# ---- design 1 ----
Design 1, the metal 1 layer:
Bar = 50 um. Supply wires on this layer in gray. Cells faint in the background.
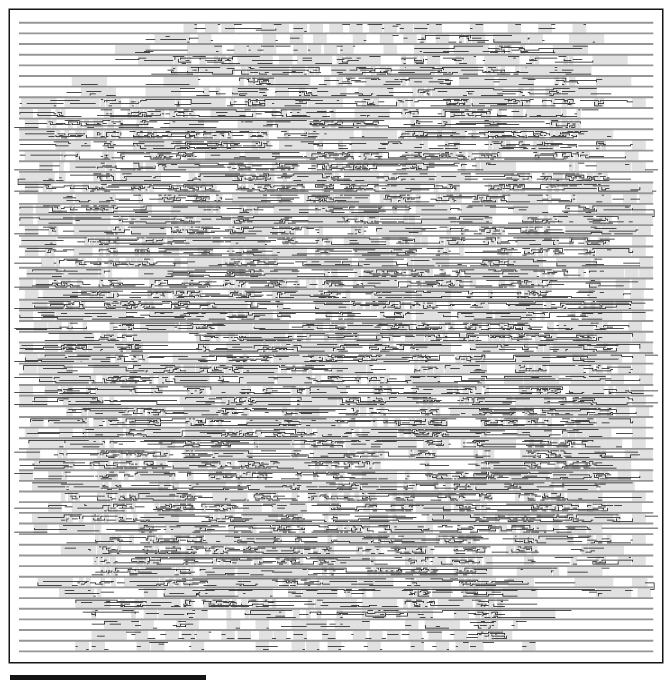

`src/rtl/data_demux_router.sv`:
```
// 1-to-4 buffered demultiplexer: routes one word per valid/ready handshake into a 2-deep FIFO per channel.
// Optional per-channel pop counters are compiled in when DEMUX_XFER_CNT_EN is defined.
`ifndef DATA_BUS_LEN
`define DATA_BUS_LEN 32
`endif

module data_demux_router #(
    parameter int DATA_W = `DATA_BUS_LEN,
    parameter int CNT_W  = 16
) (
    input  logic                clk,
    input  logic                rst,
    input  logic [DATA_W-1:0]   in_data,
    input  logic [1:0]          in_sel,
    input  logic                in_valid,
    output logic                in_ready,
    output logic [4*DATA_W-1:0] out_data,
    output logic [3:0]          out_valid,
    input  logic [3:0]          out_ready
`ifdef DEMUX_XFER_CNT_EN
    ,
    input  logic                cnt_clr,
    output logic [4*CNT_W-1:0]  xfer_cnt
`endif
);

    typedef enum logic [1:0] {
        ST_EMPTY = 2'd0,
        ST_ONE   = 2'd1,
        ST_FULL  = 2'd2
    } ch_state_e;

    if (DATA_W < 1 || CNT_W < 1) begin : g_param_check
        $error("data_demux_router: DATA_W and CNT_W must be positive");
    end

    ch_state_e         state_q [4];
    ch_state_e         state_d [4];
    logic [DATA_W-1:0] head_q  [4];
    logic [DATA_W-1:0] head_d  [4];
    logic [DATA_W-1:0] tail_q  [4];
    logic [DATA_W-1:0] tail_d  [4];
    logic [3:0]        push_ch;
    logic [3:0]        pop_ch;

    // Ready depends only on the selected channel's registered state, never on out_ready.
    assign in_ready = (state_q[in_sel] != ST_FULL);

    always_comb begin
        out_valid = 4'b0000;
        out_data  = '0;
        for (int i = 0; i < 4; i++) begin
            out_valid[i]                = (state_q[i] != ST_EMPTY);
            out_data[i*DATA_W +: DATA_W] = head_q[i];
        end
    end

    always_comb begin
        push_ch = 4'b0000;
        pop_ch  = 4'b0000;
        for (int i = 0; i < 4; i++) begin
            push_ch[i] = in_valid && in_ready && (in_sel == 2'(i));
            pop_ch[i]  = out_valid[i] && out_ready[i];
        end
    end

    // Head register is zeroed whenever a channel drains so out_data reads 0 while invalid.
    always_comb begin
        state_d = state_q;
        head_d  = head_q;
        tail_d  = tail_q;
        for (int i = 0; i < 4; i++) begin
            case (state_q[i])
                ST_EMPTY: begin
                    if (push_ch[i]) begin
                        state_d[i] = ST_ONE;
                        head_d[i]  = in_data;
                    end
                end
                ST_ONE: begin
                    if (push_ch[i] && pop_ch[i]) begin
                        head_d[i] = in_data;
                    end else if (push_ch[i]) begin
                        state_d[i] = ST_FULL;
                        tail_d[i]  = in_data;
                    end else if (pop_ch[i]) begin
                        state_d[i] = ST_EMPTY;
                        head_d[i]  = '0;
                    end
                end
                ST_FULL: begin
                    if (pop_ch[i]) begin
                        state_d[i] = ST_ONE;
                        head_d[i]  = tail_q[i];
                        tail_d[i]  = '0;
                    end
                end
                default: begin
                    state_d[i] = ST_EMPTY;
                    head_d[i]  = '0;
                    tail_d[i]  = '0;
                end
            endcase
        end
    end

    always_ff @(posedge clk or posedge rst) begin
        if (rst) begin
            for (int i = 0; i < 4; i++) begin
                state_q[i] <= ST_EMPTY;
                head_q[i]  <= '0;
                tail_q[i]  <= '0;
            end
        end else begin
            for (int i = 0; i < 4; i++) begin
                state_q[i] <= state_d[i];
                head_q[i]  <= head_d[i];
                tail_q[i]  <= tail_d[i];
            end
        end
    end

`ifdef DEMUX_XFER_CNT_EN
    logic [CNT_W-1:0] cnt_q [4];
    logic [CNT_W-1:0] cnt_d [4];

    // Clear wins over a same-cycle pop; counters stick at all-ones.
    always_comb begin
        cnt_d = cnt_q;
        for (int i = 0; i < 4; i++) begin
            if (cnt_clr) begin
                cnt_d[i] = '0;
            end else if (pop_ch[i] && (cnt_q[i] != {CNT_W{1'b1}})) begin
                cnt_d[i] = cnt_q[i] + CNT_W'(1);
            end
        end
    end

    always_ff @(posedge clk or posedge rst) begin
        if (rst) begin
            for (int i = 0; i < 4; i++) begin
                cnt_q[i] <= '0;
            end
        end else begin
            for (int i = 0; i < 4; i++) begin
                cnt_q[i] <= cnt_d[i];
            end
        end
    end

    always_comb begin
        xfer_cnt = '0;
        for (int i = 0; i < 4; i++) begin
            xfer_cnt[i*CNT_W +: CNT_W] = cnt_q[i];
        end
    end
`endif

endmodule
```
`config.mk`:
```
export PLATFORM = sky130hd
export DESIGN_NAME = data_demux_router
export DESIGN_NICKNAME = d
export VERILOG_FILES = /design/src/rtl/data_demux_router.sv
export SDC_FILE = /design/constraint.sdc
export NUM_CORES = 1
export LEC_CHECK = 0
export ABC_AREA = 1
export CAP_MARGIN = 20
export CORE_MARGIN = 2
export CORE_UTILIZATION = 50
export DETAILED_ROUTE_END_ITERATION = 10
export GPL_TIMING_DRIVEN = 0
export PLACE_DENSITY_LB_ADDON = 0.15
export SLEW_MARGIN = 20
export SYNTH_ARGS = -nofsm -noshare
export SYNTH_HDL_FRONTEND = slang
export SYNTH_SLANG_ARGS = --single-unit
```
`constraint.sdc`:
```
create_clock -name clk -period 10.6 [get_ports clk]
set_input_delay 3.18 -clock clk [delete_from_list [all_inputs] [get_ports clk]]
set_output_delay 3.18 -clock clk [all_outputs]
set_load 0.005 [all_outputs]
```
# ---- design 2 ----
**src/rtl/hms_pkg.sv**
```systemverilog
// hms_pkg: shared types and constants for the hours/minutes/seconds counter.
//   mode_t  - operating mode, also driven out on the mode port
//   FIELD_W - width of each time field (matches the 0..63 digit converters)
//   SEC_MAX / MIN_MAX - last value before a seconds / minutes wrap
package hms_pkg;
    localparam int FIELD_W = 6;
    localparam logic [FIELD_W-1:0] SEC_MAX = 6'd59;
    localparam logic [FIELD_W-1:0] MIN_MAX = 6'd59;

    typedef enum logic [1:0] {
        RUN      = 2'd0,
        SET_HOUR = 2'd1,
        SET_MIN  = 2'd2
    } mode_t;
endpackage

```
**src/rtl/hms_time_counter_mod_counter.sv**
```systemverilog
// mod_counter: modulo-(MAX+1) up counter for one time field.
//   clk, rst - clock, synchronous active-high reset
//   en       - advance by one this cycle
//   clr      - force to zero (wins over en)
//   q        - current value, 0..MAX, registered
//   carry    - en && q==MAX; tells the next field to advance on the same edge
module mod_counter
    import hms_pkg::*;
#(
    parameter logic [FIELD_W-1:0] MAX = 6'd59
) (
    input  logic               clk,
    input  logic               rst,
    input  logic               en,
    input  logic               clr,
    output logic [FIELD_W-1:0] q,
    output logic               carry
);
    logic [FIELD_W-1:0] r_q;

    always_ff @(posedge clk) begin
        if (rst || clr) begin
            r_q <= '0;
        end else if (en) begin
            r_q <= (r_q == MAX) ? '0 : r_q + 1'b1;
        end
    end

    assign q     = r_q;
    assign carry = en && (r_q == MAX);
endmodule

```
**src/rtl/hms_time_counter.sv**
```systemverilog
// hms_time_counter: time-of-day counter with a two-button set mode.
//   clk, rst          - clock, synchronous active-high reset
//   btn_mode          - single-cycle pulse, RUN -> SET_HOUR -> SET_MIN -> RUN
//   btn_inc           - single-cycle pulse, bumps the field being set
//   hours             - 0..HOURS_MAX, registered
//   minutes, seconds  - 0..59, registered
//   sec_pulse         - one cycle per counted second, RUN only
//   mode              - current mode_t
//   blink             - first half of each second while setting, 0 in RUN
module hms_time_counter
    import hms_pkg::*;
#(
    parameter int TICKS_PER_SEC = 12000000,
    parameter int HOURS_MAX     = 23
) (
    input  logic               clk,
    input  logic               rst,
    input  logic               btn_mode,
    input  logic               btn_inc,
    output logic [FIELD_W-1:0] hours,
    output logic [FIELD_W-1:0] minutes,
    output logic [FIELD_W-1:0] seconds,
    output logic               sec_pulse,
    output logic [1:0]         mode,
    output logic               blink
);
    localparam int PW = (TICKS_PER_SEC > 1) ? $clog2(TICKS_PER_SEC) : 1;
    localparam logic [PW-1:0] PRE_LAST = PW'(TICKS_PER_SEC - 1);
    localparam logic [PW-1:0] PRE_HALF = PW'(TICKS_PER_SEC / 2);

    mode_t          r_mode, w_mode_nxt;
    logic [PW-1:0]  r_presc, w_presc_nxt;
    logic           r_sec_pulse, r_blink;
    logic           w_tick, w_run, w_leave_set;
    logic           w_sec_en, w_min_en, w_hr_en;
    logic           w_sec_carry, w_min_carry, w_hr_carry_unused;

    assign w_tick      = (r_presc == PRE_LAST);
    assign w_run       = (r_mode == RUN);
    // Leaving SET_MIN restarts the second so the first tick is a full period away.
    assign w_leave_set = (r_mode == SET_MIN) && btn_mode;

    always_comb begin
        w_mode_nxt = r_mode;
        if (btn_mode) begin
            case (r_mode)
                RUN:      w_mode_nxt = SET_HOUR;
                SET_HOUR: w_mode_nxt = SET_MIN;
                default:  w_mode_nxt = RUN;
            endcase
        end
    end

    always_ff @(posedge clk) begin
        if (rst) r_mode <= RUN;
        else     r_mode <= w_mode_nxt;
    end

    assign w_presc_nxt = (w_leave_set || w_tick) ? '0 : r_presc + 1'b1;

    // Carries only chain in RUN; in set modes btn_inc drives one field alone,
    // and a mode press in the same cycle swallows it.
    assign w_sec_en = w_run && w_tick;
    assign w_min_en = w_run ? w_sec_carry
                            : ((r_mode == SET_MIN)  && btn_inc && !btn_mode);
    assign w_hr_en  = w_run ? w_min_carry
                            : ((r_mode == SET_HOUR) && btn_inc && !btn_mode);

    always_ff @(posedge clk) begin
        if (rst) begin
            r_presc     <= '0;
            r_sec_pulse <= 1'b0;
            r_blink     <= 1'b0;
        end else begin
            r_presc     <= w_presc_nxt;
            r_sec_pulse <= w_sec_en;
            // Built from next-state values so blink lines up with mode/prescaler.
            r_blink     <= (w_mode_nxt != RUN) && (w_presc_nxt < PRE_HALF);
        end
    end

    mod_counter #(.MAX(SEC_MAX)) u_sec (
        .clk(clk), .rst(rst), .en(w_sec_en), .clr(w_leave_set),
        .q(seconds), .carry(w_sec_carry)
    );

    mod_counter #(.MAX(MIN_MAX)) u_min (
        .clk(clk), .rst(rst), .en(w_min_en), .clr(1'b0),
        .q(minutes), .carry(w_min_carry)
    );

    mod_counter #(.MAX(FIELD_W'(HOURS_MAX))) u_hr (
        .clk(clk), .rst(rst), .en(w_hr_en), .clr(1'b0),
        .q(hours), .carry(w_hr_carry_unused)
    );

    assign sec_pulse = r_sec_pulse;
    assign mode      = r_mode;
    assign blink     = r_blink;
endmodule

```
**config.mk**
```make
export PLATFORM = sky130hd
export DESIGN_NAME = hms_time_counter
export DESIGN_NICKNAME = d
export VERILOG_FILES = /design/src/rtl/hms_pkg.sv /design/src/rtl/hms_time_counter_mod_counter.sv /design/src/rtl/hms_time_counter.sv
export SDC_FILE = /design/constraint.sdc
export NUM_CORES = 1
export LEC_CHECK = 0
export CAP_MARGIN = 10
export CORE_MARGIN = 4
export CORE_UTILIZATION = 45
export CTS_CLUSTER_SIZE = 10
export DETAILED_ROUTE_END_ITERATION = 8
export GPL_TIMING_DRIVEN = 0
export PLACE_DENSITY_LB_ADDON = 0.2
export SLEW_MARGIN = 20
export SYNTH_ARGS = -nofsm -noshare
export SYNTH_HDL_FRONTEND = slang
export SYNTH_HIERARCHICAL = 1
export SYNTH_SLANG_ARGS = --single-unit
```
**constraint.sdc**
```tcl
create_clock -name clk -period 4.5 [get_ports clk]
set_input_delay 0.9 -clock clk [delete_from_list [all_inputs] [get_ports clk]]
set_output_delay 0.9 -clock clk [all_outputs]
set_load 0.005 [all_outputs]
```

==> notes/layouts.md <==
Pictures saved along the way, in no particular order.

Port wiring.
image #1
Bar = 20 um.
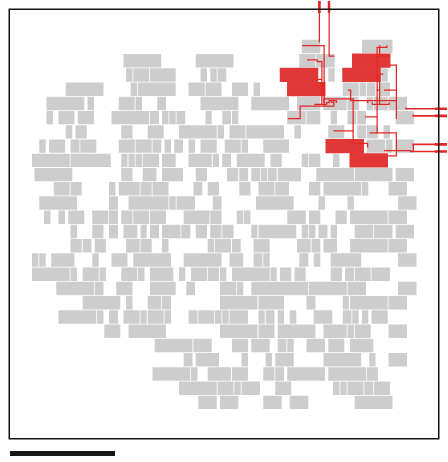
image #2
Bar = 50 um.
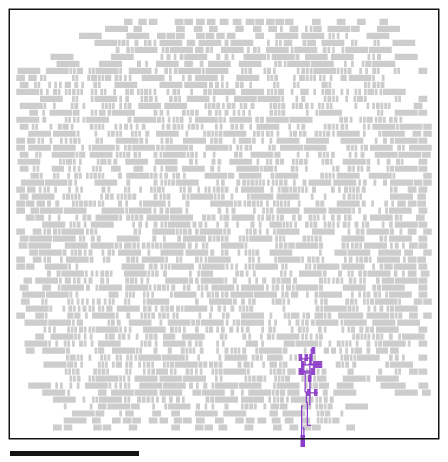
| from | picture |
|---|---|
| design 2 | image #1 |
| design 1 | image #2 |
Of these, most cells: image #2
Of these, largest die: image #2

Key to image #1:
color	port	direction	edge	end cells	wire
red	hours	output	4 east, 2 north	6	181 um

Design 2, the metal 1 layer:
Bar = 20 um. Supply wires on this layer in gray. Cells faint in the background.
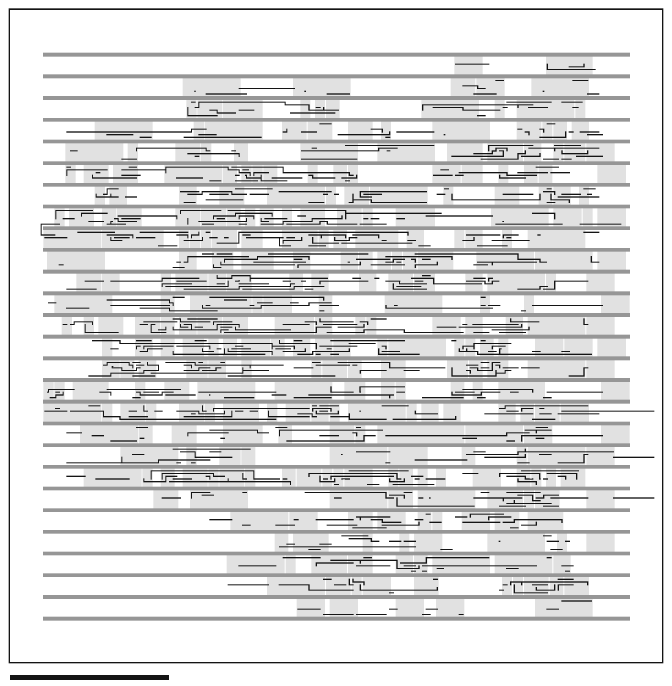
wire length on this layer	2370 um
longest straight run	21.2 um
GR Layer Usage met1: 21.27%
vias: 2056
final routed wirelength across all metal layers: 4943 um

==> results.yml, design 2 <==
# flow metrics
grt:
  grtUsageMet2_pct: 26.90
  grt_start_max_net_pins: 16
  grt_antenna_before_repair: 0
finish:
  final-clk-cell-share_pct: 3.874
  dominant-cell-class: "logic gates"
  inverters_excl_clock: 5
  lay_top_cells: "52 x nor2_1, 46 x dfxtp_1, 25 x clkdlybuf4s50_1, 19 x xor2_1, 16 x nand2_1"
  n_multi_input_combinational_cell: 225
power_and_ir_drop:
  power_w: 0.0007651
  max-vdd-ir-drop_mv: 0.1723
  p_seq_share_pct: 54.3
critical_path:
  worst_path_most_repeated_cell: "nor2_1"
  worstPathCellList: "ha_1 -> nand3_1 -> nor2_2 -> nand4_1 -> nor3_4 -> nand2_1 -> nor2_1 -> mux2i_1 -> nor2_2 -> nand2_1 -> nor2_1 -> mux2i_1 -> nor2_1 -> buf_4 -> nand4_2 -> or3_1 -> a21oi_1"
  r2r_slack_ns: 0.59
clock_network:
  cts-buffers-inserted: 5
  clkSlewWorstSetupHoldPaths_ns: 0.09
  cts_resized: 1
  cts_tree: "yes"
routing:
  antenna_left: 0
  detail_route.drc_violations: 0
  met1_length_um: 2372
final_timing:
  fin_hold_ws_ns: 0.4768
  tightestPinTransition_ns: 0.6110
  maxSlewViolCount: 0
flow_run:
  tally_of_max_capacitance_violations: 0
placement:
  place_congestion: 0.8395
status:
  outcome: "finished, final reports clean"
Design 1, wiring by layer:
Only two layers are drawn.
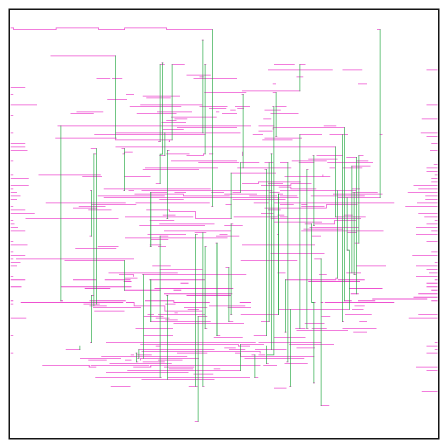
color	layer	wire length
magenta	met3	4560 um
green	met4	2360 um

Design 1, sequential cells colored by netlist name:
Bar = 50 um. Other sequential cells in the stronger gray, the rest of the logic in the fainter gray.
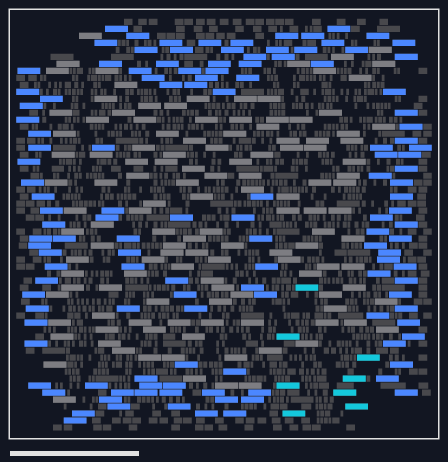
color	netlist name	placed flops	where
blue	out_data	128	all over the die
cyan	state_q	8	south-east
not colored	128

About 'the metal 1 layer' of design 1:
longest straight run	67.2 um
main direction	horizontal
wire length on this layer	18100 um
GR Layer Usage met1: 44.18%
final routed wirelength across all metal layers: 45090 um
vias: 13200

==> results.yml, design 1 <==
# flow metrics
final_timing:
  slew_headroom_pct: 29.01
  finalSetupTns_ns: 0
  final_hold_viol_count: 0
finish:
  design.final.nets: 2023
  dominant-cell-class: "registers"
  most_frequently_placed_logic_cell_in_the_final_layout: "nand2_1"
clock_network:
  postCtsSetupBuffers: 0
  clkSlewWorstSetupHoldPaths_ns: 0.06
power_and_ir_drop:
  clkPwrFrac_pct: 25.3
  clk_pwr_w: 0.00101
yosys:
  synth-adder-area-share_pct: 0
  yosys-dominant-comb-family: "simple AND/OR/NAND/NOR gates"
routing:
  drt_first_pass_iters: 5
  top_metal_used: "met5"
  routed-wl-met2_um: 20000
critical_path:
  end_kind: "primary output"
  critical_path.n_buffers_inverters: 3
status:
  outcome: "finished, final reports clean"

# ---- design 3 ----
`src/rtl/muldiv_pkg.sv`:
```
// muldiv_pkg: op and state encodings shared by the iterative mul/div unit
package muldiv_pkg;
  localparam logic [1:0] OP_MUL  = 2'b00;
  localparam logic [1:0] OP_MLA  = 2'b01;
  localparam logic [1:0] OP_UDIV = 2'b10;
  localparam logic [1:0] OP_SDIV = 2'b11;
  typedef enum logic [1:0] {S_IDLE, S_RUN, S_FIX, S_DONE} state_t;
  function automatic logic is_div(input logic [1:0] op);
    return op[1];
  endfunction
endpackage

```
`src/rtl/muldiv_step.sv`:
```
// muldiv_step: one combinational shift-add / restoring-divide iteration
// Ports: div selects divide step; acc is accumulator or partial remainder;
// mc is multiplicand or divisor; mp is multiplier or dividend/quotient.
// Outputs are the next register values plus the produced quotient bit q
// (mp_n leaves its LSB zero on a divide so the caller can insert q).
module muldiv_step #(
  parameter int WIDTH = 32
) (
  input  logic             div,
  input  logic [WIDTH-1:0] acc,
  input  logic [WIDTH-1:0] mc,
  input  logic [WIDTH-1:0] mp,
  output logic [WIDTH-1:0] acc_n,
  output logic [WIDTH-1:0] mc_n,
  output logic [WIDTH-1:0] mp_n,
  output logic             q
);
  logic [WIDTH:0]   r;
  logic [WIDTH-1:0] d;
  always_comb begin
    r     = {acc, mp[WIDTH-1]};
    d     = r[WIDTH-1:0] - mc;
    q     = div && (r >= {1'b0, mc});
    acc_n = div ? (q ? d : r[WIDTH-1:0]) : (mp[0] ? acc + mc : acc);
    mc_n  = div ? mc : mc << 1;
    mp_n  = div ? mp << 1 : mp >> 1;
  end
endmodule

```
`src/rtl/muldiv_iter.sv`:
```
// muldiv_iter: iterative MUL / MLA / UDIV / SDIV unit with start/busy/done handshake
// Ports: clk, reset (sync, active-high); start pulse sampled in IDLE; op selects
// 00 MUL, 01 MLA, 10 UDIV, 11 SDIV; a, b, c operands (c used by MLA only);
// busy, done (one-cycle pulse), result (low product bits or quotient),
// div_zero (set with done for a divide by zero, cleared on the next accept).
// Optional macro MULDIV_EARLY_EXIT_EN: MUL/MLA leave RUN as soon as the
// remaining multiplier is zero.
// busy and done are registered from the state, so they trail the FSM by one
// cycle: done appears after edge k+WIDTH+2 and busy spans WIDTH+1 cycles.
module muldiv_iter
  import muldiv_pkg::*;
#(
  parameter int WIDTH = 32
) (
  input  logic             clk,
  input  logic             reset,
  input  logic             start,
  input  logic [1:0]       op,
  input  logic [WIDTH-1:0] a,
  input  logic [WIDTH-1:0] b,
  input  logic [WIDTH-1:0] c,
  output logic             busy,
  output logic             done,
  output logic [WIDTH-1:0] result,
  output logic             div_zero
);
  localparam int CW = $clog2(WIDTH);
  state_t           state, state_n;
  logic [CW-1:0]    cnt;
  logic [1:0]       op_q;
  logic [WIDTH-1:0] acc, mc, mp, acc_s, mc_s, mp_s, fix_res;
  logic             sa, sb, dz, q_s, accept, run_end, sdiv_in;
  muldiv_step #(.WIDTH(WIDTH)) u_step (
    .div   (is_div(op_q)),
    .acc   (acc),
    .mc    (mc),
    .mp    (mp),
    .acc_n (acc_s),
    .mc_n  (mc_s),
    .mp_n  (mp_s),
    .q     (q_s)
  );
  assign accept  = state == S_IDLE && start;
  assign sdiv_in = op == OP_SDIV;
`ifdef MULDIV_EARLY_EXIT_EN
  assign run_end = cnt == CW'(WIDTH - 1) || (!is_div(op_q) && mp_s == '0);
`else
  assign run_end = cnt == CW'(WIDTH - 1);
`endif
  always_comb begin
    state_n = state == S_IDLE ? (start ? S_RUN : S_IDLE) :
              state == S_RUN  ? (run_end ? S_FIX : S_RUN) :
              state == S_FIX  ? S_DONE : S_IDLE;
    fix_res = dz ? '0 : !is_div(op_q) ? acc : (op_q == OP_SDIV && (sa ^ sb)) ? -mp : mp;
  end
  always_ff @(posedge clk) begin
    if (reset) begin
      state    <= S_IDLE;
      cnt      <= '0;
      op_q     <= OP_MUL;
      acc      <= '0;
      mc       <= '0;
      mp       <= '0;
      sa       <= 1'b0;
      sb       <= 1'b0;
      dz       <= 1'b0;
      busy     <= 1'b0;
      done     <= 1'b0;
      result   <= '0;
      div_zero <= 1'b0;
    end else begin
      state <= state_n;
      busy  <= state == S_RUN || state == S_FIX;
      done  <= state == S_DONE;
      if (accept) begin
        op_q     <= op;
        cnt      <= '0;
        acc      <= op == OP_MLA ? c : '0;
        mc       <= !is_div(op) ? a : (sdiv_in && b[WIDTH-1]) ? -b : b;
        mp       <= !is_div(op) ? b : (sdiv_in && a[WIDTH-1]) ? -a : a;
        sa       <= sdiv_in && a[WIDTH-1];
        sb       <= sdiv_in && b[WIDTH-1];
        dz       <= is_div(op) && b == '0;
        div_zero <= 1'b0;
      end
      if (state == S_RUN) begin
        acc <= acc_s;
        mc  <= mc_s;
        mp  <= mp_s | {{(WIDTH-1){1'b0}}, q_s};
        cnt <= cnt + 1'b1;
      end
      if (state == S_FIX) result <= fix_res;
      if (state == S_DONE) div_zero <= dz;
    end
  end
endmodule

```
`config.mk`:
```
export PLATFORM = sky130hd
export DESIGN_NAME = muldiv_iter
export DESIGN_NICKNAME = d
export VERILOG_FILES = /design/src/rtl/muldiv_pkg.sv /design/src/rtl/muldiv_step.sv /design/src/rtl/muldiv_iter.sv
export SDC_FILE = /design/constraint.sdc
export NUM_CORES = 1
export LEC_CHECK = 0
export CAP_MARGIN = 15
export CORE_ASPECT_RATIO = 1.5
export CORE_MARGIN = 3
export CORE_UTILIZATION = 35
export CTS_CLUSTER_SIZE = 20
export DETAILED_ROUTE_END_ITERATION = 12
export PLACE_DENSITY_LB_ADDON = 0.12
export SLEW_MARGIN = 20
export SYNTH_ARGS = -nofsm -noshare
export SYNTH_HDL_FRONTEND = slang
export SYNTH_SLANG_ARGS = --single-unit
```
`constraint.sdc`:
```
create_clock -name clk -period 10.1 [get_ports clk]
set_clock_uncertainty 0.2 [all_clocks]
set_input_delay 1.515 -clock clk [delete_from_list [all_inputs] [get_ports clk]]
set_output_delay 1.515 -clock clk [all_outputs]
set_load 0.01 [all_outputs]
```
# ---- design 4 ----
--- src/rtl/display_pixel_fetcher.sv ---
// Display timing generator and frame-buffer fetcher feeding the colour palette.
// Stage 0: raster counters. Stage 1: registered frame-buffer read request.
// Stage 2: 4bpp unpack into the palette index. Stage 3: sync/active flags,
// one cycle behind the index so they line up with the palette's registered output.
module display_pixel_fetcher #(
   parameter int H_ACTIVE   = 640,
   parameter int V_ACTIVE   = 400,
   parameter int H_TOTAL    = 800,
   parameter int V_TOTAL    = 450,
   parameter int H_SYNC_POS = 656,
   parameter int H_SYNC_LEN = 64,
   parameter int V_SYNC_POS = 410,
   parameter int V_SYNC_LEN = 4,
   parameter int ADDR_W     = 17
) (
   input  logic              clock_in,
   input  logic              reset_in,
   input  logic              enable_in,
   input  logic              swap_request_in,
   output logic              fb_read_enable_out,
   output logic [ADDR_W-1:0] fb_read_addr_out,
   input  logic [15:0]       fb_read_data_in,
   output logic [3:0]        pixel_index_out,
   output logic              active_out,
   output logic              hsync_out,
   output logic              vsync_out,
   output logic              frame_start_out,
   output logic              displayed_buffer_out
);

   localparam int H_W = $clog2(H_TOTAL + 1);
   localparam int V_W = $clog2(V_TOTAL + 1);

   localparam logic [H_W-1:0] H_ACT        = H_W'(H_ACTIVE);
   localparam logic [H_W-1:0] H_LAST       = H_W'(H_TOTAL - 1);
   localparam logic [H_W-1:0] H_SYNC_BEGIN = H_W'(H_SYNC_POS);
   localparam logic [H_W-1:0] H_SYNC_END   = H_W'(H_SYNC_POS + H_SYNC_LEN);
   localparam logic [V_W-1:0] V_ACT        = V_W'(V_ACTIVE);
   localparam logic [V_W-1:0] V_ACT_LAST   = V_W'(V_ACTIVE - 1);
   localparam logic [V_W-1:0] V_LAST       = V_W'(V_TOTAL - 1);
   localparam logic [V_W-1:0] V_SYNC_BEGIN = V_W'(V_SYNC_POS);
   localparam logic [V_W-1:0] V_SYNC_END   = V_W'(V_SYNC_POS + V_SYNC_LEN);
   localparam logic [ADDR_W-1:0] BUF_B_BASE = ADDR_W'(H_ACTIVE * V_ACTIVE / 4);

   typedef struct packed {
      logic active;
      logic hsync;
      logic vsync;
      logic frame_start;
   } sync_flags_t;

   logic [H_W-1:0]    h_count;
   logic [V_W-1:0]    v_count;
   logic [ADDR_W-1:0] word_ptr;
   logic [ADDR_W-1:0] buffer_base;
   logic              swap_pending;
   logic              read_q;
   logic [1:0]        phase_1;
   logic [15:0]       word_reg;
   logic              h_wrap;
   logic              frame_wrap;
   logic              vblank_entry;
   logic              fetch_0;
   sync_flags_t       flags_0;
   sync_flags_t       flags_1;
   sync_flags_t       flags_2;

   assign h_wrap       = (h_count == H_LAST);
   assign frame_wrap   = h_wrap && (v_count == V_LAST);
   assign vblank_entry = h_wrap && (v_count == V_ACT_LAST);
   assign flags_0 = '{
      active:      (h_count < H_ACT) && (v_count < V_ACT),
      hsync:       (h_count >= H_SYNC_BEGIN) && (h_count < H_SYNC_END),
      vsync:       (v_count >= V_SYNC_BEGIN) && (v_count < V_SYNC_END),
      frame_start: (h_count == '0) && (v_count == '0)
   };
   assign fetch_0     = flags_0.active && (h_count[1:0] == 2'b00);
   assign buffer_base = displayed_buffer_out ? BUF_B_BASE : '0;

   // The strobe is qualified by enable so a frozen pipeline never repeats a read;
   // data is consumed at the same enabled edge that completes the read.
   assign fb_read_enable_out = read_q && enable_in;

   // Stage 0: raster counters and the per-frame word pointer.
   // NOTE: every clocked block uses non-blocking assignments so all stages
   // sample the previous-cycle values of each other regardless of block order.
   always_ff @(posedge clock_in) begin
      if (reset_in) begin
         h_count  <= '0;
         v_count  <= '0;
         word_ptr <= '0;
      end else if (enable_in) begin
         if (h_wrap) begin
            h_count <= '0;
            v_count <= (v_count == V_LAST) ? '0 : v_count + V_W'(1);
         end else begin
            h_count <= h_count + H_W'(1);
         end
         if (frame_wrap) begin
            word_ptr <= '0;
         end else if (fetch_0) begin
            word_ptr <= word_ptr + ADDR_W'(1);
         end
      end
   end

   // Buffer swap: remember a request, apply it only on entry to vertical blank.
   always_ff @(posedge clock_in) begin
      if (reset_in) begin
         swap_pending         <= 1'b0;
         displayed_buffer_out <= 1'b0;
      end else if (enable_in && vblank_entry) begin
         if (swap_pending) begin
            displayed_buffer_out <= ~displayed_buffer_out;
         end
         swap_pending <= swap_request_in;
      end else if (swap_request_in) begin
         swap_pending <= 1'b1;
      end
   end

   // Stage 1: read request plus the position information the unpacker needs.
   always_ff @(posedge clock_in) begin
      if (reset_in) begin
         read_q           <= 1'b0;
         fb_read_addr_out <= '0;
         phase_1          <= 2'b00;
         flags_1          <= '0;
      end else if (enable_in) begin
         read_q  <= fetch_0;
         phase_1 <= h_count[1:0];
         flags_1 <= flags_0;
         if (fetch_0) begin
            fb_read_addr_out <= buffer_base + word_ptr;
         end
      end
   end

   // Word holding register for pixels 1..3 of the current word.
   // NOTE: no reset here; it is pure data, always loaded by phase 0 before
   // phases 1..3 of the same word read it.
   always_ff @(posedge clock_in) begin
      if (enable_in && read_q) begin
         word_reg <= fb_read_data_in;
      end
   end

   // Stage 2: unpack the pixel index, VOID outside the active region.
   always_ff @(posedge clock_in) begin
      if (reset_in) begin
         pixel_index_out <= 4'h0;
         flags_2         <= '0;
      end else if (enable_in) begin
         flags_2 <= flags_1;
         if (!flags_1.active) begin
            pixel_index_out <= 4'h0;
         end else if (read_q) begin
            pixel_index_out <= fb_read_data_in[3:0];
         end else begin
            pixel_index_out <= word_reg[{phase_1, 2'b00} +: 4];
         end
      end
   end

   // Stage 3: flags one cycle behind the index, matching the palette output.
   always_ff @(posedge clock_in) begin
      if (reset_in) begin
         active_out      <= 1'b0;
         hsync_out       <= 1'b0;
         vsync_out       <= 1'b0;
         frame_start_out <= 1'b0;
      end else if (enable_in) begin
         active_out      <= flags_2.active;
         hsync_out       <= flags_2.hsync;
         vsync_out       <= flags_2.vsync;
         frame_start_out <= flags_2.frame_start;
      end
   end

endmodule

--- config.mk ---
export PLATFORM = sky130hd
export DESIGN_NAME = display_pixel_fetcher
export DESIGN_NICKNAME = d
export VERILOG_FILES = /design/src/rtl/display_pixel_fetcher.sv
export SDC_FILE = /design/constraint.sdc
export NUM_CORES = 1
export LEC_CHECK = 0
export ABC_AREA = 1
export CAP_MARGIN = 10
export CORE_MARGIN = 2
export CORE_UTILIZATION = 50
export CTS_CLUSTER_SIZE = 40
export DETAILED_ROUTE_END_ITERATION = 10
export PLACE_DENSITY = 0.72
export SLEW_MARGIN = 20
export SYNTH_ARGS = -nofsm -noshare
export SYNTH_HDL_FRONTEND = slang
export SYNTH_SLANG_ARGS = --single-unit
export TNS_END_PERCENT = 1
--- constraint.sdc ---
create_clock -name clock_in -period 1.76 [get_ports clock_in]
set_clock_uncertainty 0.05 [all_clocks]
set_input_delay 0.352 -clock clock_in [delete_from_list [all_inputs] [get_ports clock_in]]
set_output_delay 0.352 -clock clock_in [all_outputs]
set_load 0.005 [all_outputs]

## Gallery

The metal 1 layer.
panel A
Bar = 20 um. Supply wires on this layer in gray. Cells faint in the background.
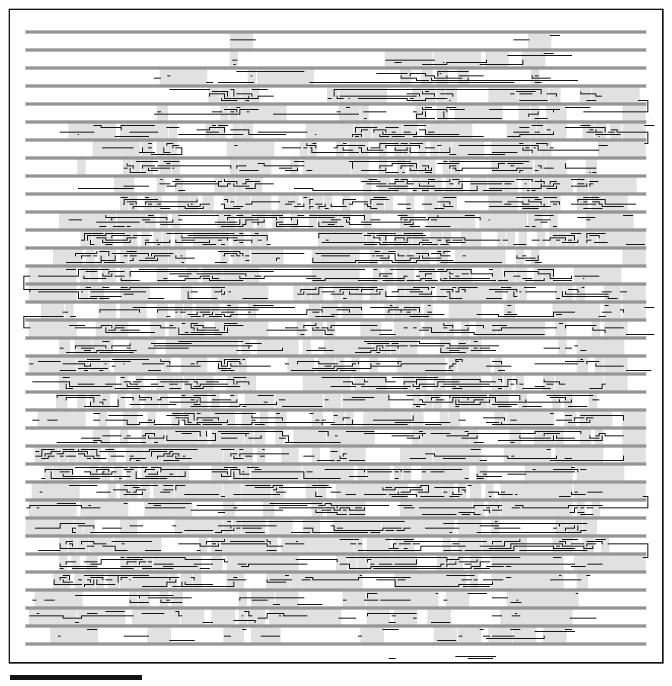
panel B
Bar = 50 um. Supply wires on this layer in gray. Cells faint in the background.
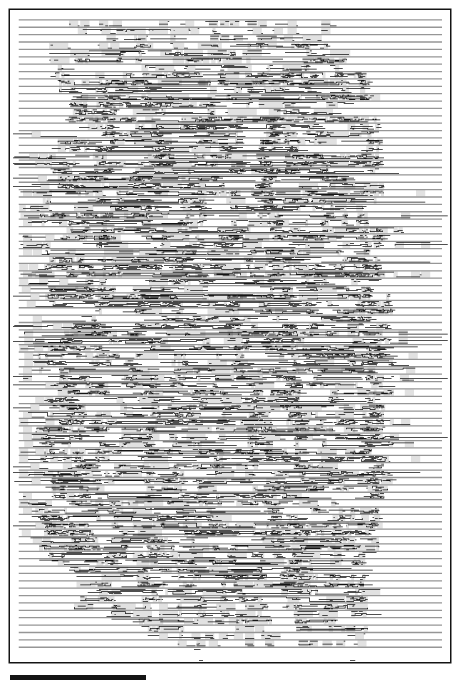
- largest die: panel B
Panel A is design 4.
Panel B is design 3.

Key to panel A:
longest straight run	34.0 um
main direction	horizontal
share of all routed wire	45%
wire length on this layer	4620 um

Design 4, wiring by layer:
Only two layers are drawn.
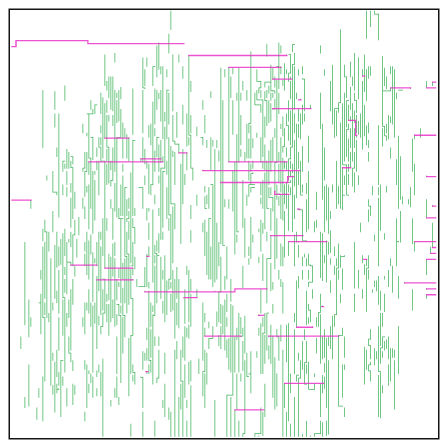
color	layer	wire length
magenta	met3	339 um
green	met2	5160 um
final routed wirelength across all metal layers: 10340 um
vias: 4061

==> results.yml, design 4 <==
# flow metrics
yosys:
  synth.cellmix.simpleShare_pct: 28.76
  yosysWarnings: 0
  synth-area-yosys_sq_um: 4468
  synth.lib_cells_used.distinct: 34
  xor_area_share_pct: 1.764
power_and_ir_drop:
  powerComb_w: 0.000375
  power_w: 0.003979
  p_switching_w: 0.0009815
  power_density_nw_per_um2: 735.5
  sw_frac_of_total_pct: 24.67
  p_seq_share_pct: 55.0
  p_comb_share_pct: 9.4
finish:
  finish.utilization_pct: 62.34
  syn2layout_area_growth_pct: 21.09
  clkbuf_count: 10
routing:
  met1_length_um: 4622
  drt-initial-drc-count: 180
  routed-wl-met2_um: 5163
  routedWlPerCell_um: 13.27
  detail_route.drc_violations: 0
  top_metal_used: "met4"
clock_network:
  postCtsSetupBuffers: 0
  post_cts_hold_buffer_count: 0
  ctsHtreeMaxLevel: 3
grt:
  first_global_vias: 3966
final_timing:
  finalWorstSetupSlack_ns: 0.08346
  slew_headroom_pct: 74.84
  fin_hold_ws_ns: 0.4193
  final_hold_viol_count: 0
die:
  fp.dieArea_sq_um: 9708
  num_io_pins: 47
status:
  outcome: "finished, final reports clean"
critical_path:
  critical_path.reg2reg.endpoint: "v_count[2]$_SDFFE_PP0P_"
  cp.depth: 1
  worstSetupEndpoint: "displayed_buffer_out"
  timing.critical_path.max_delay_family: "buffers and inverters"
Design 3, port wiring:
Bar = 50 um.
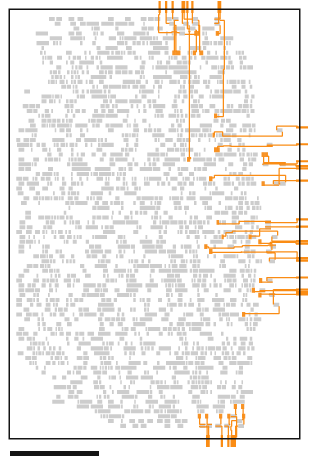
color	port	direction	edge	end cells	wire
orange	c	input	16 east, 9 north, 7 south	32	1090 um

==> results.yml, design 3 <==
# flow metrics
die:
  tap_cells: 478
hold_path:
  min-delay-start: "result[17]$_SDFFE_PP0P_"
  hold_path_end: "result[17]$_SDFFE_PP0P_"
final_timing:
  final.period_utilization_pct: 46.82
  final_hold_viol_count: 0
yosys:
  avgSynthCellArea_sq_um: 7.323
  ys_sh_aoi_pct: 33.66
  yosys-dominant-comb-family: "AND-OR/OR-AND gates"
critical_path:
  timing_worst_setup_path_type: "in2reg"
  worst_path_most_repeated_cell: "a211oi_1"
  timing.critical_path.max_delay_family: "simple AND/OR/NAND/NOR gates"
  setup_crit_start: "b[1]"
power_and_ir_drop:
  pg_seq_w: 0.000670
  clk_pwr_w: 0.000695
  power.static_leakage_nw: 5.479
finish:
  most_frequently_placed_logic_cell_in_the_final_layout: "a21oi_1"
  dominant-cell-class: "logic gates"
  comb-cell-share_pct: 61.35
  drive_above_1_share_pct: 5.185
  finish.utilization_pct: 41.78
status:
  outcome: "finished, final reports clean"
placement:
  place_inst: 2259
clock_network:
  cts_tree: "yes"
  cts-buffers-inserted: 17
  ctsHtreeMaxLevel: 4
flow_run:
  tally_of_max_capacitance_violations: 0

# ---- design 5 ----
Design 5, the metal 1 layer:
Bar = 20 um. Supply wires on this layer in gray. Cells faint in the background.
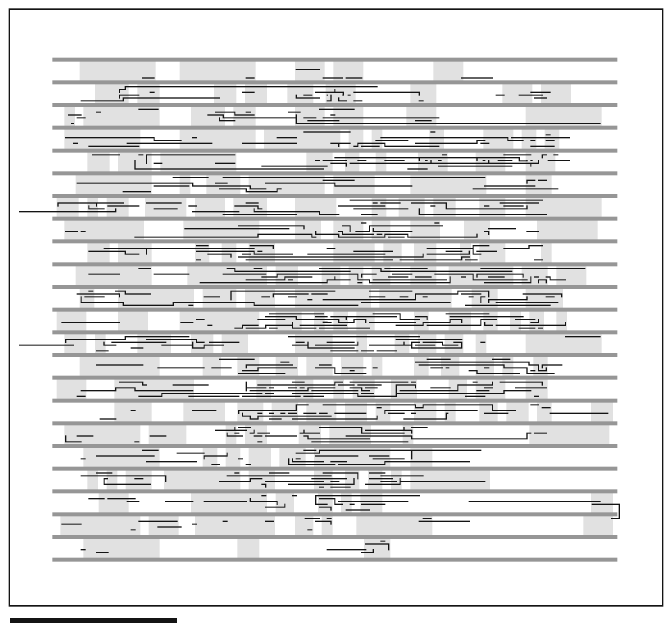

--- src/rtl/i2c_pkg.sv ---
// rtl/i2c_pkg.sv - shared I2C state encoding and bus level constants
// Used by both the target (slave) and controller blocks.

package i2c_pkg;

  typedef enum logic [2:0] {
    ST_IDLE     = 3'd0,
    ST_ADDR     = 3'd1,
    ST_ACK_ADDR = 3'd2,
    ST_RX       = 3'd3,
    ST_ACK_RX   = 3'd4,
    ST_TX       = 3'd5,
    ST_ACK_TX   = 3'd6,
    ST_IGNORE   = 3'd7
  } slave_state_e;

  localparam logic I2C_ACK  = 1'b0;
  localparam logic I2C_NACK = 1'b1;

endpackage

--- src/rtl/i2c_sync_edge.sv ---
// rtl/i2c_sync_edge.sv - multi-stage synchronizer with rise/fall pulses
// Presets to 1 so an idle bus produces no edge when reset releases.

module i2c_sync_edge #(
  parameter int STAGES = 2
) (
  input  logic clk,
  input  logic reset_n,
  input  logic async_i,
  output logic level_o,
  output logic rise_o,
  output logic fall_o
);

  localparam int N = (STAGES < 2) ? 2 : STAGES;

  logic [N-1:0] sync_q;
  logic         prev_q;

  always_ff @(posedge clk or negedge reset_n) begin
    if (!reset_n) begin
      sync_q <= '1;
      prev_q <= 1'b1;
    end else begin
      sync_q <= {sync_q[N-2:0], async_i};
      prev_q <= sync_q[N-1];
    end
  end

  assign level_o = sync_q[N-1];
  assign rise_o  = sync_q[N-1] & ~prev_q;
  assign fall_o  = ~sync_q[N-1] & prev_q;

endmodule

--- src/rtl/i2c_slave.sv ---
// rtl/i2c_slave.sv - 7-bit address I2C target with byte receive/transmit
// State moves on SCL falling edges only, except START/STOP which act at once.

module i2c_slave
  import i2c_pkg::*;
#(
  parameter logic [6:0] SLAVE_ADDR  = 7'h50,
  parameter int         SYNC_STAGES = 2
) (
  input  logic       clk,
  input  logic       reset_n,
  input  logic       i2c_scl,
  input  logic       i2c_sda_i,
  output logic       i2c_sda_o,
  output logic [7:0] rx_data,
  output logic       rx_valid,
  input  logic [7:0] tx_data,
  output logic       tx_req,
  output logic       busy
);

  logic scl_lvl, scl_rise, scl_fall;
  logic sda_lvl, sda_rise, sda_fall;
  logic start_det, stop_det, addr_match;

  slave_state_e state_q, state_d;
  logic [2:0]   cnt_q, cnt_d;
  logic         byte_done_q, byte_done_d;
  logic [7:0]   shift_q, shift_d;
  logic         ack_q, ack_d;
  logic         sda_q, sda_d;
  logic [7:0]   rx_data_q, rx_data_d;
  logic         rx_valid_q, rx_valid_d;
  logic         busy_q, busy_d;

  i2c_sync_edge #(.STAGES(SYNC_STAGES)) u_scl_sync (
    .clk     (clk),
    .reset_n (reset_n),
    .async_i (i2c_scl),
    .level_o (scl_lvl),
    .rise_o  (scl_rise),
    .fall_o  (scl_fall)
  );

  i2c_sync_edge #(.STAGES(SYNC_STAGES)) u_sda_sync (
    .clk     (clk),
    .reset_n (reset_n),
    .async_i (i2c_sda_i),
    .level_o (sda_lvl),
    .rise_o  (sda_rise),
    .fall_o  (sda_fall)
  );

  assign start_det  = sda_fall & scl_lvl;
  assign stop_det   = sda_rise & scl_lvl;
  assign addr_match = (shift_q[7:1] == SLAVE_ADDR);

  always_ff @(posedge clk or negedge reset_n) begin
    if (!reset_n) begin
      state_q <= ST_IDLE;
    end else begin
      state_q <= state_d;
    end
  end

  always_comb begin
    state_d = state_q;
    if (stop_det) begin
      state_d = ST_IDLE;
    end else if (start_det) begin
      state_d = ST_ADDR;
    end else if (scl_fall) begin
      case (state_q)
        ST_ADDR:     if (byte_done_q) state_d = addr_match ? ST_ACK_ADDR : ST_IGNORE;
        ST_ACK_ADDR: state_d = shift_q[0] ? ST_TX : ST_RX;
        ST_RX:       if (byte_done_q) state_d = ST_ACK_RX;
        ST_ACK_RX:   state_d = ST_RX;
        ST_TX:       if (byte_done_q) state_d = ST_ACK_TX;
        ST_ACK_TX:   state_d = (ack_q == I2C_ACK) ? ST_TX : ST_IGNORE;
        default:     state_d = state_q;
      endcase
    end
  end

  // Drive values are computed here and registered on the fall-detect edge,
  // so SDA moves exactly one clk after each synchronized SCL fall.
  always_comb begin
    cnt_d       = cnt_q;
    byte_done_d = byte_done_q;
    shift_d     = shift_q;
    ack_d       = ack_q;
    sda_d       = sda_q;
    rx_data_d   = rx_data_q;
    rx_valid_d  = 1'b0;
    busy_d      = busy_q;
    tx_req      = 1'b0;
    if (stop_det) begin
      sda_d       = 1'b1;
      busy_d      = 1'b0;
      cnt_d       = 3'd0;
      byte_done_d = 1'b0;
    end else if (start_det) begin
      sda_d       = 1'b1;
      cnt_d       = 3'd0;
      byte_done_d = 1'b0;
    end else begin
      if (scl_rise) begin
        case (state_q)
          ST_ADDR, ST_RX: begin
            shift_d = {shift_q[6:0], sda_lvl};
            cnt_d   = cnt_q + 3'd1;
            if (cnt_q == 3'd7) begin
              byte_done_d = 1'b1;
              if (state_q == ST_RX) begin
                rx_data_d  = {shift_q[6:0], sda_lvl};
                rx_valid_d = 1'b1;
              end
            end
          end
          ST_TX: begin
            cnt_d = cnt_q + 3'd1;
            if (cnt_q == 3'd7) byte_done_d = 1'b1;
          end
          ST_ACK_TX: ack_d = sda_lvl;
          default: ;
        endcase
      end
      if (scl_fall) begin
        case (state_q)
          ST_ADDR: begin
            if (byte_done_q) begin
              byte_done_d = 1'b0;
              busy_d      = addr_match;
              sda_d       = addr_match ? I2C_ACK : I2C_NACK;
            end
          end
          ST_ACK_ADDR: begin
            if (shift_q[0]) begin
              tx_req  = 1'b1;
              shift_d = tx_data;
              sda_d   = tx_data[7];
            end else begin
              sda_d = 1'b1;
            end
          end
          ST_RX: begin
            if (byte_done_q) begin
              byte_done_d = 1'b0;
              sda_d       = I2C_ACK;
            end
          end
          ST_ACK_RX: sda_d = 1'b1;
          ST_TX: begin
            if (byte_done_q) begin
              byte_done_d = 1'b0;
              sda_d       = 1'b1;
            end else begin
              shift_d = {shift_q[6:0], 1'b0};
              sda_d   = shift_q[6];
            end
          end
          ST_ACK_TX: begin
            if (ack_q == I2C_ACK) begin
              tx_req  = 1'b1;
              shift_d = tx_data;
              sda_d   = tx_data[7];
            end else begin
              sda_d = 1'b1;
            end
          end
          default: sda_d = 1'b1;
        endcase
      end
    end
  end

  always_ff @(posedge clk or negedge reset_n) begin
    if (!reset_n) begin
      cnt_q       <= 3'd0;
      byte_done_q <= 1'b0;
      shift_q     <= 8'h00;
      ack_q       <= I2C_NACK;
      sda_q       <= 1'b1;
      rx_data_q   <= 8'h00;
      rx_valid_q  <= 1'b0;
      busy_q      <= 1'b0;
    end else begin
      cnt_q       <= cnt_d;
      byte_done_q <= byte_done_d;
      shift_q     <= shift_d;
      ack_q       <= ack_d;
      sda_q       <= sda_d;
      rx_data_q   <= rx_data_d;
      rx_valid_q  <= rx_valid_d;
      busy_q      <= busy_d;
    end
  end

  assign i2c_sda_o = sda_q;
  assign rx_data   = rx_data_q;
  assign rx_valid  = rx_valid_q;
  assign busy      = busy_q;

endmodule

--- config.mk ---
export PLATFORM = sky130hd
export DESIGN_NAME = i2c_slave
export DESIGN_NICKNAME = d
export VERILOG_FILES = /design/src/rtl/i2c_pkg.sv /design/src/rtl/i2c_sync_edge.sv /design/src/rtl/i2c_slave.sv
export SDC_FILE = /design/constraint.sdc
export NUM_CORES = 1
export LEC_CHECK = 0
export CAP_MARGIN = 15
export CELL_PAD_IN_SITES_DETAIL_PLACEMENT = 1
export CELL_PAD_IN_SITES_GLOBAL_PLACEMENT = 1
export CORE_ASPECT_RATIO = 0.9
export CORE_MARGIN = 5
export CORE_UTILIZATION = 43
export DETAILED_ROUTE_END_ITERATION = 7
export PLACE_DENSITY_LB_ADDON = 0.15
export SLEW_MARGIN = 20
export SYNTH_ARGS = -nofsm -noshare
export SYNTH_HDL_FRONTEND = slang
export SYNTH_HIERARCHICAL = 1
export SYNTH_SLANG_ARGS = --single-unit
--- constraint.sdc ---
create_clock -name clk -period 2.2 [get_ports clk]
set_input_delay 0.33 -clock clk [delete_from_list [all_inputs] [get_ports clk]]
set_output_delay 0.33 -clock clk [all_outputs]
set_load 0.1 [all_outputs]
# ---- design 6 ----
[src/rtl/mem_port_arbiter_pkg.sv]
// Shared types and sizing helpers for the unified memory-port arbiter.
package mem_port_arbiter_pkg;

  typedef enum logic [1:0] {
    IDLE = 2'd0,
    REQ  = 2'd1,
    WAIT = 2'd2
  } arb_state_e;

  typedef enum logic {
    OWN_IF = 1'b0,
    OWN_DM = 1'b1
  } arb_owner_e;

  typedef struct packed {
    logic [31:0] addr;
    logic [31:0] wdata;
    logic [3:0]  be;
    logic        we;
  } mem_req_t;

  localparam int TIMEOUT_CYCLES_DEF = 64;

  function automatic int arb_timeout_w(input int cycles);
    return $clog2(cycles + 1);
  endfunction

  localparam int ARB_TIMEOUT_W = arb_timeout_w(TIMEOUT_CYCLES_DEF);

endpackage

[src/rtl/mem_arb_timeout.sv]
// Transaction watchdog: counts busy cycles and flags expiry on the
// TIMEOUT_CYCLES-th one. Only instantiated when MEM_ARB_TIMEOUT_EN is defined.
module mem_arb_timeout
  import mem_port_arbiter_pkg::*;
#(
  parameter int TIMEOUT_CYCLES = TIMEOUT_CYCLES_DEF
) (
  input  logic clk,
  input  logic rst,
  input  logic clear,
  input  logic enable,
  output logic expire
);

  localparam int W = arb_timeout_w(TIMEOUT_CYCLES);
  localparam logic [W-1:0] LAST = W'(TIMEOUT_CYCLES - 1);

  logic [W-1:0] count;

  // Holds at LAST so expire stays asserted until the FSM leaves the busy states
  always_ff @(posedge clk or posedge rst) begin
    if (rst) begin
      count <= '0;
    end else if (clear) begin
      count <= '0;
    end else if (enable && (count != LAST)) begin
      count <= count + W'(1);
    end else begin
      count <= count;
    end
  end

  assign expire = enable && (count == LAST);

endmodule

[src/rtl/mem_port_arbiter.sv]
// Shares one memory port between fetch and load/store, one transaction at a time.
// Optional watchdog abort is enabled with the MEM_ARB_TIMEOUT_EN macro.
module mem_port_arbiter
  import mem_port_arbiter_pkg::*;
#(
  parameter int TIMEOUT_CYCLES = TIMEOUT_CYCLES_DEF
) (
  input  logic        clk,
  input  logic        rst,
  input  logic        if_req,
  input  logic [31:0] if_addr,
  input  logic        if_flush,
  output logic        if_rvalid,
  output logic [31:0] if_rdata,
  input  logic        dm_req,
  input  logic        dm_we,
  input  logic [31:0] dm_addr,
  input  logic [31:0] dm_wdata,
  input  logic [3:0]  dm_be,
  output logic        dm_rvalid,
  output logic [31:0] dm_rdata,
  output logic        stall_if,
  output logic        stall_dm,
  output logic        fsm_pcsrc,
  output logic        mem_req,
  output logic        mem_we,
  output logic [31:0] mem_addr,
  output logic [31:0] mem_wdata,
  output logic [3:0]  mem_be,
  input  logic        mem_gnt,
  input  logic        mem_rvalid,
  input  logic [31:0] mem_rdata,
  output logic        mem_err
);

  arb_state_e state;
  arb_owner_e owner;
  arb_owner_e last_owner;
  mem_req_t   req_q;
  logic       flush_pend;
  logic       timeout;
  logic       pick_dm;
  logic       resp;
  logic       done;
  logic       if_hit;
  logic       dm_hit;
  logic       in_req;

  // Alternate on contention so neither requester can starve the other
  assign pick_dm = dm_req && (!if_req || (last_owner == OWN_IF));
  assign in_req  = (state == REQ);
  assign resp    = (state == WAIT) && mem_rvalid;
  assign done    = resp || timeout;
  assign if_hit  = done && (owner == OWN_IF) && !flush_pend && !if_flush;
  assign dm_hit  = done && (owner == OWN_DM);

  assign if_rvalid = if_hit;
  assign dm_rvalid = dm_hit;
  assign if_rdata  = (if_hit && resp) ? mem_rdata : 32'd0;
  assign dm_rdata  = (dm_hit && resp) ? mem_rdata : 32'd0;
  assign stall_if  = if_req && !if_rvalid;
  assign stall_dm  = dm_req && !dm_rvalid;
  assign fsm_pcsrc = if_rvalid;

  assign mem_req   = in_req && !timeout;
  assign mem_we    = in_req ? req_q.we    : 1'b0;
  assign mem_addr  = in_req ? req_q.addr  : 32'd0;
  assign mem_wdata = in_req ? req_q.wdata : 32'd0;
  assign mem_be    = in_req ? req_q.be    : 4'd0;

  // Transaction sequencer: arbitrate in IDLE, hold request in REQ, await response in WAIT
  always_ff @(posedge clk or posedge rst) begin
    if (rst) begin
      state      <= IDLE;
      owner      <= OWN_IF;
      last_owner <= OWN_IF;
      req_q      <= '0;
      flush_pend <= 1'b0;
    end else begin
      case (state)
        IDLE: begin
          flush_pend <= 1'b0;
          if (pick_dm) begin
            owner <= OWN_DM;
            req_q <= '{addr: dm_addr, wdata: dm_wdata, be: dm_be, we: dm_we};
            state <= REQ;
          end else if (if_req) begin
            owner <= OWN_IF;
            req_q <= '{addr: if_addr, wdata: 32'd0, be: 4'hF, we: 1'b0};
            state <= REQ;
          end else begin
            state <= IDLE;
          end
        end
        REQ, WAIT: begin
          if (if_flush && (owner == OWN_IF)) begin
            flush_pend <= 1'b1;
          end else begin
            flush_pend <= flush_pend;
          end
          if (done) begin
            state      <= IDLE;
            last_owner <= owner;
            flush_pend <= 1'b0;
          end else if (in_req && mem_gnt) begin
            state <= WAIT;
          end else begin
            state <= state;
          end
        end
        default: begin
          state <= IDLE;
        end
      endcase
    end
  end

`ifdef MEM_ARB_TIMEOUT_EN
  logic err_q;
  logic abort;

  assign abort = timeout && !resp;

  mem_arb_timeout #(
    .TIMEOUT_CYCLES(TIMEOUT_CYCLES)
  ) u_timeout (
    .clk   (clk),
    .rst   (rst),
    .clear (state == IDLE),
    .enable(state != IDLE),
    .expire(timeout)
  );

  // Sticky error flag; the abort cycle itself already reports the error
  always_ff @(posedge clk or posedge rst) begin
    if (rst) begin
      err_q <= 1'b0;
    end else if (abort) begin
      err_q <= 1'b1;
    end else begin
      err_q <= err_q;
    end
  end

  assign mem_err = err_q || abort;
`else
  logic unused_cfg;

  assign unused_cfg = (TIMEOUT_CYCLES != 0);
  assign timeout    = 1'b0;
  assign mem_err    = 1'b0;
`endif

endmodule

[config.mk]
export PLATFORM = sky130hd
export DESIGN_NAME = mem_port_arbiter
export DESIGN_NICKNAME = d
export VERILOG_FILES = /design/src/rtl/mem_port_arbiter_pkg.sv /design/src/rtl/mem_arb_timeout.sv /design/src/rtl/mem_port_arbiter.sv
export SDC_FILE = /design/constraint.sdc
export NUM_CORES = 1
export LEC_CHECK = 0
export ABC_CLOCK_PERIOD_IN_PS = 2800
export CAP_MARGIN = 20
export CORE_MARGIN = 2
export CORE_UTILIZATION = 35
export CTS_CLUSTER_SIZE = 8
export DETAILED_ROUTE_END_ITERATION = 8
export GPL_ROUTABILITY_DRIVEN = 0
export PLACE_DENSITY = 0.81
export SKIP_CTS_REPAIR_TIMING = 1
export SLEW_MARGIN = 10
export SYNTH_ARGS = -nofsm -noshare
export SYNTH_HDL_FRONTEND = slang
export SYNTH_HIERARCHICAL = 1
export SYNTH_SLANG_ARGS = --single-unit
[constraint.sdc]
create_clock -name clk -period 2.8 [get_ports clk]
set_input_delay 0.7 -clock clk [delete_from_list [all_inputs] [get_ports clk]]
set_output_delay 0.7 -clock clk [all_outputs]
set_load 0.05 [all_outputs]
# ---- design 7 ----
===== src/rtl/drum_step_sequencer_pkg.sv =====
// ============================================================================
// drum_seq_pkg : shared types and constants for the drum step sequencer
// Revision 1.0 : initial release
// ============================================================================
`default_nettype none

package drum_seq_pkg;

   typedef enum logic [0:0] {
      SEQ_IDLE = 1'b0,
      SEQ_RUN  = 1'b1
   } seq_state_e;

   localparam logic [23:0] DEFAULT_TEMPO_DIV = 24'd12500000;
   localparam logic [23:0] MIN_DIV           = 24'd2;

   // Divisors below MIN_DIV would make a step shorter than the tick pipeline.
   function automatic logic [23:0] eff_div(input logic [23:0] div);
      return (div < MIN_DIV) ? MIN_DIV : div;
   endfunction

endpackage

`default_nettype wire


===== src/rtl/drum_step_sequencer_if.sv =====
// ============================================================================
// drum_step_sequencer_if : pattern-edit bus from the UI into the sequencer
// Revision 1.0 : initial release
// ============================================================================
`default_nettype none

interface drum_step_sequencer_if #(
   parameter int TRACKS = 4,
   parameter int STEPS  = 16
);
   logic                       edit_we;
   logic [$clog2(TRACKS)-1:0]  edit_track;
   logic [$clog2(STEPS)-1:0]   edit_step;
   logic                       edit_val;

   modport master (output edit_we, output edit_track, output edit_step, output edit_val);
   modport slave  (input  edit_we, input  edit_track, input  edit_step, input  edit_val);
endinterface

`default_nettype wire


===== src/rtl/drum_step_sequencer_step_timer.sv =====
// ============================================================================
// step_timer : per-step clock counter, signals the last clock of each step.
// Optional swing via `define DRUM_SEQ_SWING_EN. Revision 1.0 : initial release
// ============================================================================
`default_nettype none

module step_timer
   import drum_seq_pkg::*;
#(
   parameter int SWING_CLKS = 0
) (
   input  wire logic        clk,
   input  wire logic        reset,
   input  wire logic        clear_i,
   input  wire logic        odd_step_i,
   input  wire logic [23:0] tempo_div_i,
   output logic             step_end_o
);
   logic [24:0] cnt_q;
   logic [24:0] cnt_d;
   logic [24:0] w_eff;
   logic [24:0] w_len;

   assign w_eff = {1'b0, eff_div(tempo_div_i)};

`ifdef DRUM_SEQ_SWING_EN
   localparam logic [24:0] c_SWING = 25'(SWING_CLKS);

   // Odd steps give back what even steps borrowed, but never drop below 2 clocks.
   always_comb begin
      w_len = w_eff + c_SWING;
      if (odd_step_i) begin
         w_len = (w_eff >= c_SWING + 25'd2) ? (w_eff - c_SWING) : 25'd2;
      end
   end
`else
   logic w_unused_swing;
   assign w_unused_swing = odd_step_i ^ (SWING_CLKS != 0);
   assign w_len          = w_eff;
`endif

   // ">=" lets a mid-step tempo decrease end the step on the next clock.
   assign step_end_o = (cnt_q >= (w_len - 25'd1));

   always_comb begin
      cnt_d = cnt_q + 25'd1;
      if (clear_i || step_end_o) begin
         cnt_d = '0;
      end
   end

   always_ff @(posedge clk) begin
      if (!reset) begin
         cnt_q <= '0;
      end else begin
         cnt_q <= cnt_d;
      end
   end

endmodule

`default_nettype wire


===== src/rtl/drum_step_sequencer.sv =====
// ============================================================================
// drum_step_sequencer : TRACKS x STEPS pattern scheduler issuing trig/gate.
// Optional swing: `define DRUM_SEQ_SWING_EN. Revision 1.0 : initial release
// ============================================================================
`default_nettype none

module drum_step_sequencer
   import drum_seq_pkg::*;
#(
   parameter int TRACKS     = 4,
   parameter int STEPS      = 16,
   parameter int SWING_CLKS = 0
) (
   input  wire logic                      CLOCK_50,
   input  wire logic                      reset,
   input  wire logic                      play,
   input  wire logic [23:0]               tempo_div,
   drum_step_sequencer_if.slave           edit,
   output logic [$clog2(STEPS)-1:0]       step_idx,
   output logic                           step_tick,
   output logic [TRACKS-1:0]              trig,
   output logic [TRACKS-1:0]              gate,
   output logic                           running
);
   localparam int c_TW = $clog2(TRACKS);
   localparam int c_SW = $clog2(STEPS);

   seq_state_e                    state_q, state_d;
   logic [c_SW-1:0]               step_q, step_d;
   logic                          tick_q, tick_d;
   logic [TRACKS-1:0]             trig_q, trig_d;
   logic [TRACKS-1:0]             gate_q, gate_d;
   logic [TRACKS-1:0][STEPS-1:0]  pattern_q, pattern_d;

   logic                          w_step_end;
   logic                          w_clear;
   logic                          w_trk_ok;
   logic [c_SW-1:0]               w_sel;
   logic [TRACKS-1:0]             w_col;

   generate
      if ((1 << c_TW) == TRACKS) begin : g_trk_pow2
         assign w_trk_ok = 1'b1;
      end else begin : g_trk_range
         assign w_trk_ok = (edit.edit_track < c_TW'(TRACKS));
      end
   endgenerate

   assign w_clear = (state_q != SEQ_RUN) || !play;

   step_timer #(
      .SWING_CLKS (SWING_CLKS)
   ) u_step_timer (
      .clk         (CLOCK_50),
      .reset       (reset),
      .clear_i     (w_clear),
      .odd_step_i  (step_q[0]),
      .tempo_div_i (tempo_div),
      .step_end_o  (w_step_end)
   );

   // Column of the step about to start; reads the pre-write pattern.
   always_comb begin
      w_sel = (state_q == SEQ_RUN) ? (step_q + 1'b1) : '0;
      w_col = '0;
      for (int t = 0; t < TRACKS; t++) begin
         w_col[t] = pattern_q[t][w_sel];
      end
   end

   always_comb begin
      state_d   = state_q;
      step_d    = step_q;
      tick_d    = 1'b0;
      trig_d    = '0;
      gate_d    = gate_q;
      pattern_d = pattern_q;

      if (edit.edit_we && w_trk_ok) begin
         pattern_d[edit.edit_track][edit.edit_step] = edit.edit_val;
      end

      case (state_q)
         SEQ_IDLE: begin
            step_d = '0;
            gate_d = '0;
            if (play) begin
               state_d = SEQ_RUN;
               tick_d  = 1'b1;
               trig_d  = w_col;
               gate_d  = w_col;
            end
         end
         SEQ_RUN: begin
            if (!play) begin
               state_d = SEQ_IDLE;
               step_d  = '0;
               gate_d  = '0;
            end else if (w_step_end) begin
               step_d = step_q + 1'b1;
               tick_d = 1'b1;
               trig_d = w_col;
               gate_d = w_col;
            end
         end
         default: begin
            state_d = SEQ_IDLE;
            step_d  = '0;
            gate_d  = '0;
         end
      endcase
   end

   always_ff @(posedge CLOCK_50) begin
      if (!reset) begin
         state_q   <= SEQ_IDLE;
         step_q    <= '0;
         tick_q    <= 1'b0;
         trig_q    <= '0;
         gate_q    <= '0;
         pattern_q <= '0;
      end else begin
         state_q   <= state_d;
         step_q    <= step_d;
         tick_q    <= tick_d;
         trig_q    <= trig_d;
         gate_q    <= gate_d;
         pattern_q <= pattern_d;
      end
   end

   assign step_idx  = step_q;
   assign step_tick = tick_q;
   assign trig      = trig_q;
   assign gate      = gate_q;
   assign running   = (state_q == SEQ_RUN);

endmodule

`default_nettype wire

===== src/flat_wrapper.sv =====
// flat-port wrapper written by rule: the top's interface ports become plain ports
module drum_step_sequencer_flat import drum_seq_pkg::*;
#(
   parameter int TRACKS     = 4,
   parameter int STEPS      = 16,
   parameter int SWING_CLKS = 0
)
  (CLOCK_50, reset, play, tempo_div, step_idx, step_tick, trig, gate, running, edit_edit_we, edit_edit_track, edit_edit_step, edit_edit_val);
  drum_step_sequencer_if #(.TRACKS(TRACKS), .STEPS(STEPS)) edit_i ();
  input  wire logic CLOCK_50;
  input  wire logic reset;
  input  wire logic play;
  input  wire logic [23:0] tempo_div;
  output logic [$clog2(STEPS)-1:0] step_idx;
  output logic step_tick;
  output logic [TRACKS-1:0] trig;
  output logic [TRACKS-1:0] gate;
  output logic running;
  input wire logic [$bits(edit_i.edit_we)-1:0] edit_edit_we;
  input wire logic [$bits(edit_i.edit_track)-1:0] edit_edit_track;
  input wire logic [$bits(edit_i.edit_step)-1:0] edit_edit_step;
  input wire logic [$bits(edit_i.edit_val)-1:0] edit_edit_val;
  assign edit_i.edit_we = edit_edit_we;
  assign edit_i.edit_track = edit_edit_track;
  assign edit_i.edit_step = edit_edit_step;
  assign edit_i.edit_val = edit_edit_val;
  drum_step_sequencer #(.TRACKS(TRACKS), .STEPS(STEPS), .SWING_CLKS(SWING_CLKS)) u_core (.CLOCK_50(CLOCK_50), .reset(reset), .play(play), .tempo_div(tempo_div), .edit(edit_i), .step_idx(step_idx), .step_tick(step_tick), .trig(trig), .gate(gate), .running(running));
endmodule

===== config.mk =====
export PLATFORM = sky130hd
export DESIGN_NAME = drum_step_sequencer_flat
export DESIGN_NICKNAME = d
export VERILOG_FILES = /design/src/rtl/drum_step_sequencer_pkg.sv /design/src/rtl/drum_step_sequencer_if.sv /design/src/rtl/drum_step_sequencer_step_timer.sv /design/src/rtl/drum_step_sequencer.sv /design/src/flat_wrapper.sv
export SDC_FILE = /design/constraint.sdc
export NUM_CORES = 1
export LEC_CHECK = 0
export CORE_MARGIN = 3
export CORE_UTILIZATION = 45
export DETAILED_ROUTE_END_ITERATION = 6
export GPL_TIMING_DRIVEN = 0
export PLACE_DENSITY_LB_ADDON = 0.05
export SLEW_MARGIN = 20
export SYNTH_ARGS = -nofsm -noshare
export SYNTH_HDL_FRONTEND = slang
export SYNTH_SLANG_ARGS = --single-unit

===== constraint.sdc =====
create_clock -name CLOCK_50 -period 8.64 [get_ports CLOCK_50]
set_input_delay 1.728 -clock CLOCK_50 [delete_from_list [all_inputs] [get_ports CLOCK_50]]
set_output_delay 1.728 -clock CLOCK_50 [all_outputs]
set_load 0.01 [all_outputs]

Design 5, wiring by layer:
Only two layers are drawn.
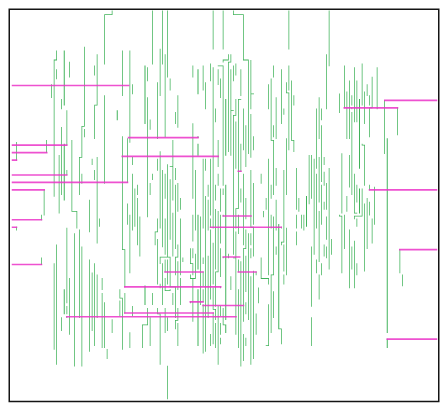
color	layer	wire length
green	met2	2430 um
magenta	met3	268 um
post-DR wirelength/cell: 20.09 um
Tot GR Track Use: 18.32%
vias: 1483
final routed wirelength across all metal layers: 4942 um

## Picture notes: 'the metal 1 layer' of design 5
main direction	horizontal
longest straight run	36.3 um
GR Layer Usage met1: 24.78%

==> results.yml, design 5 <==
# flow metrics
final_timing:
  final_period_minus_worst_setup_slack_ns: 2.098
  fin_hold_ws_ns: 0.3638
  final_hold_viol_count: 0
  slew_headroom_pct: 66.15
die:
  floorplan.die.width_um: 78.02
placement:
  placement.cell_area_sq_um: 2088
  place_ws_ns: 0.1762
finish:
  drive_above_1_share_pct: 28.79
  fillCellCount: 437
  antenna-diode-count: 0
yosys:
  top_cell_area_share_pct: 34.94
  library_cell_occupying_the_most_area_in_the_post_synthesis_netlist: "dfrtp_1"
  synth.cellmix.simpleShare_pct: 15.16
  synth.yosys.seq_area_share_pct: 46.68
  top_post_synthesis_cells_by_area: "dfrtp_1 35%, dfstp_2 12%, mux2i_1 3.9%"
  xor_area_share_pct: 0.9783
clock_network:
  ctsHtreeMaxLevel: 2
  cts.root.buffer_cell: "clkbuf_8"
  postCtsSetupBuffers: 0
power_and_ir_drop:
  p_switching_w: 0.0009872
  clkPwrFrac_pct: 19.9
  power.group.top: "registers"
  power_density_nw_per_um2: 1089
status:
  outcome: "finished, final reports clean"
flow_run:
  tally_of_max_capacitance_violations: 0
hold_path:
  min-delay-start: "u_scl_sync/sync_q[0]$_DFF_PN1_"
grt:
  grt_pass1_wl_um: 8093
routing:
  met1_length_um: 2224
critical_path:
  worstPathCellList: "nand2b_1 -> nor4b_4 -> and2_4 -> buf_12"
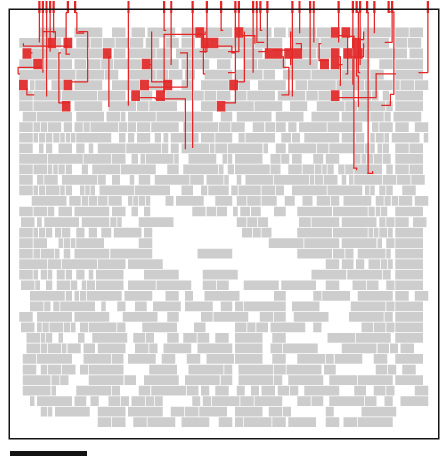
Design 6: port wiring
Bar = 20 um.
color	port	direction	edge	end cells	wire
red	dm_rdata	output	north	32	825 um
io pins: 280
total of buffers placed on input and output ports: 278

==> results.yml, design 6 <==
# flow metrics
finish:
  inverters_excl_clock: 4
  syn2layout_area_growth_pct: 121.5
  n_multi_input_combinational_cell: 325
  largest-register: "req_q"
  area.sequential_sq_um: 1852
  lay_top_cells: "140 x buf_12, 138 x clkdlybuf4s50_1, 102 x and2_1, 74 x dfrtp_1, 66 x a21oi_1"
  area.combinational_sq_um: 2016
  most_frequently_placed_logic_cell_in_the_final_layout: "buf_12"
  finish.utilization_pct: 80.41
  reg_top3: "req_q: 69 flops, state: 2 flops"
  largest_reg_flops: 69
final_timing:
  final_period_minus_worst_setup_slack_ns: 2.700
  finalSetupTns_ns: 0
  maxSlewViolCount: 0
critical_path:
  worst_case_reg_to_reg_path_depth: 6
  critical_path.n_buffers_inverters: 4
  reg_to_reg_start: "state[1]$_DFFE_PP0P_"
  slowest_stage: "dfrtp_1"
  cp.required_ns: 2.10
  end_kind: "primary output"
  worst-endpoint-arrival_ns: 2.00
  r2r_slack_ns: 1.05
  cp.depth: 8
  critPathMaxFanout: 9
grt:
  groute.layer.met3.usage_pct: 5.928
  first_global_vias: 4642
routing:
  drt_first_pass_iters: 5
  met3_wirelength_um: 1025
power_and_ir_drop:
  power_density_nw_per_um2: 1085
  pg_seq_w: 0.00192
flow_run:
  tool_warnings: 29
yosys:
  avgSynthCellArea_sq_um: 9.043
  yosys-top-cells-count: "134 x and2_1, 74 x dfrtp_1, 66 x a21oi_1"
  yosysWarnings: 6
  synth-area-yosys_sq_um: 3970
die:
  fp.dieArea_sq_um: 12210
  core.rowCount: 38
status:
  outcome: "finished, final reports clean"
clock_network:
  ctsHtreeMaxLevel: 3
  cts.root.buffer_cell: "clkbuf_16"
placement:
  place_inst: 838
hold_path:
  hold_path_end: "req_q[36]$_DFFE_PP0N_"
  hold_class: "reg2reg"
Design 7, sequential cells colored by netlist name:
Bar = 20 um. Other sequential cells in the stronger gray, the rest of the logic in the fainter gray.
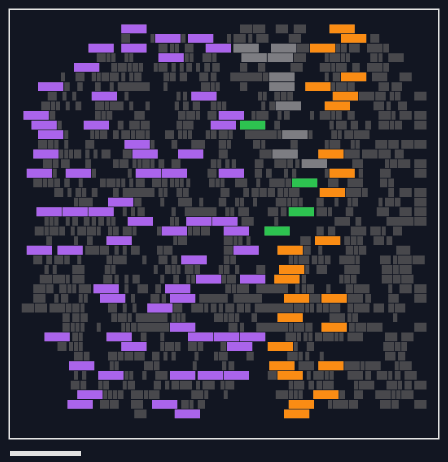
color	netlist name	placed flops
orange	u_core.u_step_timer.cnt_q	25
purple	u_core.pattern_q	64
green	u_core.step_idx	4
not colored	10

==> results.yml, design 7 <==
# flow metrics
yosys:
  ys_sh_aoi_pct: 14.91
  synth-adder-area-share_pct: 5.896
  top_post_synthesis_cells_by_area: "dfxtp_1 35%, nand2_1 11%, a21boi_0 7.6%"
  yosysWarnings: 0
  postSynthCellCount: 773
  most_common_cell: "nand2_1"
grt:
  grt_busiest_layer: "met2"
  groute.layer.met3.usage_pct: 3.869
finish:
  syn2layout_area_growth_pct: 17.18
  reg_top3: "u_core.pattern_q: 64 flops, u_core.u_step_timer.cnt_q: 25 flops"
  antenna-diode-count: 0
  most_frequently_placed_logic_cell_in_the_final_layout: "nand2_1"
routing:
  vias_per_cell: 5.557
  detail_route.drc_violations: 0
  met3_wirelength_um: 930
  routed-wl-met2_um: 8011
power_and_ir_drop:
  power.static_leakage_nw: 2.283
  p_int_w: 0.0007353
clock_network:
  ctsHtreeMaxLevel: 3
  cts.root.buffer_cell: "clkbuf_16"
status:
  outcome: "finished, final reports clean"
critical_path:
  worstSetupEndpoint: "u_core.u_step_timer.cnt_q[5]$_SDFF_PP0_"

# ---- design 8 ----
Design 8, port wiring:
Bar = 20 um.
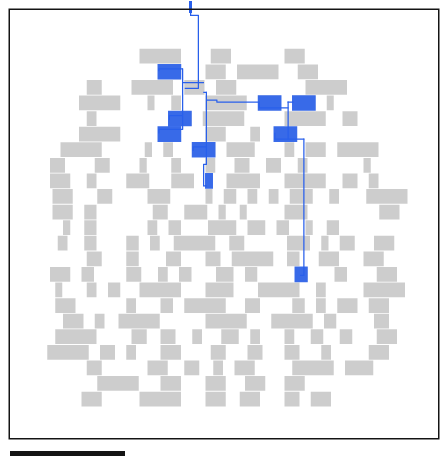

[config.mk]
export PLATFORM = sky130hd
export DESIGN_NAME = imm_extend_pipe
export DESIGN_NICKNAME = d
export VERILOG_FILES = /design/src/rtl/imm_extend_pipe_pkg.sv /design/src/rtl/imm_extend_core.sv /design/src/rtl/imm_extend_pipe.sv
export SDC_FILE = /design/constraint.sdc
export NUM_CORES = 1
export LEC_CHECK = 0
export CELL_PAD_IN_SITES_DETAIL_PLACEMENT = 2
export CELL_PAD_IN_SITES_GLOBAL_PLACEMENT = 2
export CORE_MARGIN = 4
export CORE_UTILIZATION = 30
export DETAILED_ROUTE_END_ITERATION = 10
export HOLD_SLACK_MARGIN = 0.05
export PLACE_DENSITY = 0.88
export SYNTH_ARGS = -nofsm -noshare
export SYNTH_HDL_FRONTEND = slang
export SYNTH_SLANG_ARGS = --single-unit
export TNS_END_PERCENT = 100
[constraint.sdc]
create_clock -name clk -period 2.75 [get_ports clk]
set_input_delay 0.55 -clock clk [delete_from_list [all_inputs] [get_ports clk]]
set_output_delay 0.55 -clock clk [all_outputs]
set_load 0.02 [all_outputs]
[src/rtl/imm_extend_pipe_pkg.sv]
// cpu_defs: mode codes and prefix-state encodings shared by the immediate-generation stage
package cpu_defs;
    localparam logic [1:0] MODE_ZERO   = 2'b00;
    localparam logic [1:0] MODE_SIGN   = 2'b01;
    localparam logic [1:0] MODE_HIGH   = 2'b10;
    localparam logic [1:0] MODE_PREFIX = 2'b11;
    typedef enum logic {
        ST_NO_PFX   = 1'b0,
        ST_PFX_HELD = 1'b1
    } state_t;
endpackage

[src/rtl/imm_extend_core.sv]
// imm_extend_core: combinational zero/sign/high extension of a plain or prefix-concatenated immediate
module imm_extend_core
    import cpu_defs::*;
#(
    parameter int IN_W  = 8,
    parameter int OUT_W = 16
) (
    input  logic [2*IN_W-1:0] value,
    input  logic              use_cat,
    input  logic [1:0]        mode,
    output logic [OUT_W-1:0]  result
);
    logic [IN_W-1:0]  lo;
    logic [OUT_W-1:0] zext;
    logic [OUT_W-1:0] sext;
    logic [OUT_W-1:0] high;
    assign lo   = value[IN_W-1:0];
    // size casts of signed operands sign-extend, which also covers OUT_W == 2*IN_W
    assign zext = use_cat ? OUT_W'(value) : OUT_W'(lo);
    assign sext = use_cat ? OUT_W'($signed(value)) : OUT_W'($signed(lo));
    assign high = {lo, {(OUT_W-IN_W){1'b0}}};
    assign result = mode == MODE_HIGH ? high : mode == MODE_SIGN ? sext : zext;
endmodule

[src/rtl/imm_extend_pipe.sv]
// imm_extend_pipe: registered immediate generator with prefix concatenation and valid/ready handshakes
module imm_extend_pipe
    import cpu_defs::*;
#(
    parameter int IN_W  = 8,
    parameter int OUT_W = 16
) (
    input  logic             clk,
    input  logic             rst_n,
    input  logic             flush,
    input  logic             in_valid,
    output logic             in_ready,
    input  logic [IN_W-1:0]  in_imm,
    input  logic [1:0]       in_mode,
    output logic             out_valid,
    input  logic             out_ready,
    output logic [OUT_W-1:0] out_imm,
    output logic             out_prefixed,
    output logic             prefix_pending
);
    state_t           state;
    state_t           next_state;
    logic [IN_W-1:0]  prefix_reg;
    logic [OUT_W-1:0] result;
    logic             accept;
    logic             is_pfx;
    logic             produce;
    logic             use_cat;

    assign in_ready = !out_valid || out_ready;
    assign accept   = in_valid && in_ready && !flush;
    assign is_pfx   = in_mode == MODE_PREFIX;
    assign produce  = accept && !is_pfx;
    // HIGH never consumes a held prefix; it simply discards it
    assign use_cat  = state == ST_PFX_HELD && (in_mode == MODE_ZERO || in_mode == MODE_SIGN);

    imm_extend_core #(.IN_W(IN_W), .OUT_W(OUT_W)) u_core (
        .value  ({prefix_reg, in_imm}),
        .use_cat(use_cat),
        .mode   (in_mode),
        .result (result)
    );

    always_ff @(posedge clk)
        state <= !rst_n ? ST_NO_PFX : next_state;

    always_comb
        next_state = flush ? ST_NO_PFX : !accept ? state : is_pfx ? ST_PFX_HELD : ST_NO_PFX;

    always_comb
        prefix_pending = state == ST_PFX_HELD;

    always_ff @(posedge clk) begin
        if (!rst_n) begin
            out_valid    <= 1'b0;
            out_imm      <= '0;
            out_prefixed <= 1'b0;
            prefix_reg   <= '0;
        end else if (flush) begin
            out_valid  <= 1'b0;
            prefix_reg <= '0;
        end else begin
            if (accept && is_pfx)
                prefix_reg <= in_imm;
            if (produce) begin
                out_valid    <= 1'b1;
                out_imm      <= result;
                out_prefixed <= use_cat;
            end else if (out_valid && out_ready) begin
                out_valid <= 1'b0;
            end
        end
    end
endmodule

# ---- design 9 ----
File: config.mk
export PLATFORM = sky130hd
export DESIGN_NAME = sdram_arbiter
export DESIGN_NICKNAME = d
export VERILOG_FILES = /design/src/rtl/sdram_arbiter.sv
export SDC_FILE = /design/constraint.sdc
export NUM_CORES = 1
export LEC_CHECK = 0
export CAP_MARGIN = 5
export CORE_MARGIN = 2
export CORE_UTILIZATION = 42
export CTS_CLUSTER_DIAMETER = 80
export DETAILED_ROUTE_END_ITERATION = 12
export PLACE_DENSITY = 0.81
export RECOVER_POWER = 50
export REMOVE_ABC_BUFFERS = 1
export SETUP_SLACK_MARGIN = 0.1
export SLEW_MARGIN = 15
export SYNTH_ARGS = -nofsm -noshare
export SYNTH_HDL_FRONTEND = slang
export SYNTH_SLANG_ARGS = --single-unit
File: constraint.sdc
create_clock -name clk -period 2.7 [get_ports clk]
set_input_delay 0.405 -clock clk [delete_from_list [all_inputs] [get_ports clk]]
set_output_delay 0.405 -clock clk [all_outputs]
set_load 0.01 [all_outputs]
File: src/rtl/sdram_arbiter.sv
// Two-port arbiter and single-word transaction sequencer for the SDRAM controller host port.
// Define SDRAM_ARB_APRIO_EN to give port A strict priority instead of round-robin.
module sdram_arbiter #(
    parameter int unsigned TIMEOUT = 255
) (
    input  logic        clk,
    input  logic        rst_n,
    input  logic        a_req,
    input  logic        a_wr,
    input  logic [22:0] a_addr,
    input  logic [15:0] a_wr_data,
    output logic        a_ack,
    output logic [15:0] a_rd_data,
    input  logic        b_req,
    input  logic        b_wr,
    input  logic [22:0] b_addr,
    input  logic [15:0] b_wr_data,
    output logic        b_ack,
    output logic [15:0] b_rd_data,
    output logic        err,
    output logic [22:0] h_addr,
    output logic [15:0] h_wr_data,
    output logic        h_en,
    output logic        h_rd,
    output logic        h_wr,
    input  logic [15:0] h_data_rd,
    input  logic        h_done,
    output logic        h_idle
);

    typedef enum logic [1:0] {StIdle, StIssue, StWait} state_e;

    localparam logic [7:0] TimeoutCnt = 8'(TIMEOUT);

    state_e      state;
    logic        grant_b;
    logic        last_b;
    logic [7:0]  cnt;
    logic [7:0]  cnt_inc;
    logic        a_wins;
    logic        finish;
    logic [15:0] rd_value;

`ifdef SDRAM_ARB_APRIO_EN
    assign a_wins = a_req;
`else
    // last_b set means B was served last, so A takes the tie.
    assign a_wins = a_req & (~b_req | last_b);
`endif

    assign cnt_inc  = cnt + 8'd1;
    assign finish   = h_done | (cnt_inc == TimeoutCnt);
    assign rd_value = h_done ? h_data_rd : 16'hFFFF;
    assign h_idle   = (state == StIdle) & ~a_req & ~b_req;

    always_ff @(posedge clk or negedge rst_n) begin
        if (!rst_n) begin
            state     <= StIdle;
            grant_b   <= 1'b0;
            last_b    <= 1'b1;
            cnt       <= 8'd0;
            a_ack     <= 1'b0;
            b_ack     <= 1'b0;
            err       <= 1'b0;
            a_rd_data <= 16'd0;
            b_rd_data <= 16'd0;
            h_addr    <= 23'd0;
            h_wr_data <= 16'd0;
            h_en      <= 1'b0;
            h_rd      <= 1'b0;
            h_wr      <= 1'b0;
        end else begin
            a_ack <= 1'b0;
            b_ack <= 1'b0;
            err   <= 1'b0;
            case (state)
                StIdle: begin
                    if (a_req | b_req) begin
                        grant_b   <= ~a_wins;
                        h_addr    <= a_wins ? a_addr : b_addr;
                        h_wr_data <= a_wins ? a_wr_data : b_wr_data;
                        h_rd      <= a_wins ? ~a_wr : ~b_wr;
                        h_wr      <= a_wins ? a_wr : b_wr;
                        h_en      <= 1'b1;
                        state     <= StIssue;
                    end
                end
                StIssue: begin
                    h_en  <= 1'b0;
                    cnt   <= 8'd0;
                    state <= StWait;
                end
                StWait: begin
                    cnt <= cnt_inc;
                    if (finish) begin
                        // A completion coinciding with the timeout still counts as success.
                        err <= ~h_done;
                        if (grant_b) begin
                            b_ack <= 1'b1;
                            if (h_rd) b_rd_data <= rd_value;
                        end else begin
                            a_ack <= 1'b1;
                            if (h_rd) a_rd_data <= rd_value;
                        end
                        last_b <= grant_b;
                        h_rd   <= 1'b0;
                        h_wr   <= 1'b0;
                        state  <= StIdle;
                    end
                end
                default: state <= StIdle;
            endcase
        end
    end

endmodule

# ---- design 10 ----
===== config.mk =====
export PLATFORM = sky130hd
export DESIGN_NAME = branch_resolve_ex
export DESIGN_NICKNAME = d
export VERILOG_FILES = /design/src/rtl/branch_resolve_ex.sv
export SDC_FILE = /design/constraint.sdc
export NUM_CORES = 1
export LEC_CHECK = 0
export CELL_PAD_IN_SITES_DETAIL_PLACEMENT = 1
export CELL_PAD_IN_SITES_GLOBAL_PLACEMENT = 1
export CORE_UTILIZATION = 23
export CTS_CLUSTER_DIAMETER = 40
export DETAILED_ROUTE_END_ITERATION = 7
export PLACE_DENSITY = 0.81
export SYNTH_ARGS = -nofsm -noshare
export SYNTH_HDL_FRONTEND = slang
export SYNTH_SLANG_ARGS = --single-unit

===== constraint.sdc =====
create_clock -name clk -period 3.1 [get_ports clk]
set_clock_uncertainty 0.05 [all_clocks]
set_input_delay 0.93 -clock clk [delete_from_list [all_inputs] [get_ports clk]]
set_output_delay 0.93 -clock clk [all_outputs]
set_load 0.02 [all_outputs]

===== src/rtl/branch_resolve_ex.sv =====
// rtl/branch_resolve_ex.sv - EX-stage branch resolution, redirect/flush FSM, training FIFO
// Optional statistics counters enabled by defining BRANCH_PERF_CNT_EN.
module branch_resolve_ex #(
  parameter int                          PC_WIDTH         = 8,
  parameter int                          DATA_WIDTH       = 32,
  parameter int                          ALU_OPCODE_WIDTH = 4,
  parameter logic [ALU_OPCODE_WIDTH-1:0] OP_BEQ           = 4'd8,
  parameter logic [ALU_OPCODE_WIDTH-1:0] OP_BNE           = 4'd9,
  parameter logic [ALU_OPCODE_WIDTH-1:0] OP_JMP           = 4'd10,
  parameter int                          FLUSH_CYCLES     = 2,
  parameter int                          CNT_WIDTH        = 16
) (
  input  logic                        clk,
  input  logic                        reset,
  input  logic [PC_WIDTH-1:0]         pc_in,
  input  logic [PC_WIDTH-1:0]         save_pc_in,
  input  logic [PC_WIDTH-1:0]         extended_addr_in,
  input  logic [DATA_WIDTH-1:0]       rd_data1_in,
  input  logic [DATA_WIDTH-1:0]       rd_data2_in,
  input  logic [ALU_OPCODE_WIDTH-1:0] alu_opcode_in,
  input  logic                        prediction_in,
  input  logic [DATA_WIDTH-1:0]       inst_in,
  output logic                        flush_out,
  output logic                        redirect_valid,
  output logic [PC_WIDTH-1:0]         redirect_pc,
  output logic                        train_valid,
  input  logic                        train_ready,
  output logic [PC_WIDTH-1:0]         train_pc,
  output logic                        train_taken,
  output logic                        train_mispred,
  output logic [CNT_WIDTH-1:0]        branch_count,
  output logic [CNT_WIDTH-1:0]        mispred_count,
  output logic [CNT_WIDTH-1:0]        train_drop_count
);

  typedef enum logic {IDLE, FLUSH} state_t;

  state_t              state_q, state_d;
  logic [2:0]          flush_cnt_q, flush_cnt_d;
  logic                flush_q, flush_d;
  logic                redirect_valid_q, redirect_valid_d;
  logic [PC_WIDTH-1:0] redirect_pc_q, redirect_pc_d;
  logic                is_branch_op, branch_valid, taken, mispred;

  logic [PC_WIDTH-1:0] fifo_pc_q [2];
  logic [PC_WIDTH-1:0] fifo_pc_d [2];
  logic [1:0]          fifo_taken_q, fifo_taken_d;
  logic [1:0]          fifo_mis_q, fifo_mis_d;
  logic                rd_ptr_q, rd_ptr_d;
  logic [1:0]          count_q, count_d;
  logic                pop, push_ok, wr_ptr;

  always_comb begin
    is_branch_op = (alu_opcode_in == OP_BEQ) || (alu_opcode_in == OP_BNE) ||
                   (alu_opcode_in == OP_JMP);
    branch_valid = (inst_in != '0) && is_branch_op && (state_q == IDLE);
    taken = 1'b1;
    if (alu_opcode_in == OP_BEQ)      taken = (rd_data1_in == rd_data2_in);
    else if (alu_opcode_in == OP_BNE) taken = (rd_data1_in != rd_data2_in);
    mispred = branch_valid && (taken != prediction_in);
  end

  always_comb begin
    state_d          = state_q;
    flush_cnt_d      = flush_cnt_q;
    flush_d          = flush_q;
    redirect_valid_d = 1'b0;
    redirect_pc_d    = redirect_pc_q;
    case (state_q)
      IDLE: begin
        if (mispred) begin
          state_d          = FLUSH;
          flush_d          = 1'b1;
          redirect_valid_d = 1'b1;
          redirect_pc_d    = prediction_in ? save_pc_in : extended_addr_in;
          flush_cnt_d      = 3'(FLUSH_CYCLES - 1);
        end
      end
      FLUSH: begin
        if (flush_cnt_q == '0) begin
          state_d = IDLE;
          flush_d = 1'b0;
        end else begin
          flush_cnt_d = flush_cnt_q - 3'd1;
        end
      end
      default: state_d = IDLE;
    endcase
  end

  // A pop frees the head slot first, so a full FIFO can accept a push in the same cycle.
  always_comb begin
    fifo_pc_d    = fifo_pc_q;
    fifo_taken_d = fifo_taken_q;
    fifo_mis_d   = fifo_mis_q;
    pop          = (count_q != 2'd0) && train_ready;
    push_ok      = branch_valid && ((count_q != 2'd2) || pop);
    wr_ptr       = rd_ptr_q ^ count_q[0];
    if (push_ok) begin
      fifo_pc_d[wr_ptr]    = pc_in;
      fifo_taken_d[wr_ptr] = taken;
      fifo_mis_d[wr_ptr]   = mispred;
    end
    rd_ptr_d = rd_ptr_q ^ pop;
    count_d  = 2'(count_q + {1'b0, push_ok} - {1'b0, pop});
  end

  always_ff @(posedge clk) begin
    if (reset) begin
      state_q          <= IDLE;
      flush_cnt_q      <= '0;
      flush_q          <= 1'b0;
      redirect_valid_q <= 1'b0;
      redirect_pc_q    <= '0;
      fifo_pc_q        <= '{default: '0};
      fifo_taken_q     <= '0;
      fifo_mis_q       <= '0;
      rd_ptr_q         <= 1'b0;
      count_q          <= '0;
    end else begin
      state_q          <= state_d;
      flush_cnt_q      <= flush_cnt_d;
      flush_q          <= flush_d;
      redirect_valid_q <= redirect_valid_d;
      redirect_pc_q    <= redirect_pc_d;
      fifo_pc_q        <= fifo_pc_d;
      fifo_taken_q     <= fifo_taken_d;
      fifo_mis_q       <= fifo_mis_d;
      rd_ptr_q         <= rd_ptr_d;
      count_q          <= count_d;
    end
  end

  assign flush_out      = flush_q;
  assign redirect_valid = redirect_valid_q;
  assign redirect_pc    = redirect_pc_q;
  assign train_valid    = (count_q != 2'd0);
  assign train_pc       = fifo_pc_q[rd_ptr_q];
  assign train_taken    = fifo_taken_q[rd_ptr_q];
  assign train_mispred  = fifo_mis_q[rd_ptr_q];

`ifdef BRANCH_PERF_CNT_EN
  logic [CNT_WIDTH-1:0] branch_cnt_q, branch_cnt_d;
  logic [CNT_WIDTH-1:0] mis_cnt_q, mis_cnt_d;
  logic [CNT_WIDTH-1:0] drop_cnt_q, drop_cnt_d;
  logic                 drop;

  // Counters saturate at all-ones rather than wrapping.
  always_comb begin
    branch_cnt_d = branch_cnt_q;
    mis_cnt_d    = mis_cnt_q;
    drop_cnt_d   = drop_cnt_q;
    drop         = branch_valid && !push_ok;
    if (branch_valid && (branch_cnt_q != '1)) branch_cnt_d = branch_cnt_q + 1'b1;
    if (mispred && (mis_cnt_q != '1))         mis_cnt_d    = mis_cnt_q + 1'b1;
    if (drop && (drop_cnt_q != '1))           drop_cnt_d   = drop_cnt_q + 1'b1;
  end

  always_ff @(posedge clk) begin
    if (reset) begin
      branch_cnt_q <= '0;
      mis_cnt_q    <= '0;
      drop_cnt_q   <= '0;
    end else begin
      branch_cnt_q <= branch_cnt_d;
      mis_cnt_q    <= mis_cnt_d;
      drop_cnt_q   <= drop_cnt_d;
    end
  end

  assign branch_count     = branch_cnt_q;
  assign mispred_count    = mis_cnt_q;
  assign train_drop_count = drop_cnt_q;
`else
  assign branch_count     = '0;
  assign mispred_count    = '0;
  assign train_drop_count = '0;
`endif

endmodule


Design 10, track usage over the die:
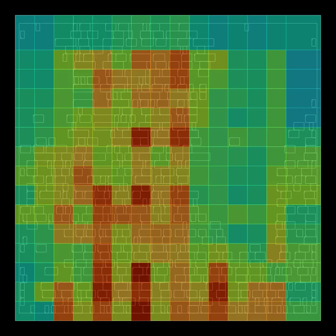
GR Layer Usage met1: 16.39%
core occupancy in the finished layout: 41.59%

==> results.yml, design 10 <==
# flow metrics
grt:
  groute.layer.met3.usage_pct: 2.929
  grt_antenna_before_repair: 0
  grt_pass1_wl_um: 14060
final_timing:
  fmax_mhz: 316.1
  final_setup_violation_count: 4
  finalWorstSetupSlack_ns: -0.06393
die:
  fp.dieArea_sq_um: 11870
  core_util_at_fp_pct: 23.96
  chipHeight_um: 109.0
status:
  outcome: "finished, violations left"
  failed_checks: "setup timing"
yosys:
  avgSynthCellArea_sq_um: 8.800
  library_cell_occupying_the_most_area_in_the_post_synthesis_netlist: "dfxtp_1"
  synth.yosys.seq_area_share_pct: 28.15
critical_path:
  r2r_slack_ns: 1.18
  worstSetupStartpointType: "input pin"
  timing.critical_path.max_delay_family: "simple AND/OR/NAND/NOR gates"
clock_network:
  cts_resized: 5
  cts.root.buffer_cell: "clkbuf_16"
  cts-buffers-inserted: 5
finish:
  drive_above_1_share_pct: 15.81
  clkbuf_count: 7
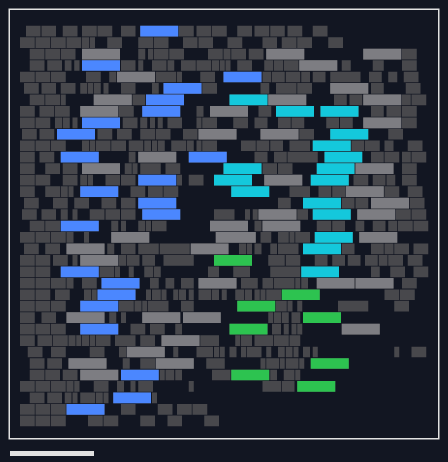
Design 9: sequential cells colored by netlist name
Bar = 20 um. Other sequential cells in the stronger gray, the rest of the logic in the fainter gray.
color	netlist name	placed flops
green	cnt	8
cyan	b_rd_data	16
blue	h_addr	23
not colored	42

==> results.yml, design 9 <==
# flow metrics
status:
  outcome: "finished, final reports clean"
finish:
  most_frequently_placed_logic_cell_in_the_final_layout: "clkdlybuf4s50_1"
  drive_above_1_share_pct: 5.699
  largest_reg_flops: 23
  comb-cell-share_pct: 26.42
critical_path:
  setup_crit_start: "state[0]$_DFFE_PN0P_"
  critPathMaxFanout: 6
grt:
  track_usage_pct: 21.44
  grt-ovfl-total: 0
  grt_start_max_net_pins: 61
routing:
  drt_first_pass_iters: 4
yosys:
  synth.cellmix.simpleShare_pct: 11.08
  postSynthRegisterBits: 89
clock_network:
  cts_tree: "yes"
  cts.root.buffer_cell: "clkbuf_8"
placement:
  placement.cell_area_sq_um: 5976
  total_of_buffers_placed_on_input_and_output_ports: 178
final_timing:
  fin_hold_ws_ns: 0.4774
power_and_ir_drop:
  power.group.top: "combinational logic"
  power_density_nw_per_um2: 963.4
flow_run:
  tally_of_max_capacitance_violations: 0
Design 8, sequential cells colored by netlist name:
Bar = 20 um. Other sequential cells in the stronger gray, the rest of the logic in the fainter gray.
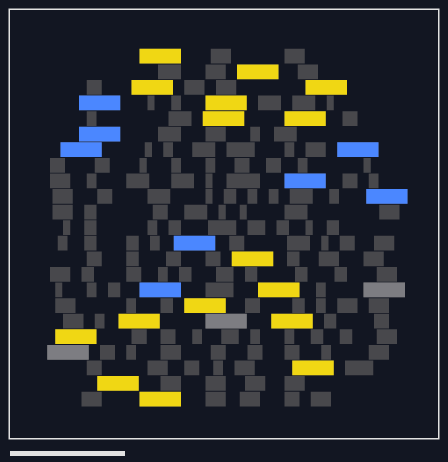
color	netlist name	placed flops
blue	prefix_reg	8
yellow	out_imm	16
core occupancy in the finished layout: 41.36%
fraction of area in registers: 31.53%
power drawn by the sequential cells: 0.000414 W
Seq. cell area: 540.5 sq um

Notes on 'port wiring' of design 8 above:
color	port	direction	edge	end cells	wire
blue	rst_n	input	north	9	118 um

==> results.yml, design 8 <==
# flow metrics
status:
  outcome: "finished, final reports clean"
flow_run:
  tool_warnings: 26
placement:
  place_inst: 217
  placement.cell_area_sq_um: 1669
  dp_hpwl_um: 3353
power_and_ir_drop:
  p_switching_w: 0.0002180
  power_w: 0.0007920
  power_density_nw_per_um2: 462.0
yosys:
  postSynthCellCount: 145
  synth-adder-area-share_pct: 0
  top_cell_area_share_pct: 40.49
  yosys-top-cells-count: "27 x dfxtp_1, 26 x a21oi_1, 17 x o31ai_1"
  top_post_synthesis_cells_by_area: "dfxtp_1 40%, a21oi_1 9.7%, o31ai_1 9.6%"
  postSynthRegisterBits: 27
critical_path:
  timing.critical_path.max_delay_family: "buffers and inverters"
  worstSetupStartpointType: "input pin"
  critical_path.reg2reg.endpoint: "out_imm[14]$_SDFFE_PN0P_"
clock_network:
  cts_tree: "yes"
die:
  core_util_at_fp_pct: 32.22
  core.rowCount: 23
final_timing:
  fin_hold_ws_ns: 0.4768
finish:
  nNonClkBuffers: 40
  ff_count: 27
  largest_reg_flops: 16
  lay_top_cells: "34 x clkdlybuf4s50_1, 27 x dfxtp_1, 26 x a21oi_1, 17 x o31ai_1, 15 x nand4_1"
routing:
  drt-initial-drc-count: 65
  num_vias: 1309
  drt_first_pass_iters: 4
  antenna_left: 0
  met3_wirelength_um: 155
hold_path:
  hold_path_end: "out_imm[4]$_SDFFE_PN0P_"
grt:
  grt_busiest_layer: "met2"
  grt-ovfl-total: 0
  track_usage_pct: 17.89
  grt_util_met1_pct: 22.48

# ---- design 11 ----
Design 11, port wiring:
Bar = 10 um.
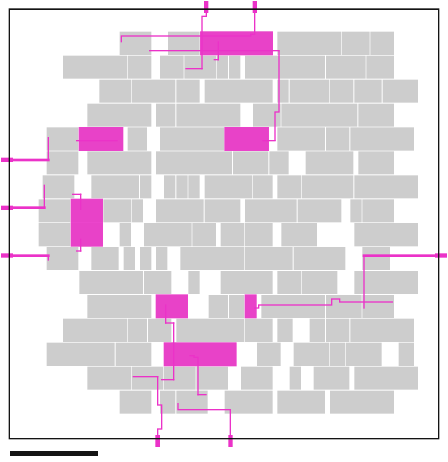

<file path="config.mk">
export PLATFORM = sky130hd
export DESIGN_NAME = serial_shift_scheduler
export DESIGN_NICKNAME = d
export VERILOG_FILES = /design/src/rtl/serial_shift_scheduler.sv
export SDC_FILE = /design/constraint.sdc
export NUM_CORES = 1
export LEC_CHECK = 0
export CORE_MARGIN = 2
export CORE_UTILIZATION = 39
export CTS_CLUSTER_SIZE = 12
export DETAILED_ROUTE_END_ITERATION = 8
export PLACE_DENSITY = 0.83
export RECOVER_POWER = 100
export SYNTH_ARGS = -nofsm -noshare
export SYNTH_HDL_FRONTEND = slang
export SYNTH_SLANG_ARGS = --single-unit
</file>
<file path="constraint.sdc">
create_clock -name clk -period 1.16 [get_ports clk]
set_input_delay 0.348 -clock clk [delete_from_list [all_inputs] [get_ports clk]]
set_output_delay 0.348 -clock clk [all_outputs]
set_load 0.05 [all_outputs]
</file>
<file path="src/rtl/serial_shift_scheduler.sv">
// Round-robin scheduler sharing one MSB-first serial shift channel between two
// parallel-word requesters; each frame is WIDTH sen cycles followed by a done gap.
module serial_shift_scheduler #(
  parameter int unsigned WIDTH = 8
) (
  input  logic             clk,
  input  logic             rst,
  input  logic             req0_valid,
  input  logic [WIDTH-1:0] req0_data,
  output logic             req0_ready,
  input  logic             req1_valid,
  input  logic [WIDTH-1:0] req1_data,
  output logic             req1_ready,
  input  logic             abort,
  output logic             sout,
  output logic             sen,
  output logic             busy,
  output logic             done,
  output logic             gnt_id
);

  localparam int unsigned      CNT_W    = $clog2(WIDTH);
  localparam logic [CNT_W-1:0] CNT_LAST = CNT_W'(WIDTH - 1);

  typedef enum logic [1:0] {
    IDLE  = 2'd0,
    SHIFT = 2'd1,
    GAP   = 2'd2
  } state_e;

  state_e           state_q, state_d;
  logic [WIDTH-1:0] shreg_q, shreg_d;
  logic [CNT_W-1:0] cnt_q, cnt_d;
  logic             rr_ptr_q, rr_ptr_d;
  logic             gnt_id_q, gnt_id_d;
  logic             sel1;

  // Requester 1 wins when it is alone, or when both are valid and it is its turn.
  assign sel1 = req1_valid && (!req0_valid || rr_ptr_q);

  always_ff @(posedge clk) begin
    if (rst) begin
      state_q  <= IDLE;
      shreg_q  <= '0;
      cnt_q    <= '0;
      rr_ptr_q <= 1'b0;
      gnt_id_q <= 1'b0;
    end else begin
      state_q  <= state_d;
      shreg_q  <= shreg_d;
      cnt_q    <= cnt_d;
      rr_ptr_q <= rr_ptr_d;
      gnt_id_q <= gnt_id_d;
    end
  end

  always_comb begin
    state_d    = state_q;
    shreg_d    = shreg_q;
    cnt_d      = cnt_q;
    rr_ptr_d   = rr_ptr_q;
    gnt_id_d   = gnt_id_q;
    req0_ready = 1'b0;
    req1_ready = 1'b0;
    case (state_q)
      IDLE: begin
        req0_ready = !rst && req0_valid && !sel1;
        req1_ready = !rst && sel1;
        if (req0_ready || req1_ready) begin
          shreg_d  = sel1 ? req1_data : req0_data;
          cnt_d    = '0;
          gnt_id_d = sel1;
          rr_ptr_d = !sel1;
          state_d  = SHIFT;
        end
      end
      SHIFT: begin
        shreg_d = {shreg_q[WIDTH-2:0], 1'b0};
        cnt_d   = cnt_q + CNT_W'(1);
        // Abort wins over the final-bit transition, so a cut frame never reaches GAP.
        if (abort) begin
          state_d = IDLE;
        end else if (cnt_q == CNT_LAST) begin
          state_d = GAP;
        end
      end
      GAP: begin
        state_d = IDLE;
      end
      default: begin
        state_d = IDLE;
      end
    endcase
  end

  assign sen    = (state_q == SHIFT);
  assign sout   = sen && shreg_q[WIDTH-1];
  assign busy   = (state_q != IDLE);
  assign done   = (state_q == GAP);
  assign gnt_id = gnt_id_q;

endmodule

</file>
# ---- design 12 ----
==> config.mk <==
export PLATFORM = sky130hd
export DESIGN_NAME = ext_bus_mailbox_target_flat
export DESIGN_NICKNAME = d
export VERILOG_FILES = /design/src/rtl/ext_bus_mailbox_target_if.sv /design/src/rtl/ext_bus_mailbox_target.sv /design/src/flat_wrapper.sv
export SDC_FILE = /design/constraint.sdc
export NUM_CORES = 1
export LEC_CHECK = 0
export CAP_MARGIN = 10
export CORE_ASPECT_RATIO = 0.5
export CORE_MARGIN = 5
export CORE_UTILIZATION = 52
export CTS_CLUSTER_SIZE = 12
export DETAILED_ROUTE_END_ITERATION = 7
export GPL_TIMING_DRIVEN = 0
export MAX_ROUTING_LAYER = met4
export PLACE_DENSITY_LB_ADDON = 0.08
export SETUP_SLACK_MARGIN = 0.4
export SYNTH_ARGS = -nofsm -noshare
export SYNTH_HDL_FRONTEND = slang
export SYNTH_SLANG_ARGS = --single-unit
==> constraint.sdc <==
create_clock -name int_clock -period 3.39 [get_ports int_clock]
set_clock_uncertainty 0.05 [all_clocks]
set_input_delay 0.8475 -clock int_clock [delete_from_list [all_inputs] [get_ports int_clock]]
set_output_delay 0.8475 -clock int_clock [all_outputs]
set_load 0.01 [all_outputs]
==> src/rtl/ext_bus_mailbox_target_if.sv <==
// External bus bundle: ce/oe/we strobes, word address, data both ways.
// master drives strobes and write data; slave returns registered read data.
interface ext_bus_mailbox_target_if;
  logic [3:0]  ext_bus_ce;
  logic        ext_bus_oe;
  logic        ext_bus_we;
  logic [23:0] ext_bus_address;
  logic [31:0] ext_bus_write_data;
  logic [31:0] ext_bus_read_data;
  logic        ext_bus_read_data_enable;

  modport master (
    output ext_bus_ce,
    output ext_bus_oe,
    output ext_bus_we,
    output ext_bus_address,
    output ext_bus_write_data,
    input  ext_bus_read_data,
    input  ext_bus_read_data_enable
  );

  modport slave (
    input  ext_bus_ce,
    input  ext_bus_oe,
    input  ext_bus_we,
    input  ext_bus_address,
    input  ext_bus_write_data,
    output ext_bus_read_data,
    output ext_bus_read_data_enable
  );
endinterface

==> src/rtl/ext_bus_mailbox_target.sv <==
// Bus target: mailbox FIFO, reply register, scratch and status words.
// Each strobe assertion gives exactly one side effect via edge detect.
module ext_bus_mailbox_target #(
  parameter int CE_INDEX  = 0,
  parameter int FIFO_LOG2 = 2
) (
  input  logic        int_clock,
  input  logic        int_reset,
  ext_bus_mailbox_target_if.slave ext_bus,
  output logic [31:0] mailbox_data,
  output logic        mailbox_valid,
  input  logic        mailbox_ack,
  input  logic [31:0] reply_data_in,
  input  logic        reply_write
);

  localparam int DEPTH = 1 << FIFO_LOG2;

  typedef logic [FIFO_LOG2-1:0] ptr_t;
  typedef logic [FIFO_LOG2:0]   cnt_t;

  logic        sel, wr, rd;
  logic        prev_wr, prev_rd;
  logic        wr_event, rd_event;
  logic [1:0]  addr;
  logic        unused_addr;

  logic [31:0] mem [DEPTH];
  ptr_t        wptr, rptr;
  cnt_t        count;
  logic        empty, full;
  logic        push_req, push_ok, pop;
  logic        overflow, overflow_set, overflow_clr;

  logic [31:0] scratch;
  logic [31:0] reply;
  logic        reply_full, reply_overrun;
  logic        reply_clr, overrun_clr;

  logic [31:0] status_word;
  logic [31:0] rd_mux;

  assign sel  = ext_bus.ext_bus_ce[CE_INDEX];
  assign wr   = sel & ext_bus.ext_bus_we;
  assign rd   = sel & ext_bus.ext_bus_oe & ~ext_bus.ext_bus_we;
  assign addr = ext_bus.ext_bus_address[1:0];

  assign unused_addr = &{1'b0, ext_bus.ext_bus_address[23:2]};

  assign wr_event = wr & ~prev_wr;
  assign rd_event = rd & ~prev_rd;

  assign empty = (count == '0);
  assign full  = (count == cnt_t'(DEPTH));

  assign mailbox_valid = ~empty;
  assign mailbox_data  = mem[rptr];

  assign pop      = mailbox_ack & ~empty;
  assign push_req = wr_event & (addr == 2'd1);
  assign push_ok  = push_req & (~full | pop);

  assign overflow_set = push_req & full & ~pop;
  assign overflow_clr = wr_event & (addr == 2'd0) &
                        ext_bus.ext_bus_write_data[16];
  assign overrun_clr  = wr_event & (addr == 2'd0) &
                        ext_bus.ext_bus_write_data[17];
  assign reply_clr    = rd_event & (addr == 2'd3);

  // Strobe history; held high in reset so a strobe across release is inert.
  always_ff @(posedge int_clock) begin
    if (int_reset) begin
      prev_wr <= 1'b1;
      prev_rd <= 1'b1;
    end else begin
      prev_wr <= wr;
      prev_rd <= rd;
    end
  end

  // FIFO storage; contents need no reset since count gates visibility.
  always_ff @(posedge int_clock) begin
    if (push_ok) mem[wptr] <= ext_bus.ext_bus_write_data;
  end

  // FIFO pointers, occupancy and sticky overflow (set beats clear).
  always_ff @(posedge int_clock) begin
    if (int_reset) begin
      wptr     <= '0;
      rptr     <= '0;
      count    <= '0;
      overflow <= 1'b0;
    end else begin
      if (push_ok) wptr <= wptr + ptr_t'(1);
      if (pop)     rptr <= rptr + ptr_t'(1);
      unique case ({push_ok, pop})
        2'b10:   count <= count + cnt_t'(1);
        2'b01:   count <= count - cnt_t'(1);
        default: count <= count;
      endcase
      overflow <= overflow_set | (overflow & ~overflow_clr);
    end
  end

  // Scratch word and reply channel; a local write beats a bus read clear.
  always_ff @(posedge int_clock) begin
    if (int_reset) begin
      scratch       <= '0;
      reply         <= '0;
      reply_full    <= 1'b0;
      reply_overrun <= 1'b0;
    end else begin
      if (wr_event && addr == 2'd2) scratch <= ext_bus.ext_bus_write_data;
      if (reply_write) reply <= reply_data_in;
      reply_full    <= reply_write | (reply_full & ~reply_clr);
      reply_overrun <= (reply_write & reply_full) |
                       (reply_overrun & ~overrun_clr);
    end
  end

  // Status word assembly and read mux by register address.
  always_comb begin
    status_word              = '0;
    status_word[FIFO_LOG2:0] = count;
    status_word[8]           = empty;
    status_word[9]           = full;
    status_word[12]          = reply_full;
    status_word[16]          = overflow;
    status_word[17]          = reply_overrun;
    rd_mux = '0;
    unique case (addr)
      2'd0: rd_mux = status_word;
      2'd1: rd_mux[FIFO_LOG2:0] = count;
      2'd2: rd_mux = scratch;
      2'd3: rd_mux = reply;
      default: rd_mux = '0;
    endcase
  end

  // Registered read return, refreshed every cycle the read strobe is high.
  always_ff @(posedge int_clock) begin
    if (int_reset) begin
      ext_bus.ext_bus_read_data        <= '0;
      ext_bus.ext_bus_read_data_enable <= 1'b0;
    end else if (rd) begin
      ext_bus.ext_bus_read_data        <= rd_mux;
      ext_bus.ext_bus_read_data_enable <= 1'b1;
    end else begin
      ext_bus.ext_bus_read_data        <= '0;
      ext_bus.ext_bus_read_data_enable <= 1'b0;
    end
  end

endmodule

==> src/flat_wrapper.sv <==
// flat-port wrapper written by rule: the top's interface ports become plain ports
module ext_bus_mailbox_target_flat 
#(
  parameter int CE_INDEX  = 0,
  parameter int FIFO_LOG2 = 2
)
  (int_clock, int_reset, mailbox_data, mailbox_valid, mailbox_ack, reply_data_in, reply_write, ext_bus_ext_bus_ce, ext_bus_ext_bus_oe, ext_bus_ext_bus_we, ext_bus_ext_bus_address, ext_bus_ext_bus_write_data, ext_bus_ext_bus_read_data, ext_bus_ext_bus_read_data_enable);
  ext_bus_mailbox_target_if ext_bus_i ();
  input  logic int_clock;
  input  logic int_reset;
  output logic [31:0] mailbox_data;
  output logic mailbox_valid;
  input  logic mailbox_ack;
  input  logic [31:0] reply_data_in;
  input  logic reply_write;
  input wire logic [$bits(ext_bus_i.ext_bus_ce)-1:0] ext_bus_ext_bus_ce;
  input wire logic [$bits(ext_bus_i.ext_bus_oe)-1:0] ext_bus_ext_bus_oe;
  input wire logic [$bits(ext_bus_i.ext_bus_we)-1:0] ext_bus_ext_bus_we;
  input wire logic [$bits(ext_bus_i.ext_bus_address)-1:0] ext_bus_ext_bus_address;
  input wire logic [$bits(ext_bus_i.ext_bus_write_data)-1:0] ext_bus_ext_bus_write_data;
  output wire logic [$bits(ext_bus_i.ext_bus_read_data)-1:0] ext_bus_ext_bus_read_data;
  output wire logic [$bits(ext_bus_i.ext_bus_read_data_enable)-1:0] ext_bus_ext_bus_read_data_enable;
  assign ext_bus_i.ext_bus_ce = ext_bus_ext_bus_ce;
  assign ext_bus_i.ext_bus_oe = ext_bus_ext_bus_oe;
  assign ext_bus_i.ext_bus_we = ext_bus_ext_bus_we;
  assign ext_bus_i.ext_bus_address = ext_bus_ext_bus_address;
  assign ext_bus_i.ext_bus_write_data = ext_bus_ext_bus_write_data;
  assign ext_bus_ext_bus_read_data = ext_bus_i.ext_bus_read_data;
  assign ext_bus_ext_bus_read_data_enable = ext_bus_i.ext_bus_read_data_enable;
  ext_bus_mailbox_target #(.CE_INDEX(CE_INDEX), .FIFO_LOG2(FIFO_LOG2)) u_core (.int_clock(int_clock), .int_reset(int_reset), .ext_bus(ext_bus_i), .mailbox_data(mailbox_data), .mailbox_valid(mailbox_valid), .mailbox_ack(mailbox_ack), .reply_data_in(reply_data_in), .reply_write(reply_write));
endmodule
# ---- design 13 ----
**src/rtl/pointwise_stream_out.sv**
```systemverilog
// Output stage for the pointwise multiply datapath.
// Provides a 2-entry skid FIFO with a valid/ready handshake on both sides.
// Tracks raster position so it can tag end-of-line and end-of-frame.
// Emits a registered frame_done pulse once the last pixel of a frame has been accepted.
module pointwise_stream_out #(
  parameter int WIDTH = 16,
  parameter int IMG_W = 64,
  parameter int IMG_H = 64
) (
  input  logic             clk,
  input  logic             reset,
  input  logic             in_valid,
  input  logic [WIDTH-1:0] in_data,
  output logic             in_ready,
  output logic             out_valid,
  output logic [WIDTH-1:0] out_data,
  output logic             out_eol,
  output logic             out_eof,
  input  logic             out_ready,
  output logic             frame_done
);

  // Keep the counters at least 1 bit wide, so IMG_W=1 or IMG_H=1 still elaborates.
  localparam int XW = (IMG_W > 1) ? $clog2(IMG_W) : 1;
  localparam int YW = (IMG_H > 1) ? $clog2(IMG_H) : 1;
  localparam logic [XW-1:0] X_LAST = XW'(IMG_W - 1);
  localparam logic [YW-1:0] Y_LAST = YW'(IMG_H - 1);

  // ent0 is always the head; ent1 holds the second word when count==2.
  logic [WIDTH-1:0] ent0, ent1;
  logic [1:0]       count;
  logic [XW-1:0]    x;
  logic [YW-1:0]    y;
  logic             push, pop;

  // Both ready and valid come only from registered count.
  // out_ready therefore never reaches in_ready combinationally.
  assign in_ready  = (count != 2'd2);
  assign out_valid = (count != 2'd0);
  assign out_data  = ent0;
  assign out_eol   = out_valid & (x == X_LAST);
  assign out_eof   = out_eol & (y == Y_LAST);

  assign push = in_valid & in_ready;
  assign pop  = out_valid & out_ready;

  // Skid FIFO storage and occupancy; a pop shifts ent1 forward into the head slot.
  always_ff @(posedge clk) begin
    if (reset) begin
      ent0  <= '0;
      ent1  <= '0;
      count <= 2'd0;
    end else begin
      unique case ({push, pop})
        2'b11: ent0 <= in_data;          // only reachable at count==1
        2'b10: begin
          if (count == 2'd0) ent0 <= in_data;
          else               ent1 <= in_data;
          count <= count + 2'd1;
        end
        2'b01: begin
          ent0  <= ent1;
          count <= count - 2'd1;
        end
        default: ;
      endcase
    end
  end

  // Raster position of the head word; it advances only when the sink takes a word.
  always_ff @(posedge clk) begin
    if (reset) begin
      x <= '0;
      y <= '0;
    end else if (pop) begin
      if (x == X_LAST) begin
        x <= '0;
        y <= (y == Y_LAST) ? '0 : y + YW'(1);
      end else begin
        x <= x + XW'(1);
      end
    end
  end

  // Pulse for one cycle after the frame's last pixel leaves.
  always_ff @(posedge clk) begin
    if (reset) frame_done <= 1'b0;
    else       frame_done <= pop & out_eof;
  end

endmodule
```
**config.mk**
```make
export PLATFORM = sky130hd
export DESIGN_NAME = pointwise_stream_out
export DESIGN_NICKNAME = d
export VERILOG_FILES = /design/src/rtl/pointwise_stream_out.sv
export SDC_FILE = /design/constraint.sdc
export NUM_CORES = 1
export LEC_CHECK = 0
export CAP_MARGIN = 20
export CORE_ASPECT_RATIO = 1.2
export CORE_UTILIZATION = 50
export DETAILED_ROUTE_END_ITERATION = 8
export PLACE_DENSITY = 0.78
export SYNTH_ARGS = -nofsm -noshare
export SYNTH_HDL_FRONTEND = slang
export SYNTH_SLANG_ARGS = --single-unit
```
**constraint.sdc**
```tcl
create_clock -name clk -period 2.6 [get_ports clk]
set_clock_uncertainty 0.1 [all_clocks]
set_input_delay 0.52 -clock clk [delete_from_list [all_inputs] [get_ports clk]]
set_output_delay 0.52 -clock clk [all_outputs]
set_load 0.005 [all_outputs]
```

==> layout pictures side by side <==
Wiring by layer.
Only two layers are drawn.
picture 1
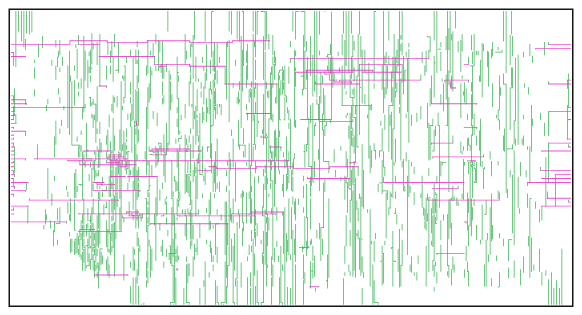
picture 2
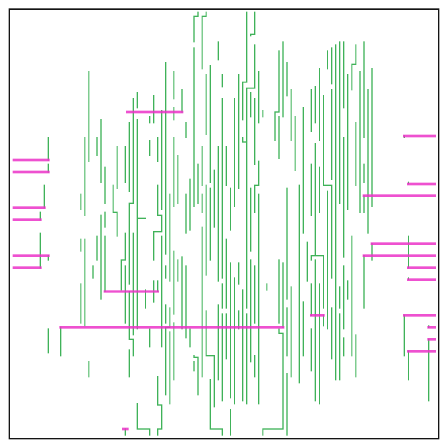
picture 3
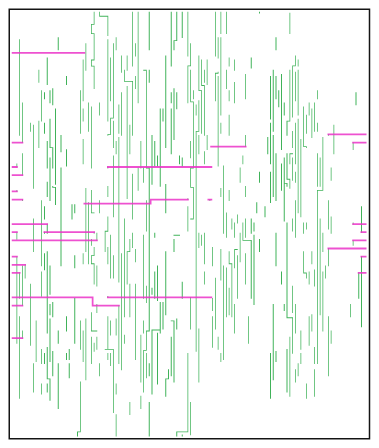
Picture 3 comes from design 13.
Picture 1 comes from design 12.
Picture 2 comes from design 11.

Design 13, track usage over the die:
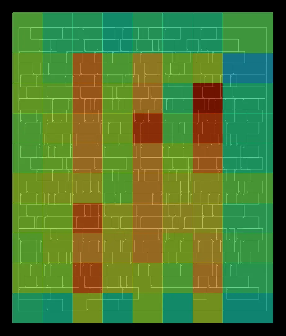
Tot GR Track Use: 20.30%
met3 track demand over resource in global routing: 5.596%
GR Layer Usage met1: 24.57%
met2 Track Usage GR: 33.70%
post-DR wirelength/cell: 12.23 um

==> results.yml, design 13 <==
# flow metrics
status:
  outcome: "finished, final reports clean"
placement:
  place_ws_ns: 0.2761
  total_of_buffers_placed_on_input_and_output_ports: 40
critical_path:
  critical_path.max_stage_delay_ns: 0.51
  critical_path.reg2reg.endpoint: "count[1]$_SDFFE_PP0P_"
  r2r_slack_ns: 0.80
  worstPathCellList: "ha_2 -> nand2_1 -> or2_2 -> nor3_2 -> clkdlybuf4s50_1"
  critPathMaxFanout: 6
  setup_crit_start: "y[0]$_SDFFE_PP0P_"
finish:
  ff_count: 47
  final-instance-count-excl-fill: 322
  design.final.nets: 294
  seq-cell-share_pct: 36.41
  comb-cell-share_pct: 38.73
  syn2layout_area_growth_pct: 29.03
  nNonClkBuffers: 45
  inverters_excl_clock: 3
yosys:
  yosys-top-cells-count: "47 x dfxtp_1, 45 x nand2_1, 24 x nor2_1"
  library_cell_occupying_the_most_area_in_the_post_synthesis_netlist: "dfxtp_1"
  top_cell_area_share_pct: 46.85
  top_post_synthesis_cells_by_area: "dfxtp_1 47%, mux2i_1 8.5%, nand2_1 8.4%"
  synth.yosys.seq_area_share_pct: 46.85
  synth-area-yosys_sq_um: 2008
  synth.cellmix.simpleShare_pct: 20.62
  postSynthRegisterBits: 47
routing:
  antenna_left: 0
  met1_length_um: 1807
  drt-initial-drc-count: 62
  top_metal_used: "met4"
  met3_wirelength_um: 152
power_and_ir_drop:
  sw_frac_of_total_pct: 32.84
  power_w: 0.002454
  power.group.top: "registers"
  clkPwrFrac_pct: 20.7
  p_int_w: 0.001648
  powerComb_w: 0.000940
  clk_pwr_w: 0.000508
die:
  core_sq_um: 3724
  chipHeight_um: 71.42
grt:
  grt-ovfl-total: 0
  grt_start_max_net_pins: 43
final_timing:
  maxSlewViolCount: 0
  final_period_minus_worst_setup_slack_ns: 2.494
clock_network:
  ctsHtreeMaxLevel: 2
  tritoncts_num_sinks: 47
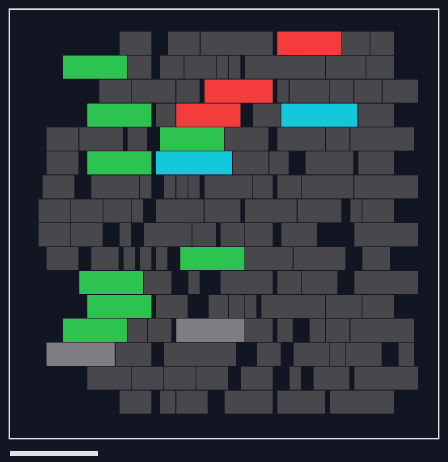
Design 11: sequential cells colored by netlist name
Bar = 10 um. Other sequential cells in the stronger gray, the rest of the logic in the fainter gray.
color	netlist name	placed flops
cyan	state_q	2
green	shreg_q	8
red	cnt_q	3
not colored	2
fraction of area in registers: 20.39%
power drawn by the sequential cells: 0.000599 W

## Picture notes: 'port wiring' of design 11
color	port	direction	edge	end cells	wire
magenta	req0_data	input	3 west, 2 south, 2 north, 1 east	8	150 um
io pins: 28
total of buffers placed on input and output ports: 27

==> results.yml, design 11 <==
# flow metrics
grt:
  grt_start_max_net_pins: 10
finish:
  lay_top_cells: "17 x clkdlybuf4s50_1, 10 x dfxtp_1, 10 x buf_4, 8 x inv_1, 8 x buf_6"
  largest_reg_flops: 8
power_and_ir_drop:
  clkPwrFrac_pct: 19.8
  power_w: 0.001500
  power_density_nw_per_um2: 981.6
  p_seq_share_pct: 39.9
flow_run:
  tool_warnings: 29
critical_path:
  worstPathCellList: "nand2b_4 -> nand2_8 -> nor3_4 -> buf_12"
  reg_to_reg_start: "state_q[0]$_SDFFE_PP0P_"
  cp.depth: 4
die:
  core.rowCount: 16
final_timing:
  finalWorstSetupSlack_ns: -0.3925
  final_setup_violation_count: 17
  fin_hold_ws_ns: 0.4866
  slew_headroom_pct: 83.51
yosys:
  yosys-dominant-comb-family: "simple AND/OR/NAND/NOR gates"
clock_network:
  cts_max_path_buffers: 2
  cts-buffers-inserted: 3
status:
  failed_checks: "setup timing"
  outcome: "finished, violations left"
Design 12, sequential cells colored by netlist name:
Bar = 50 um. Other sequential cells in the stronger gray, the rest of the logic in the fainter gray.
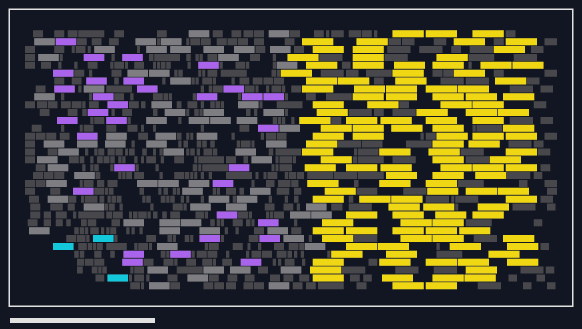
color	netlist name	placed flops
cyan	u_core.count	3
yellow	u_core.mem	128
purple	u_core.reply	32
not colored	76
Seq. cell area: 6066 sq um
power drawn by the sequential cells: 0.00310 W
fraction of area in registers: 54.36%
core occupancy in the finished layout: 67.56%

Design 12, track usage over the die:
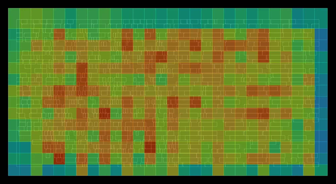
GR Layer Usage met1: 33.55%
global routing's busiest layer: met1
met2 Track Usage GR: 30.49%
Tot GR Track Use: 21.48%
met3 track demand over resource in global routing: 3.426%

==> results.yml, design 12 <==
# flow metrics
yosys:
  ys_sh_aoi_pct: 3.775
  synth-adder-area-share_pct: 0.7948
  syn-cell-area_sq_um: 8816
  yosys-dominant-comb-family: "multiplexers"
  library_cell_occupying_the_most_area_in_the_post_synthesis_netlist: "edfxtp_1"
  synth-area-yosys_sq_um: 8816
  yosysWarnings: 0
critical_path:
  worstSetupStartpointType: "input pin"
  timing.critical_path.max_delay_family: "simple AND/OR/NAND/NOR gates"
  reg_to_reg_start: "u_core.prev_wr$_SDFF_PP1_"
  critical_path.n_buffers_inverters: 1
status:
  outcome: "finished, final reports clean"
flow_run:
  tool_warnings: 56
  tally_of_max_capacitance_violations: 0
placement:
  total_of_buffers_placed_on_input_and_output_ports: 134
  dp_hpwl_um: 14360
  place_inst: 985
  placement.cell_area_sq_um: 10450
die:
  fp.dieArea_sq_um: 19820
  core_util_at_fp_pct: 53.38
  core_sq_um: 16520
finish:
  fillCellCount: 1231
  n_multi_input_combinational_cell: 339
  design.final.nets: 886
  final_cell_area_sq_um: 11160
  antenna-diode-count: 0
  lay_top_cells: "128 x edfxtp_1, 111 x dfxtp_1, 104 x clkdlybuf4s50_1, 74 x nand2_1, 73 x nor2_1"
  drive_above_1_share_pct: 10.83
routing:
  met3_wirelength_um: 1248
  routedWlPerCell_um: 20.15
power_and_ir_drop:
  p_switching_w: 0.001177
  power.static_leakage_nw: 3.995
  clk_pwr_w: 0.00226
  sw_frac_of_total_pct: 20.80
final_timing:
  final_setup_violation_count: 0
  finalSetupTns_ns: 0
  final_hold_viol_count: 0
clock_network:
  clkLatencyLatePin_ns: 0.50
  post_cts_hold_buffer_count: 0
grt:
  grt_pass1_wl_um: 31660
  grt_start_max_net_pins: 33


==> layout pictures side by side <==
Port wiring.
shot_01.png
Bar = 20 um.
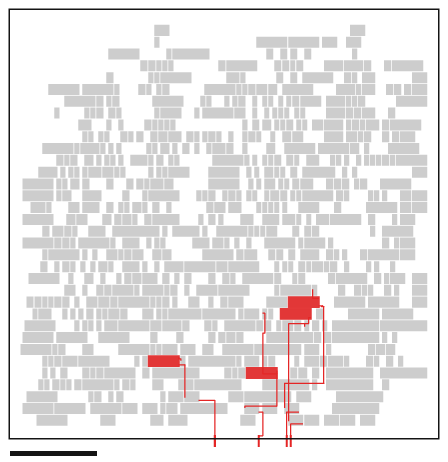
shot_02.png
Bar = 20 um.
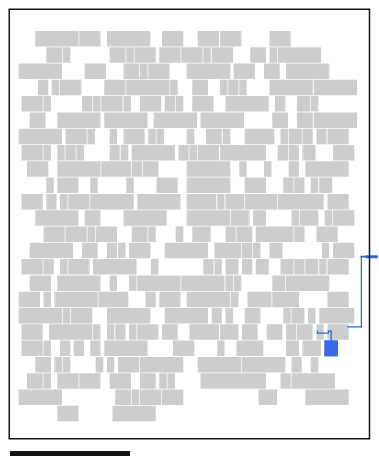
shot_03.png
Bar = 50 um.
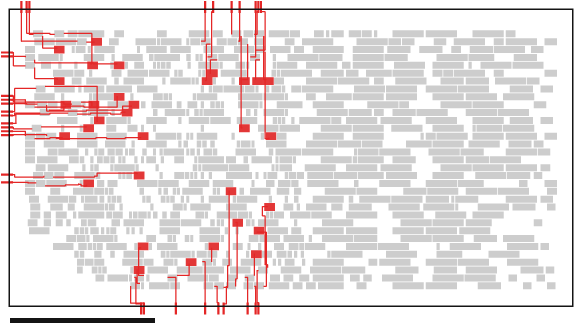
shot_04.png
Bar = 20 um.
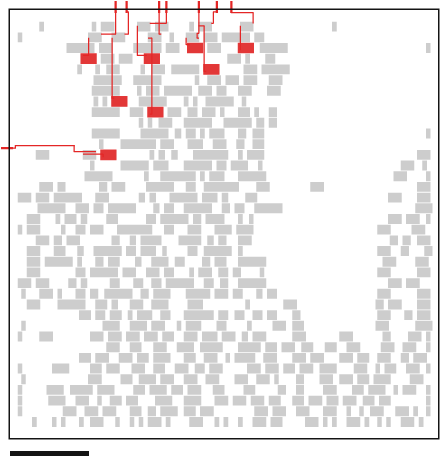
shot_05.png
Bar = 20 um.
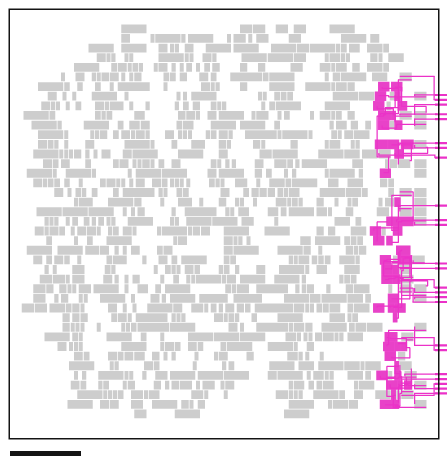
shot_06.png
Bar = 20 um.
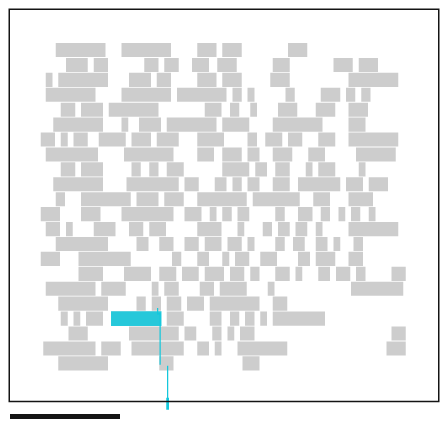
shot_06.png: design 5
shot_05.png: design 7
shot_01.png: design 4
shot_03.png: design 12
shot_02.png: design 13
shot_04.png: design 10
- smallest die: shot_02.png
- fewest cells: shot_06.png

Key to shot_03.png:
color	port	direction	edge	end cells	wire
red	reply_data_in	input	13 west, 10 north, 9 south	32	967 um


## Gallery

Sequential cells colored by netlist name.
(a)
Bar = 20 um. Other sequential cells in the stronger gray, the rest of the logic in the fainter gray.
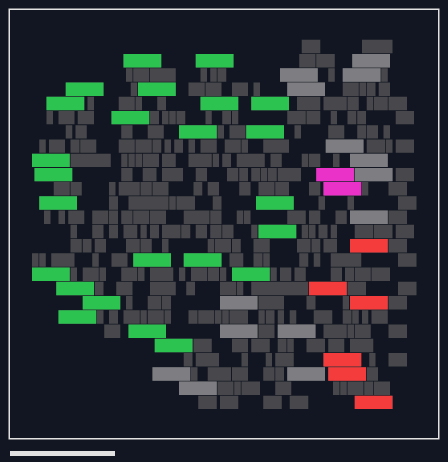
(b)
Bar = 20 um. Other sequential cells in the stronger gray, the rest of the logic in the fainter gray.
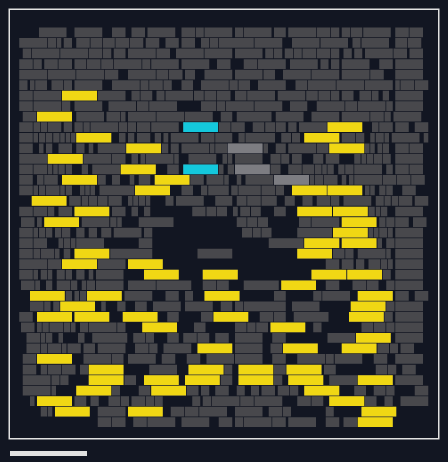
(c)
Bar = 20 um. Other sequential cells in the stronger gray, the rest of the logic in the fainter gray.
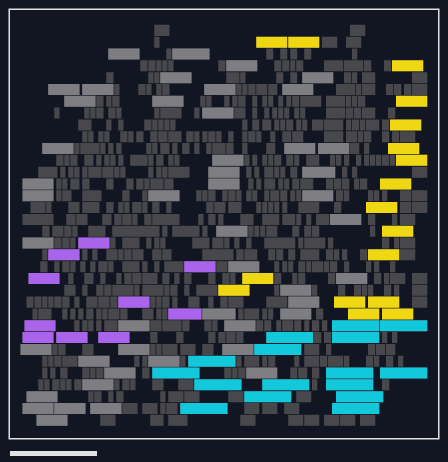
(d)
Bar = 20 um. Other sequential cells in the stronger gray, the rest of the logic in the fainter gray.
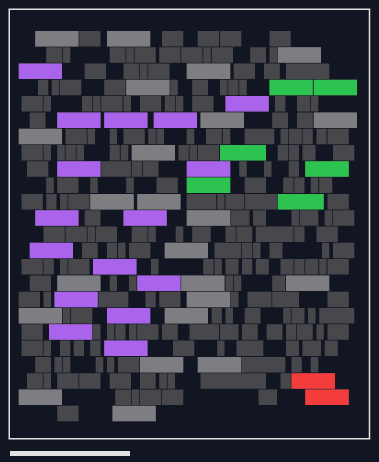
(e)
Bar = 20 um. Other sequential cells in the stronger gray, the rest of the logic in the fainter gray.
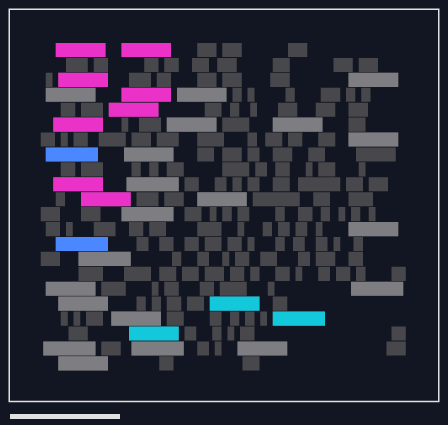
(f)
Bar = 50 um. Other sequential cells in the stronger gray, the rest of the logic in the fainter gray.
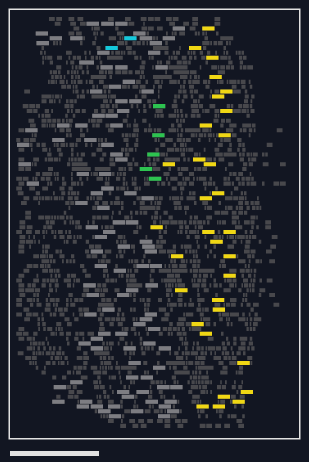
(f): design 3
(b): design 6
(d): design 13
(a): design 2
(e): design 5
(c): design 4
Of these, smallest die: (d)
Of these, most cells: (f)

Power and IR drop assume default switching activity.
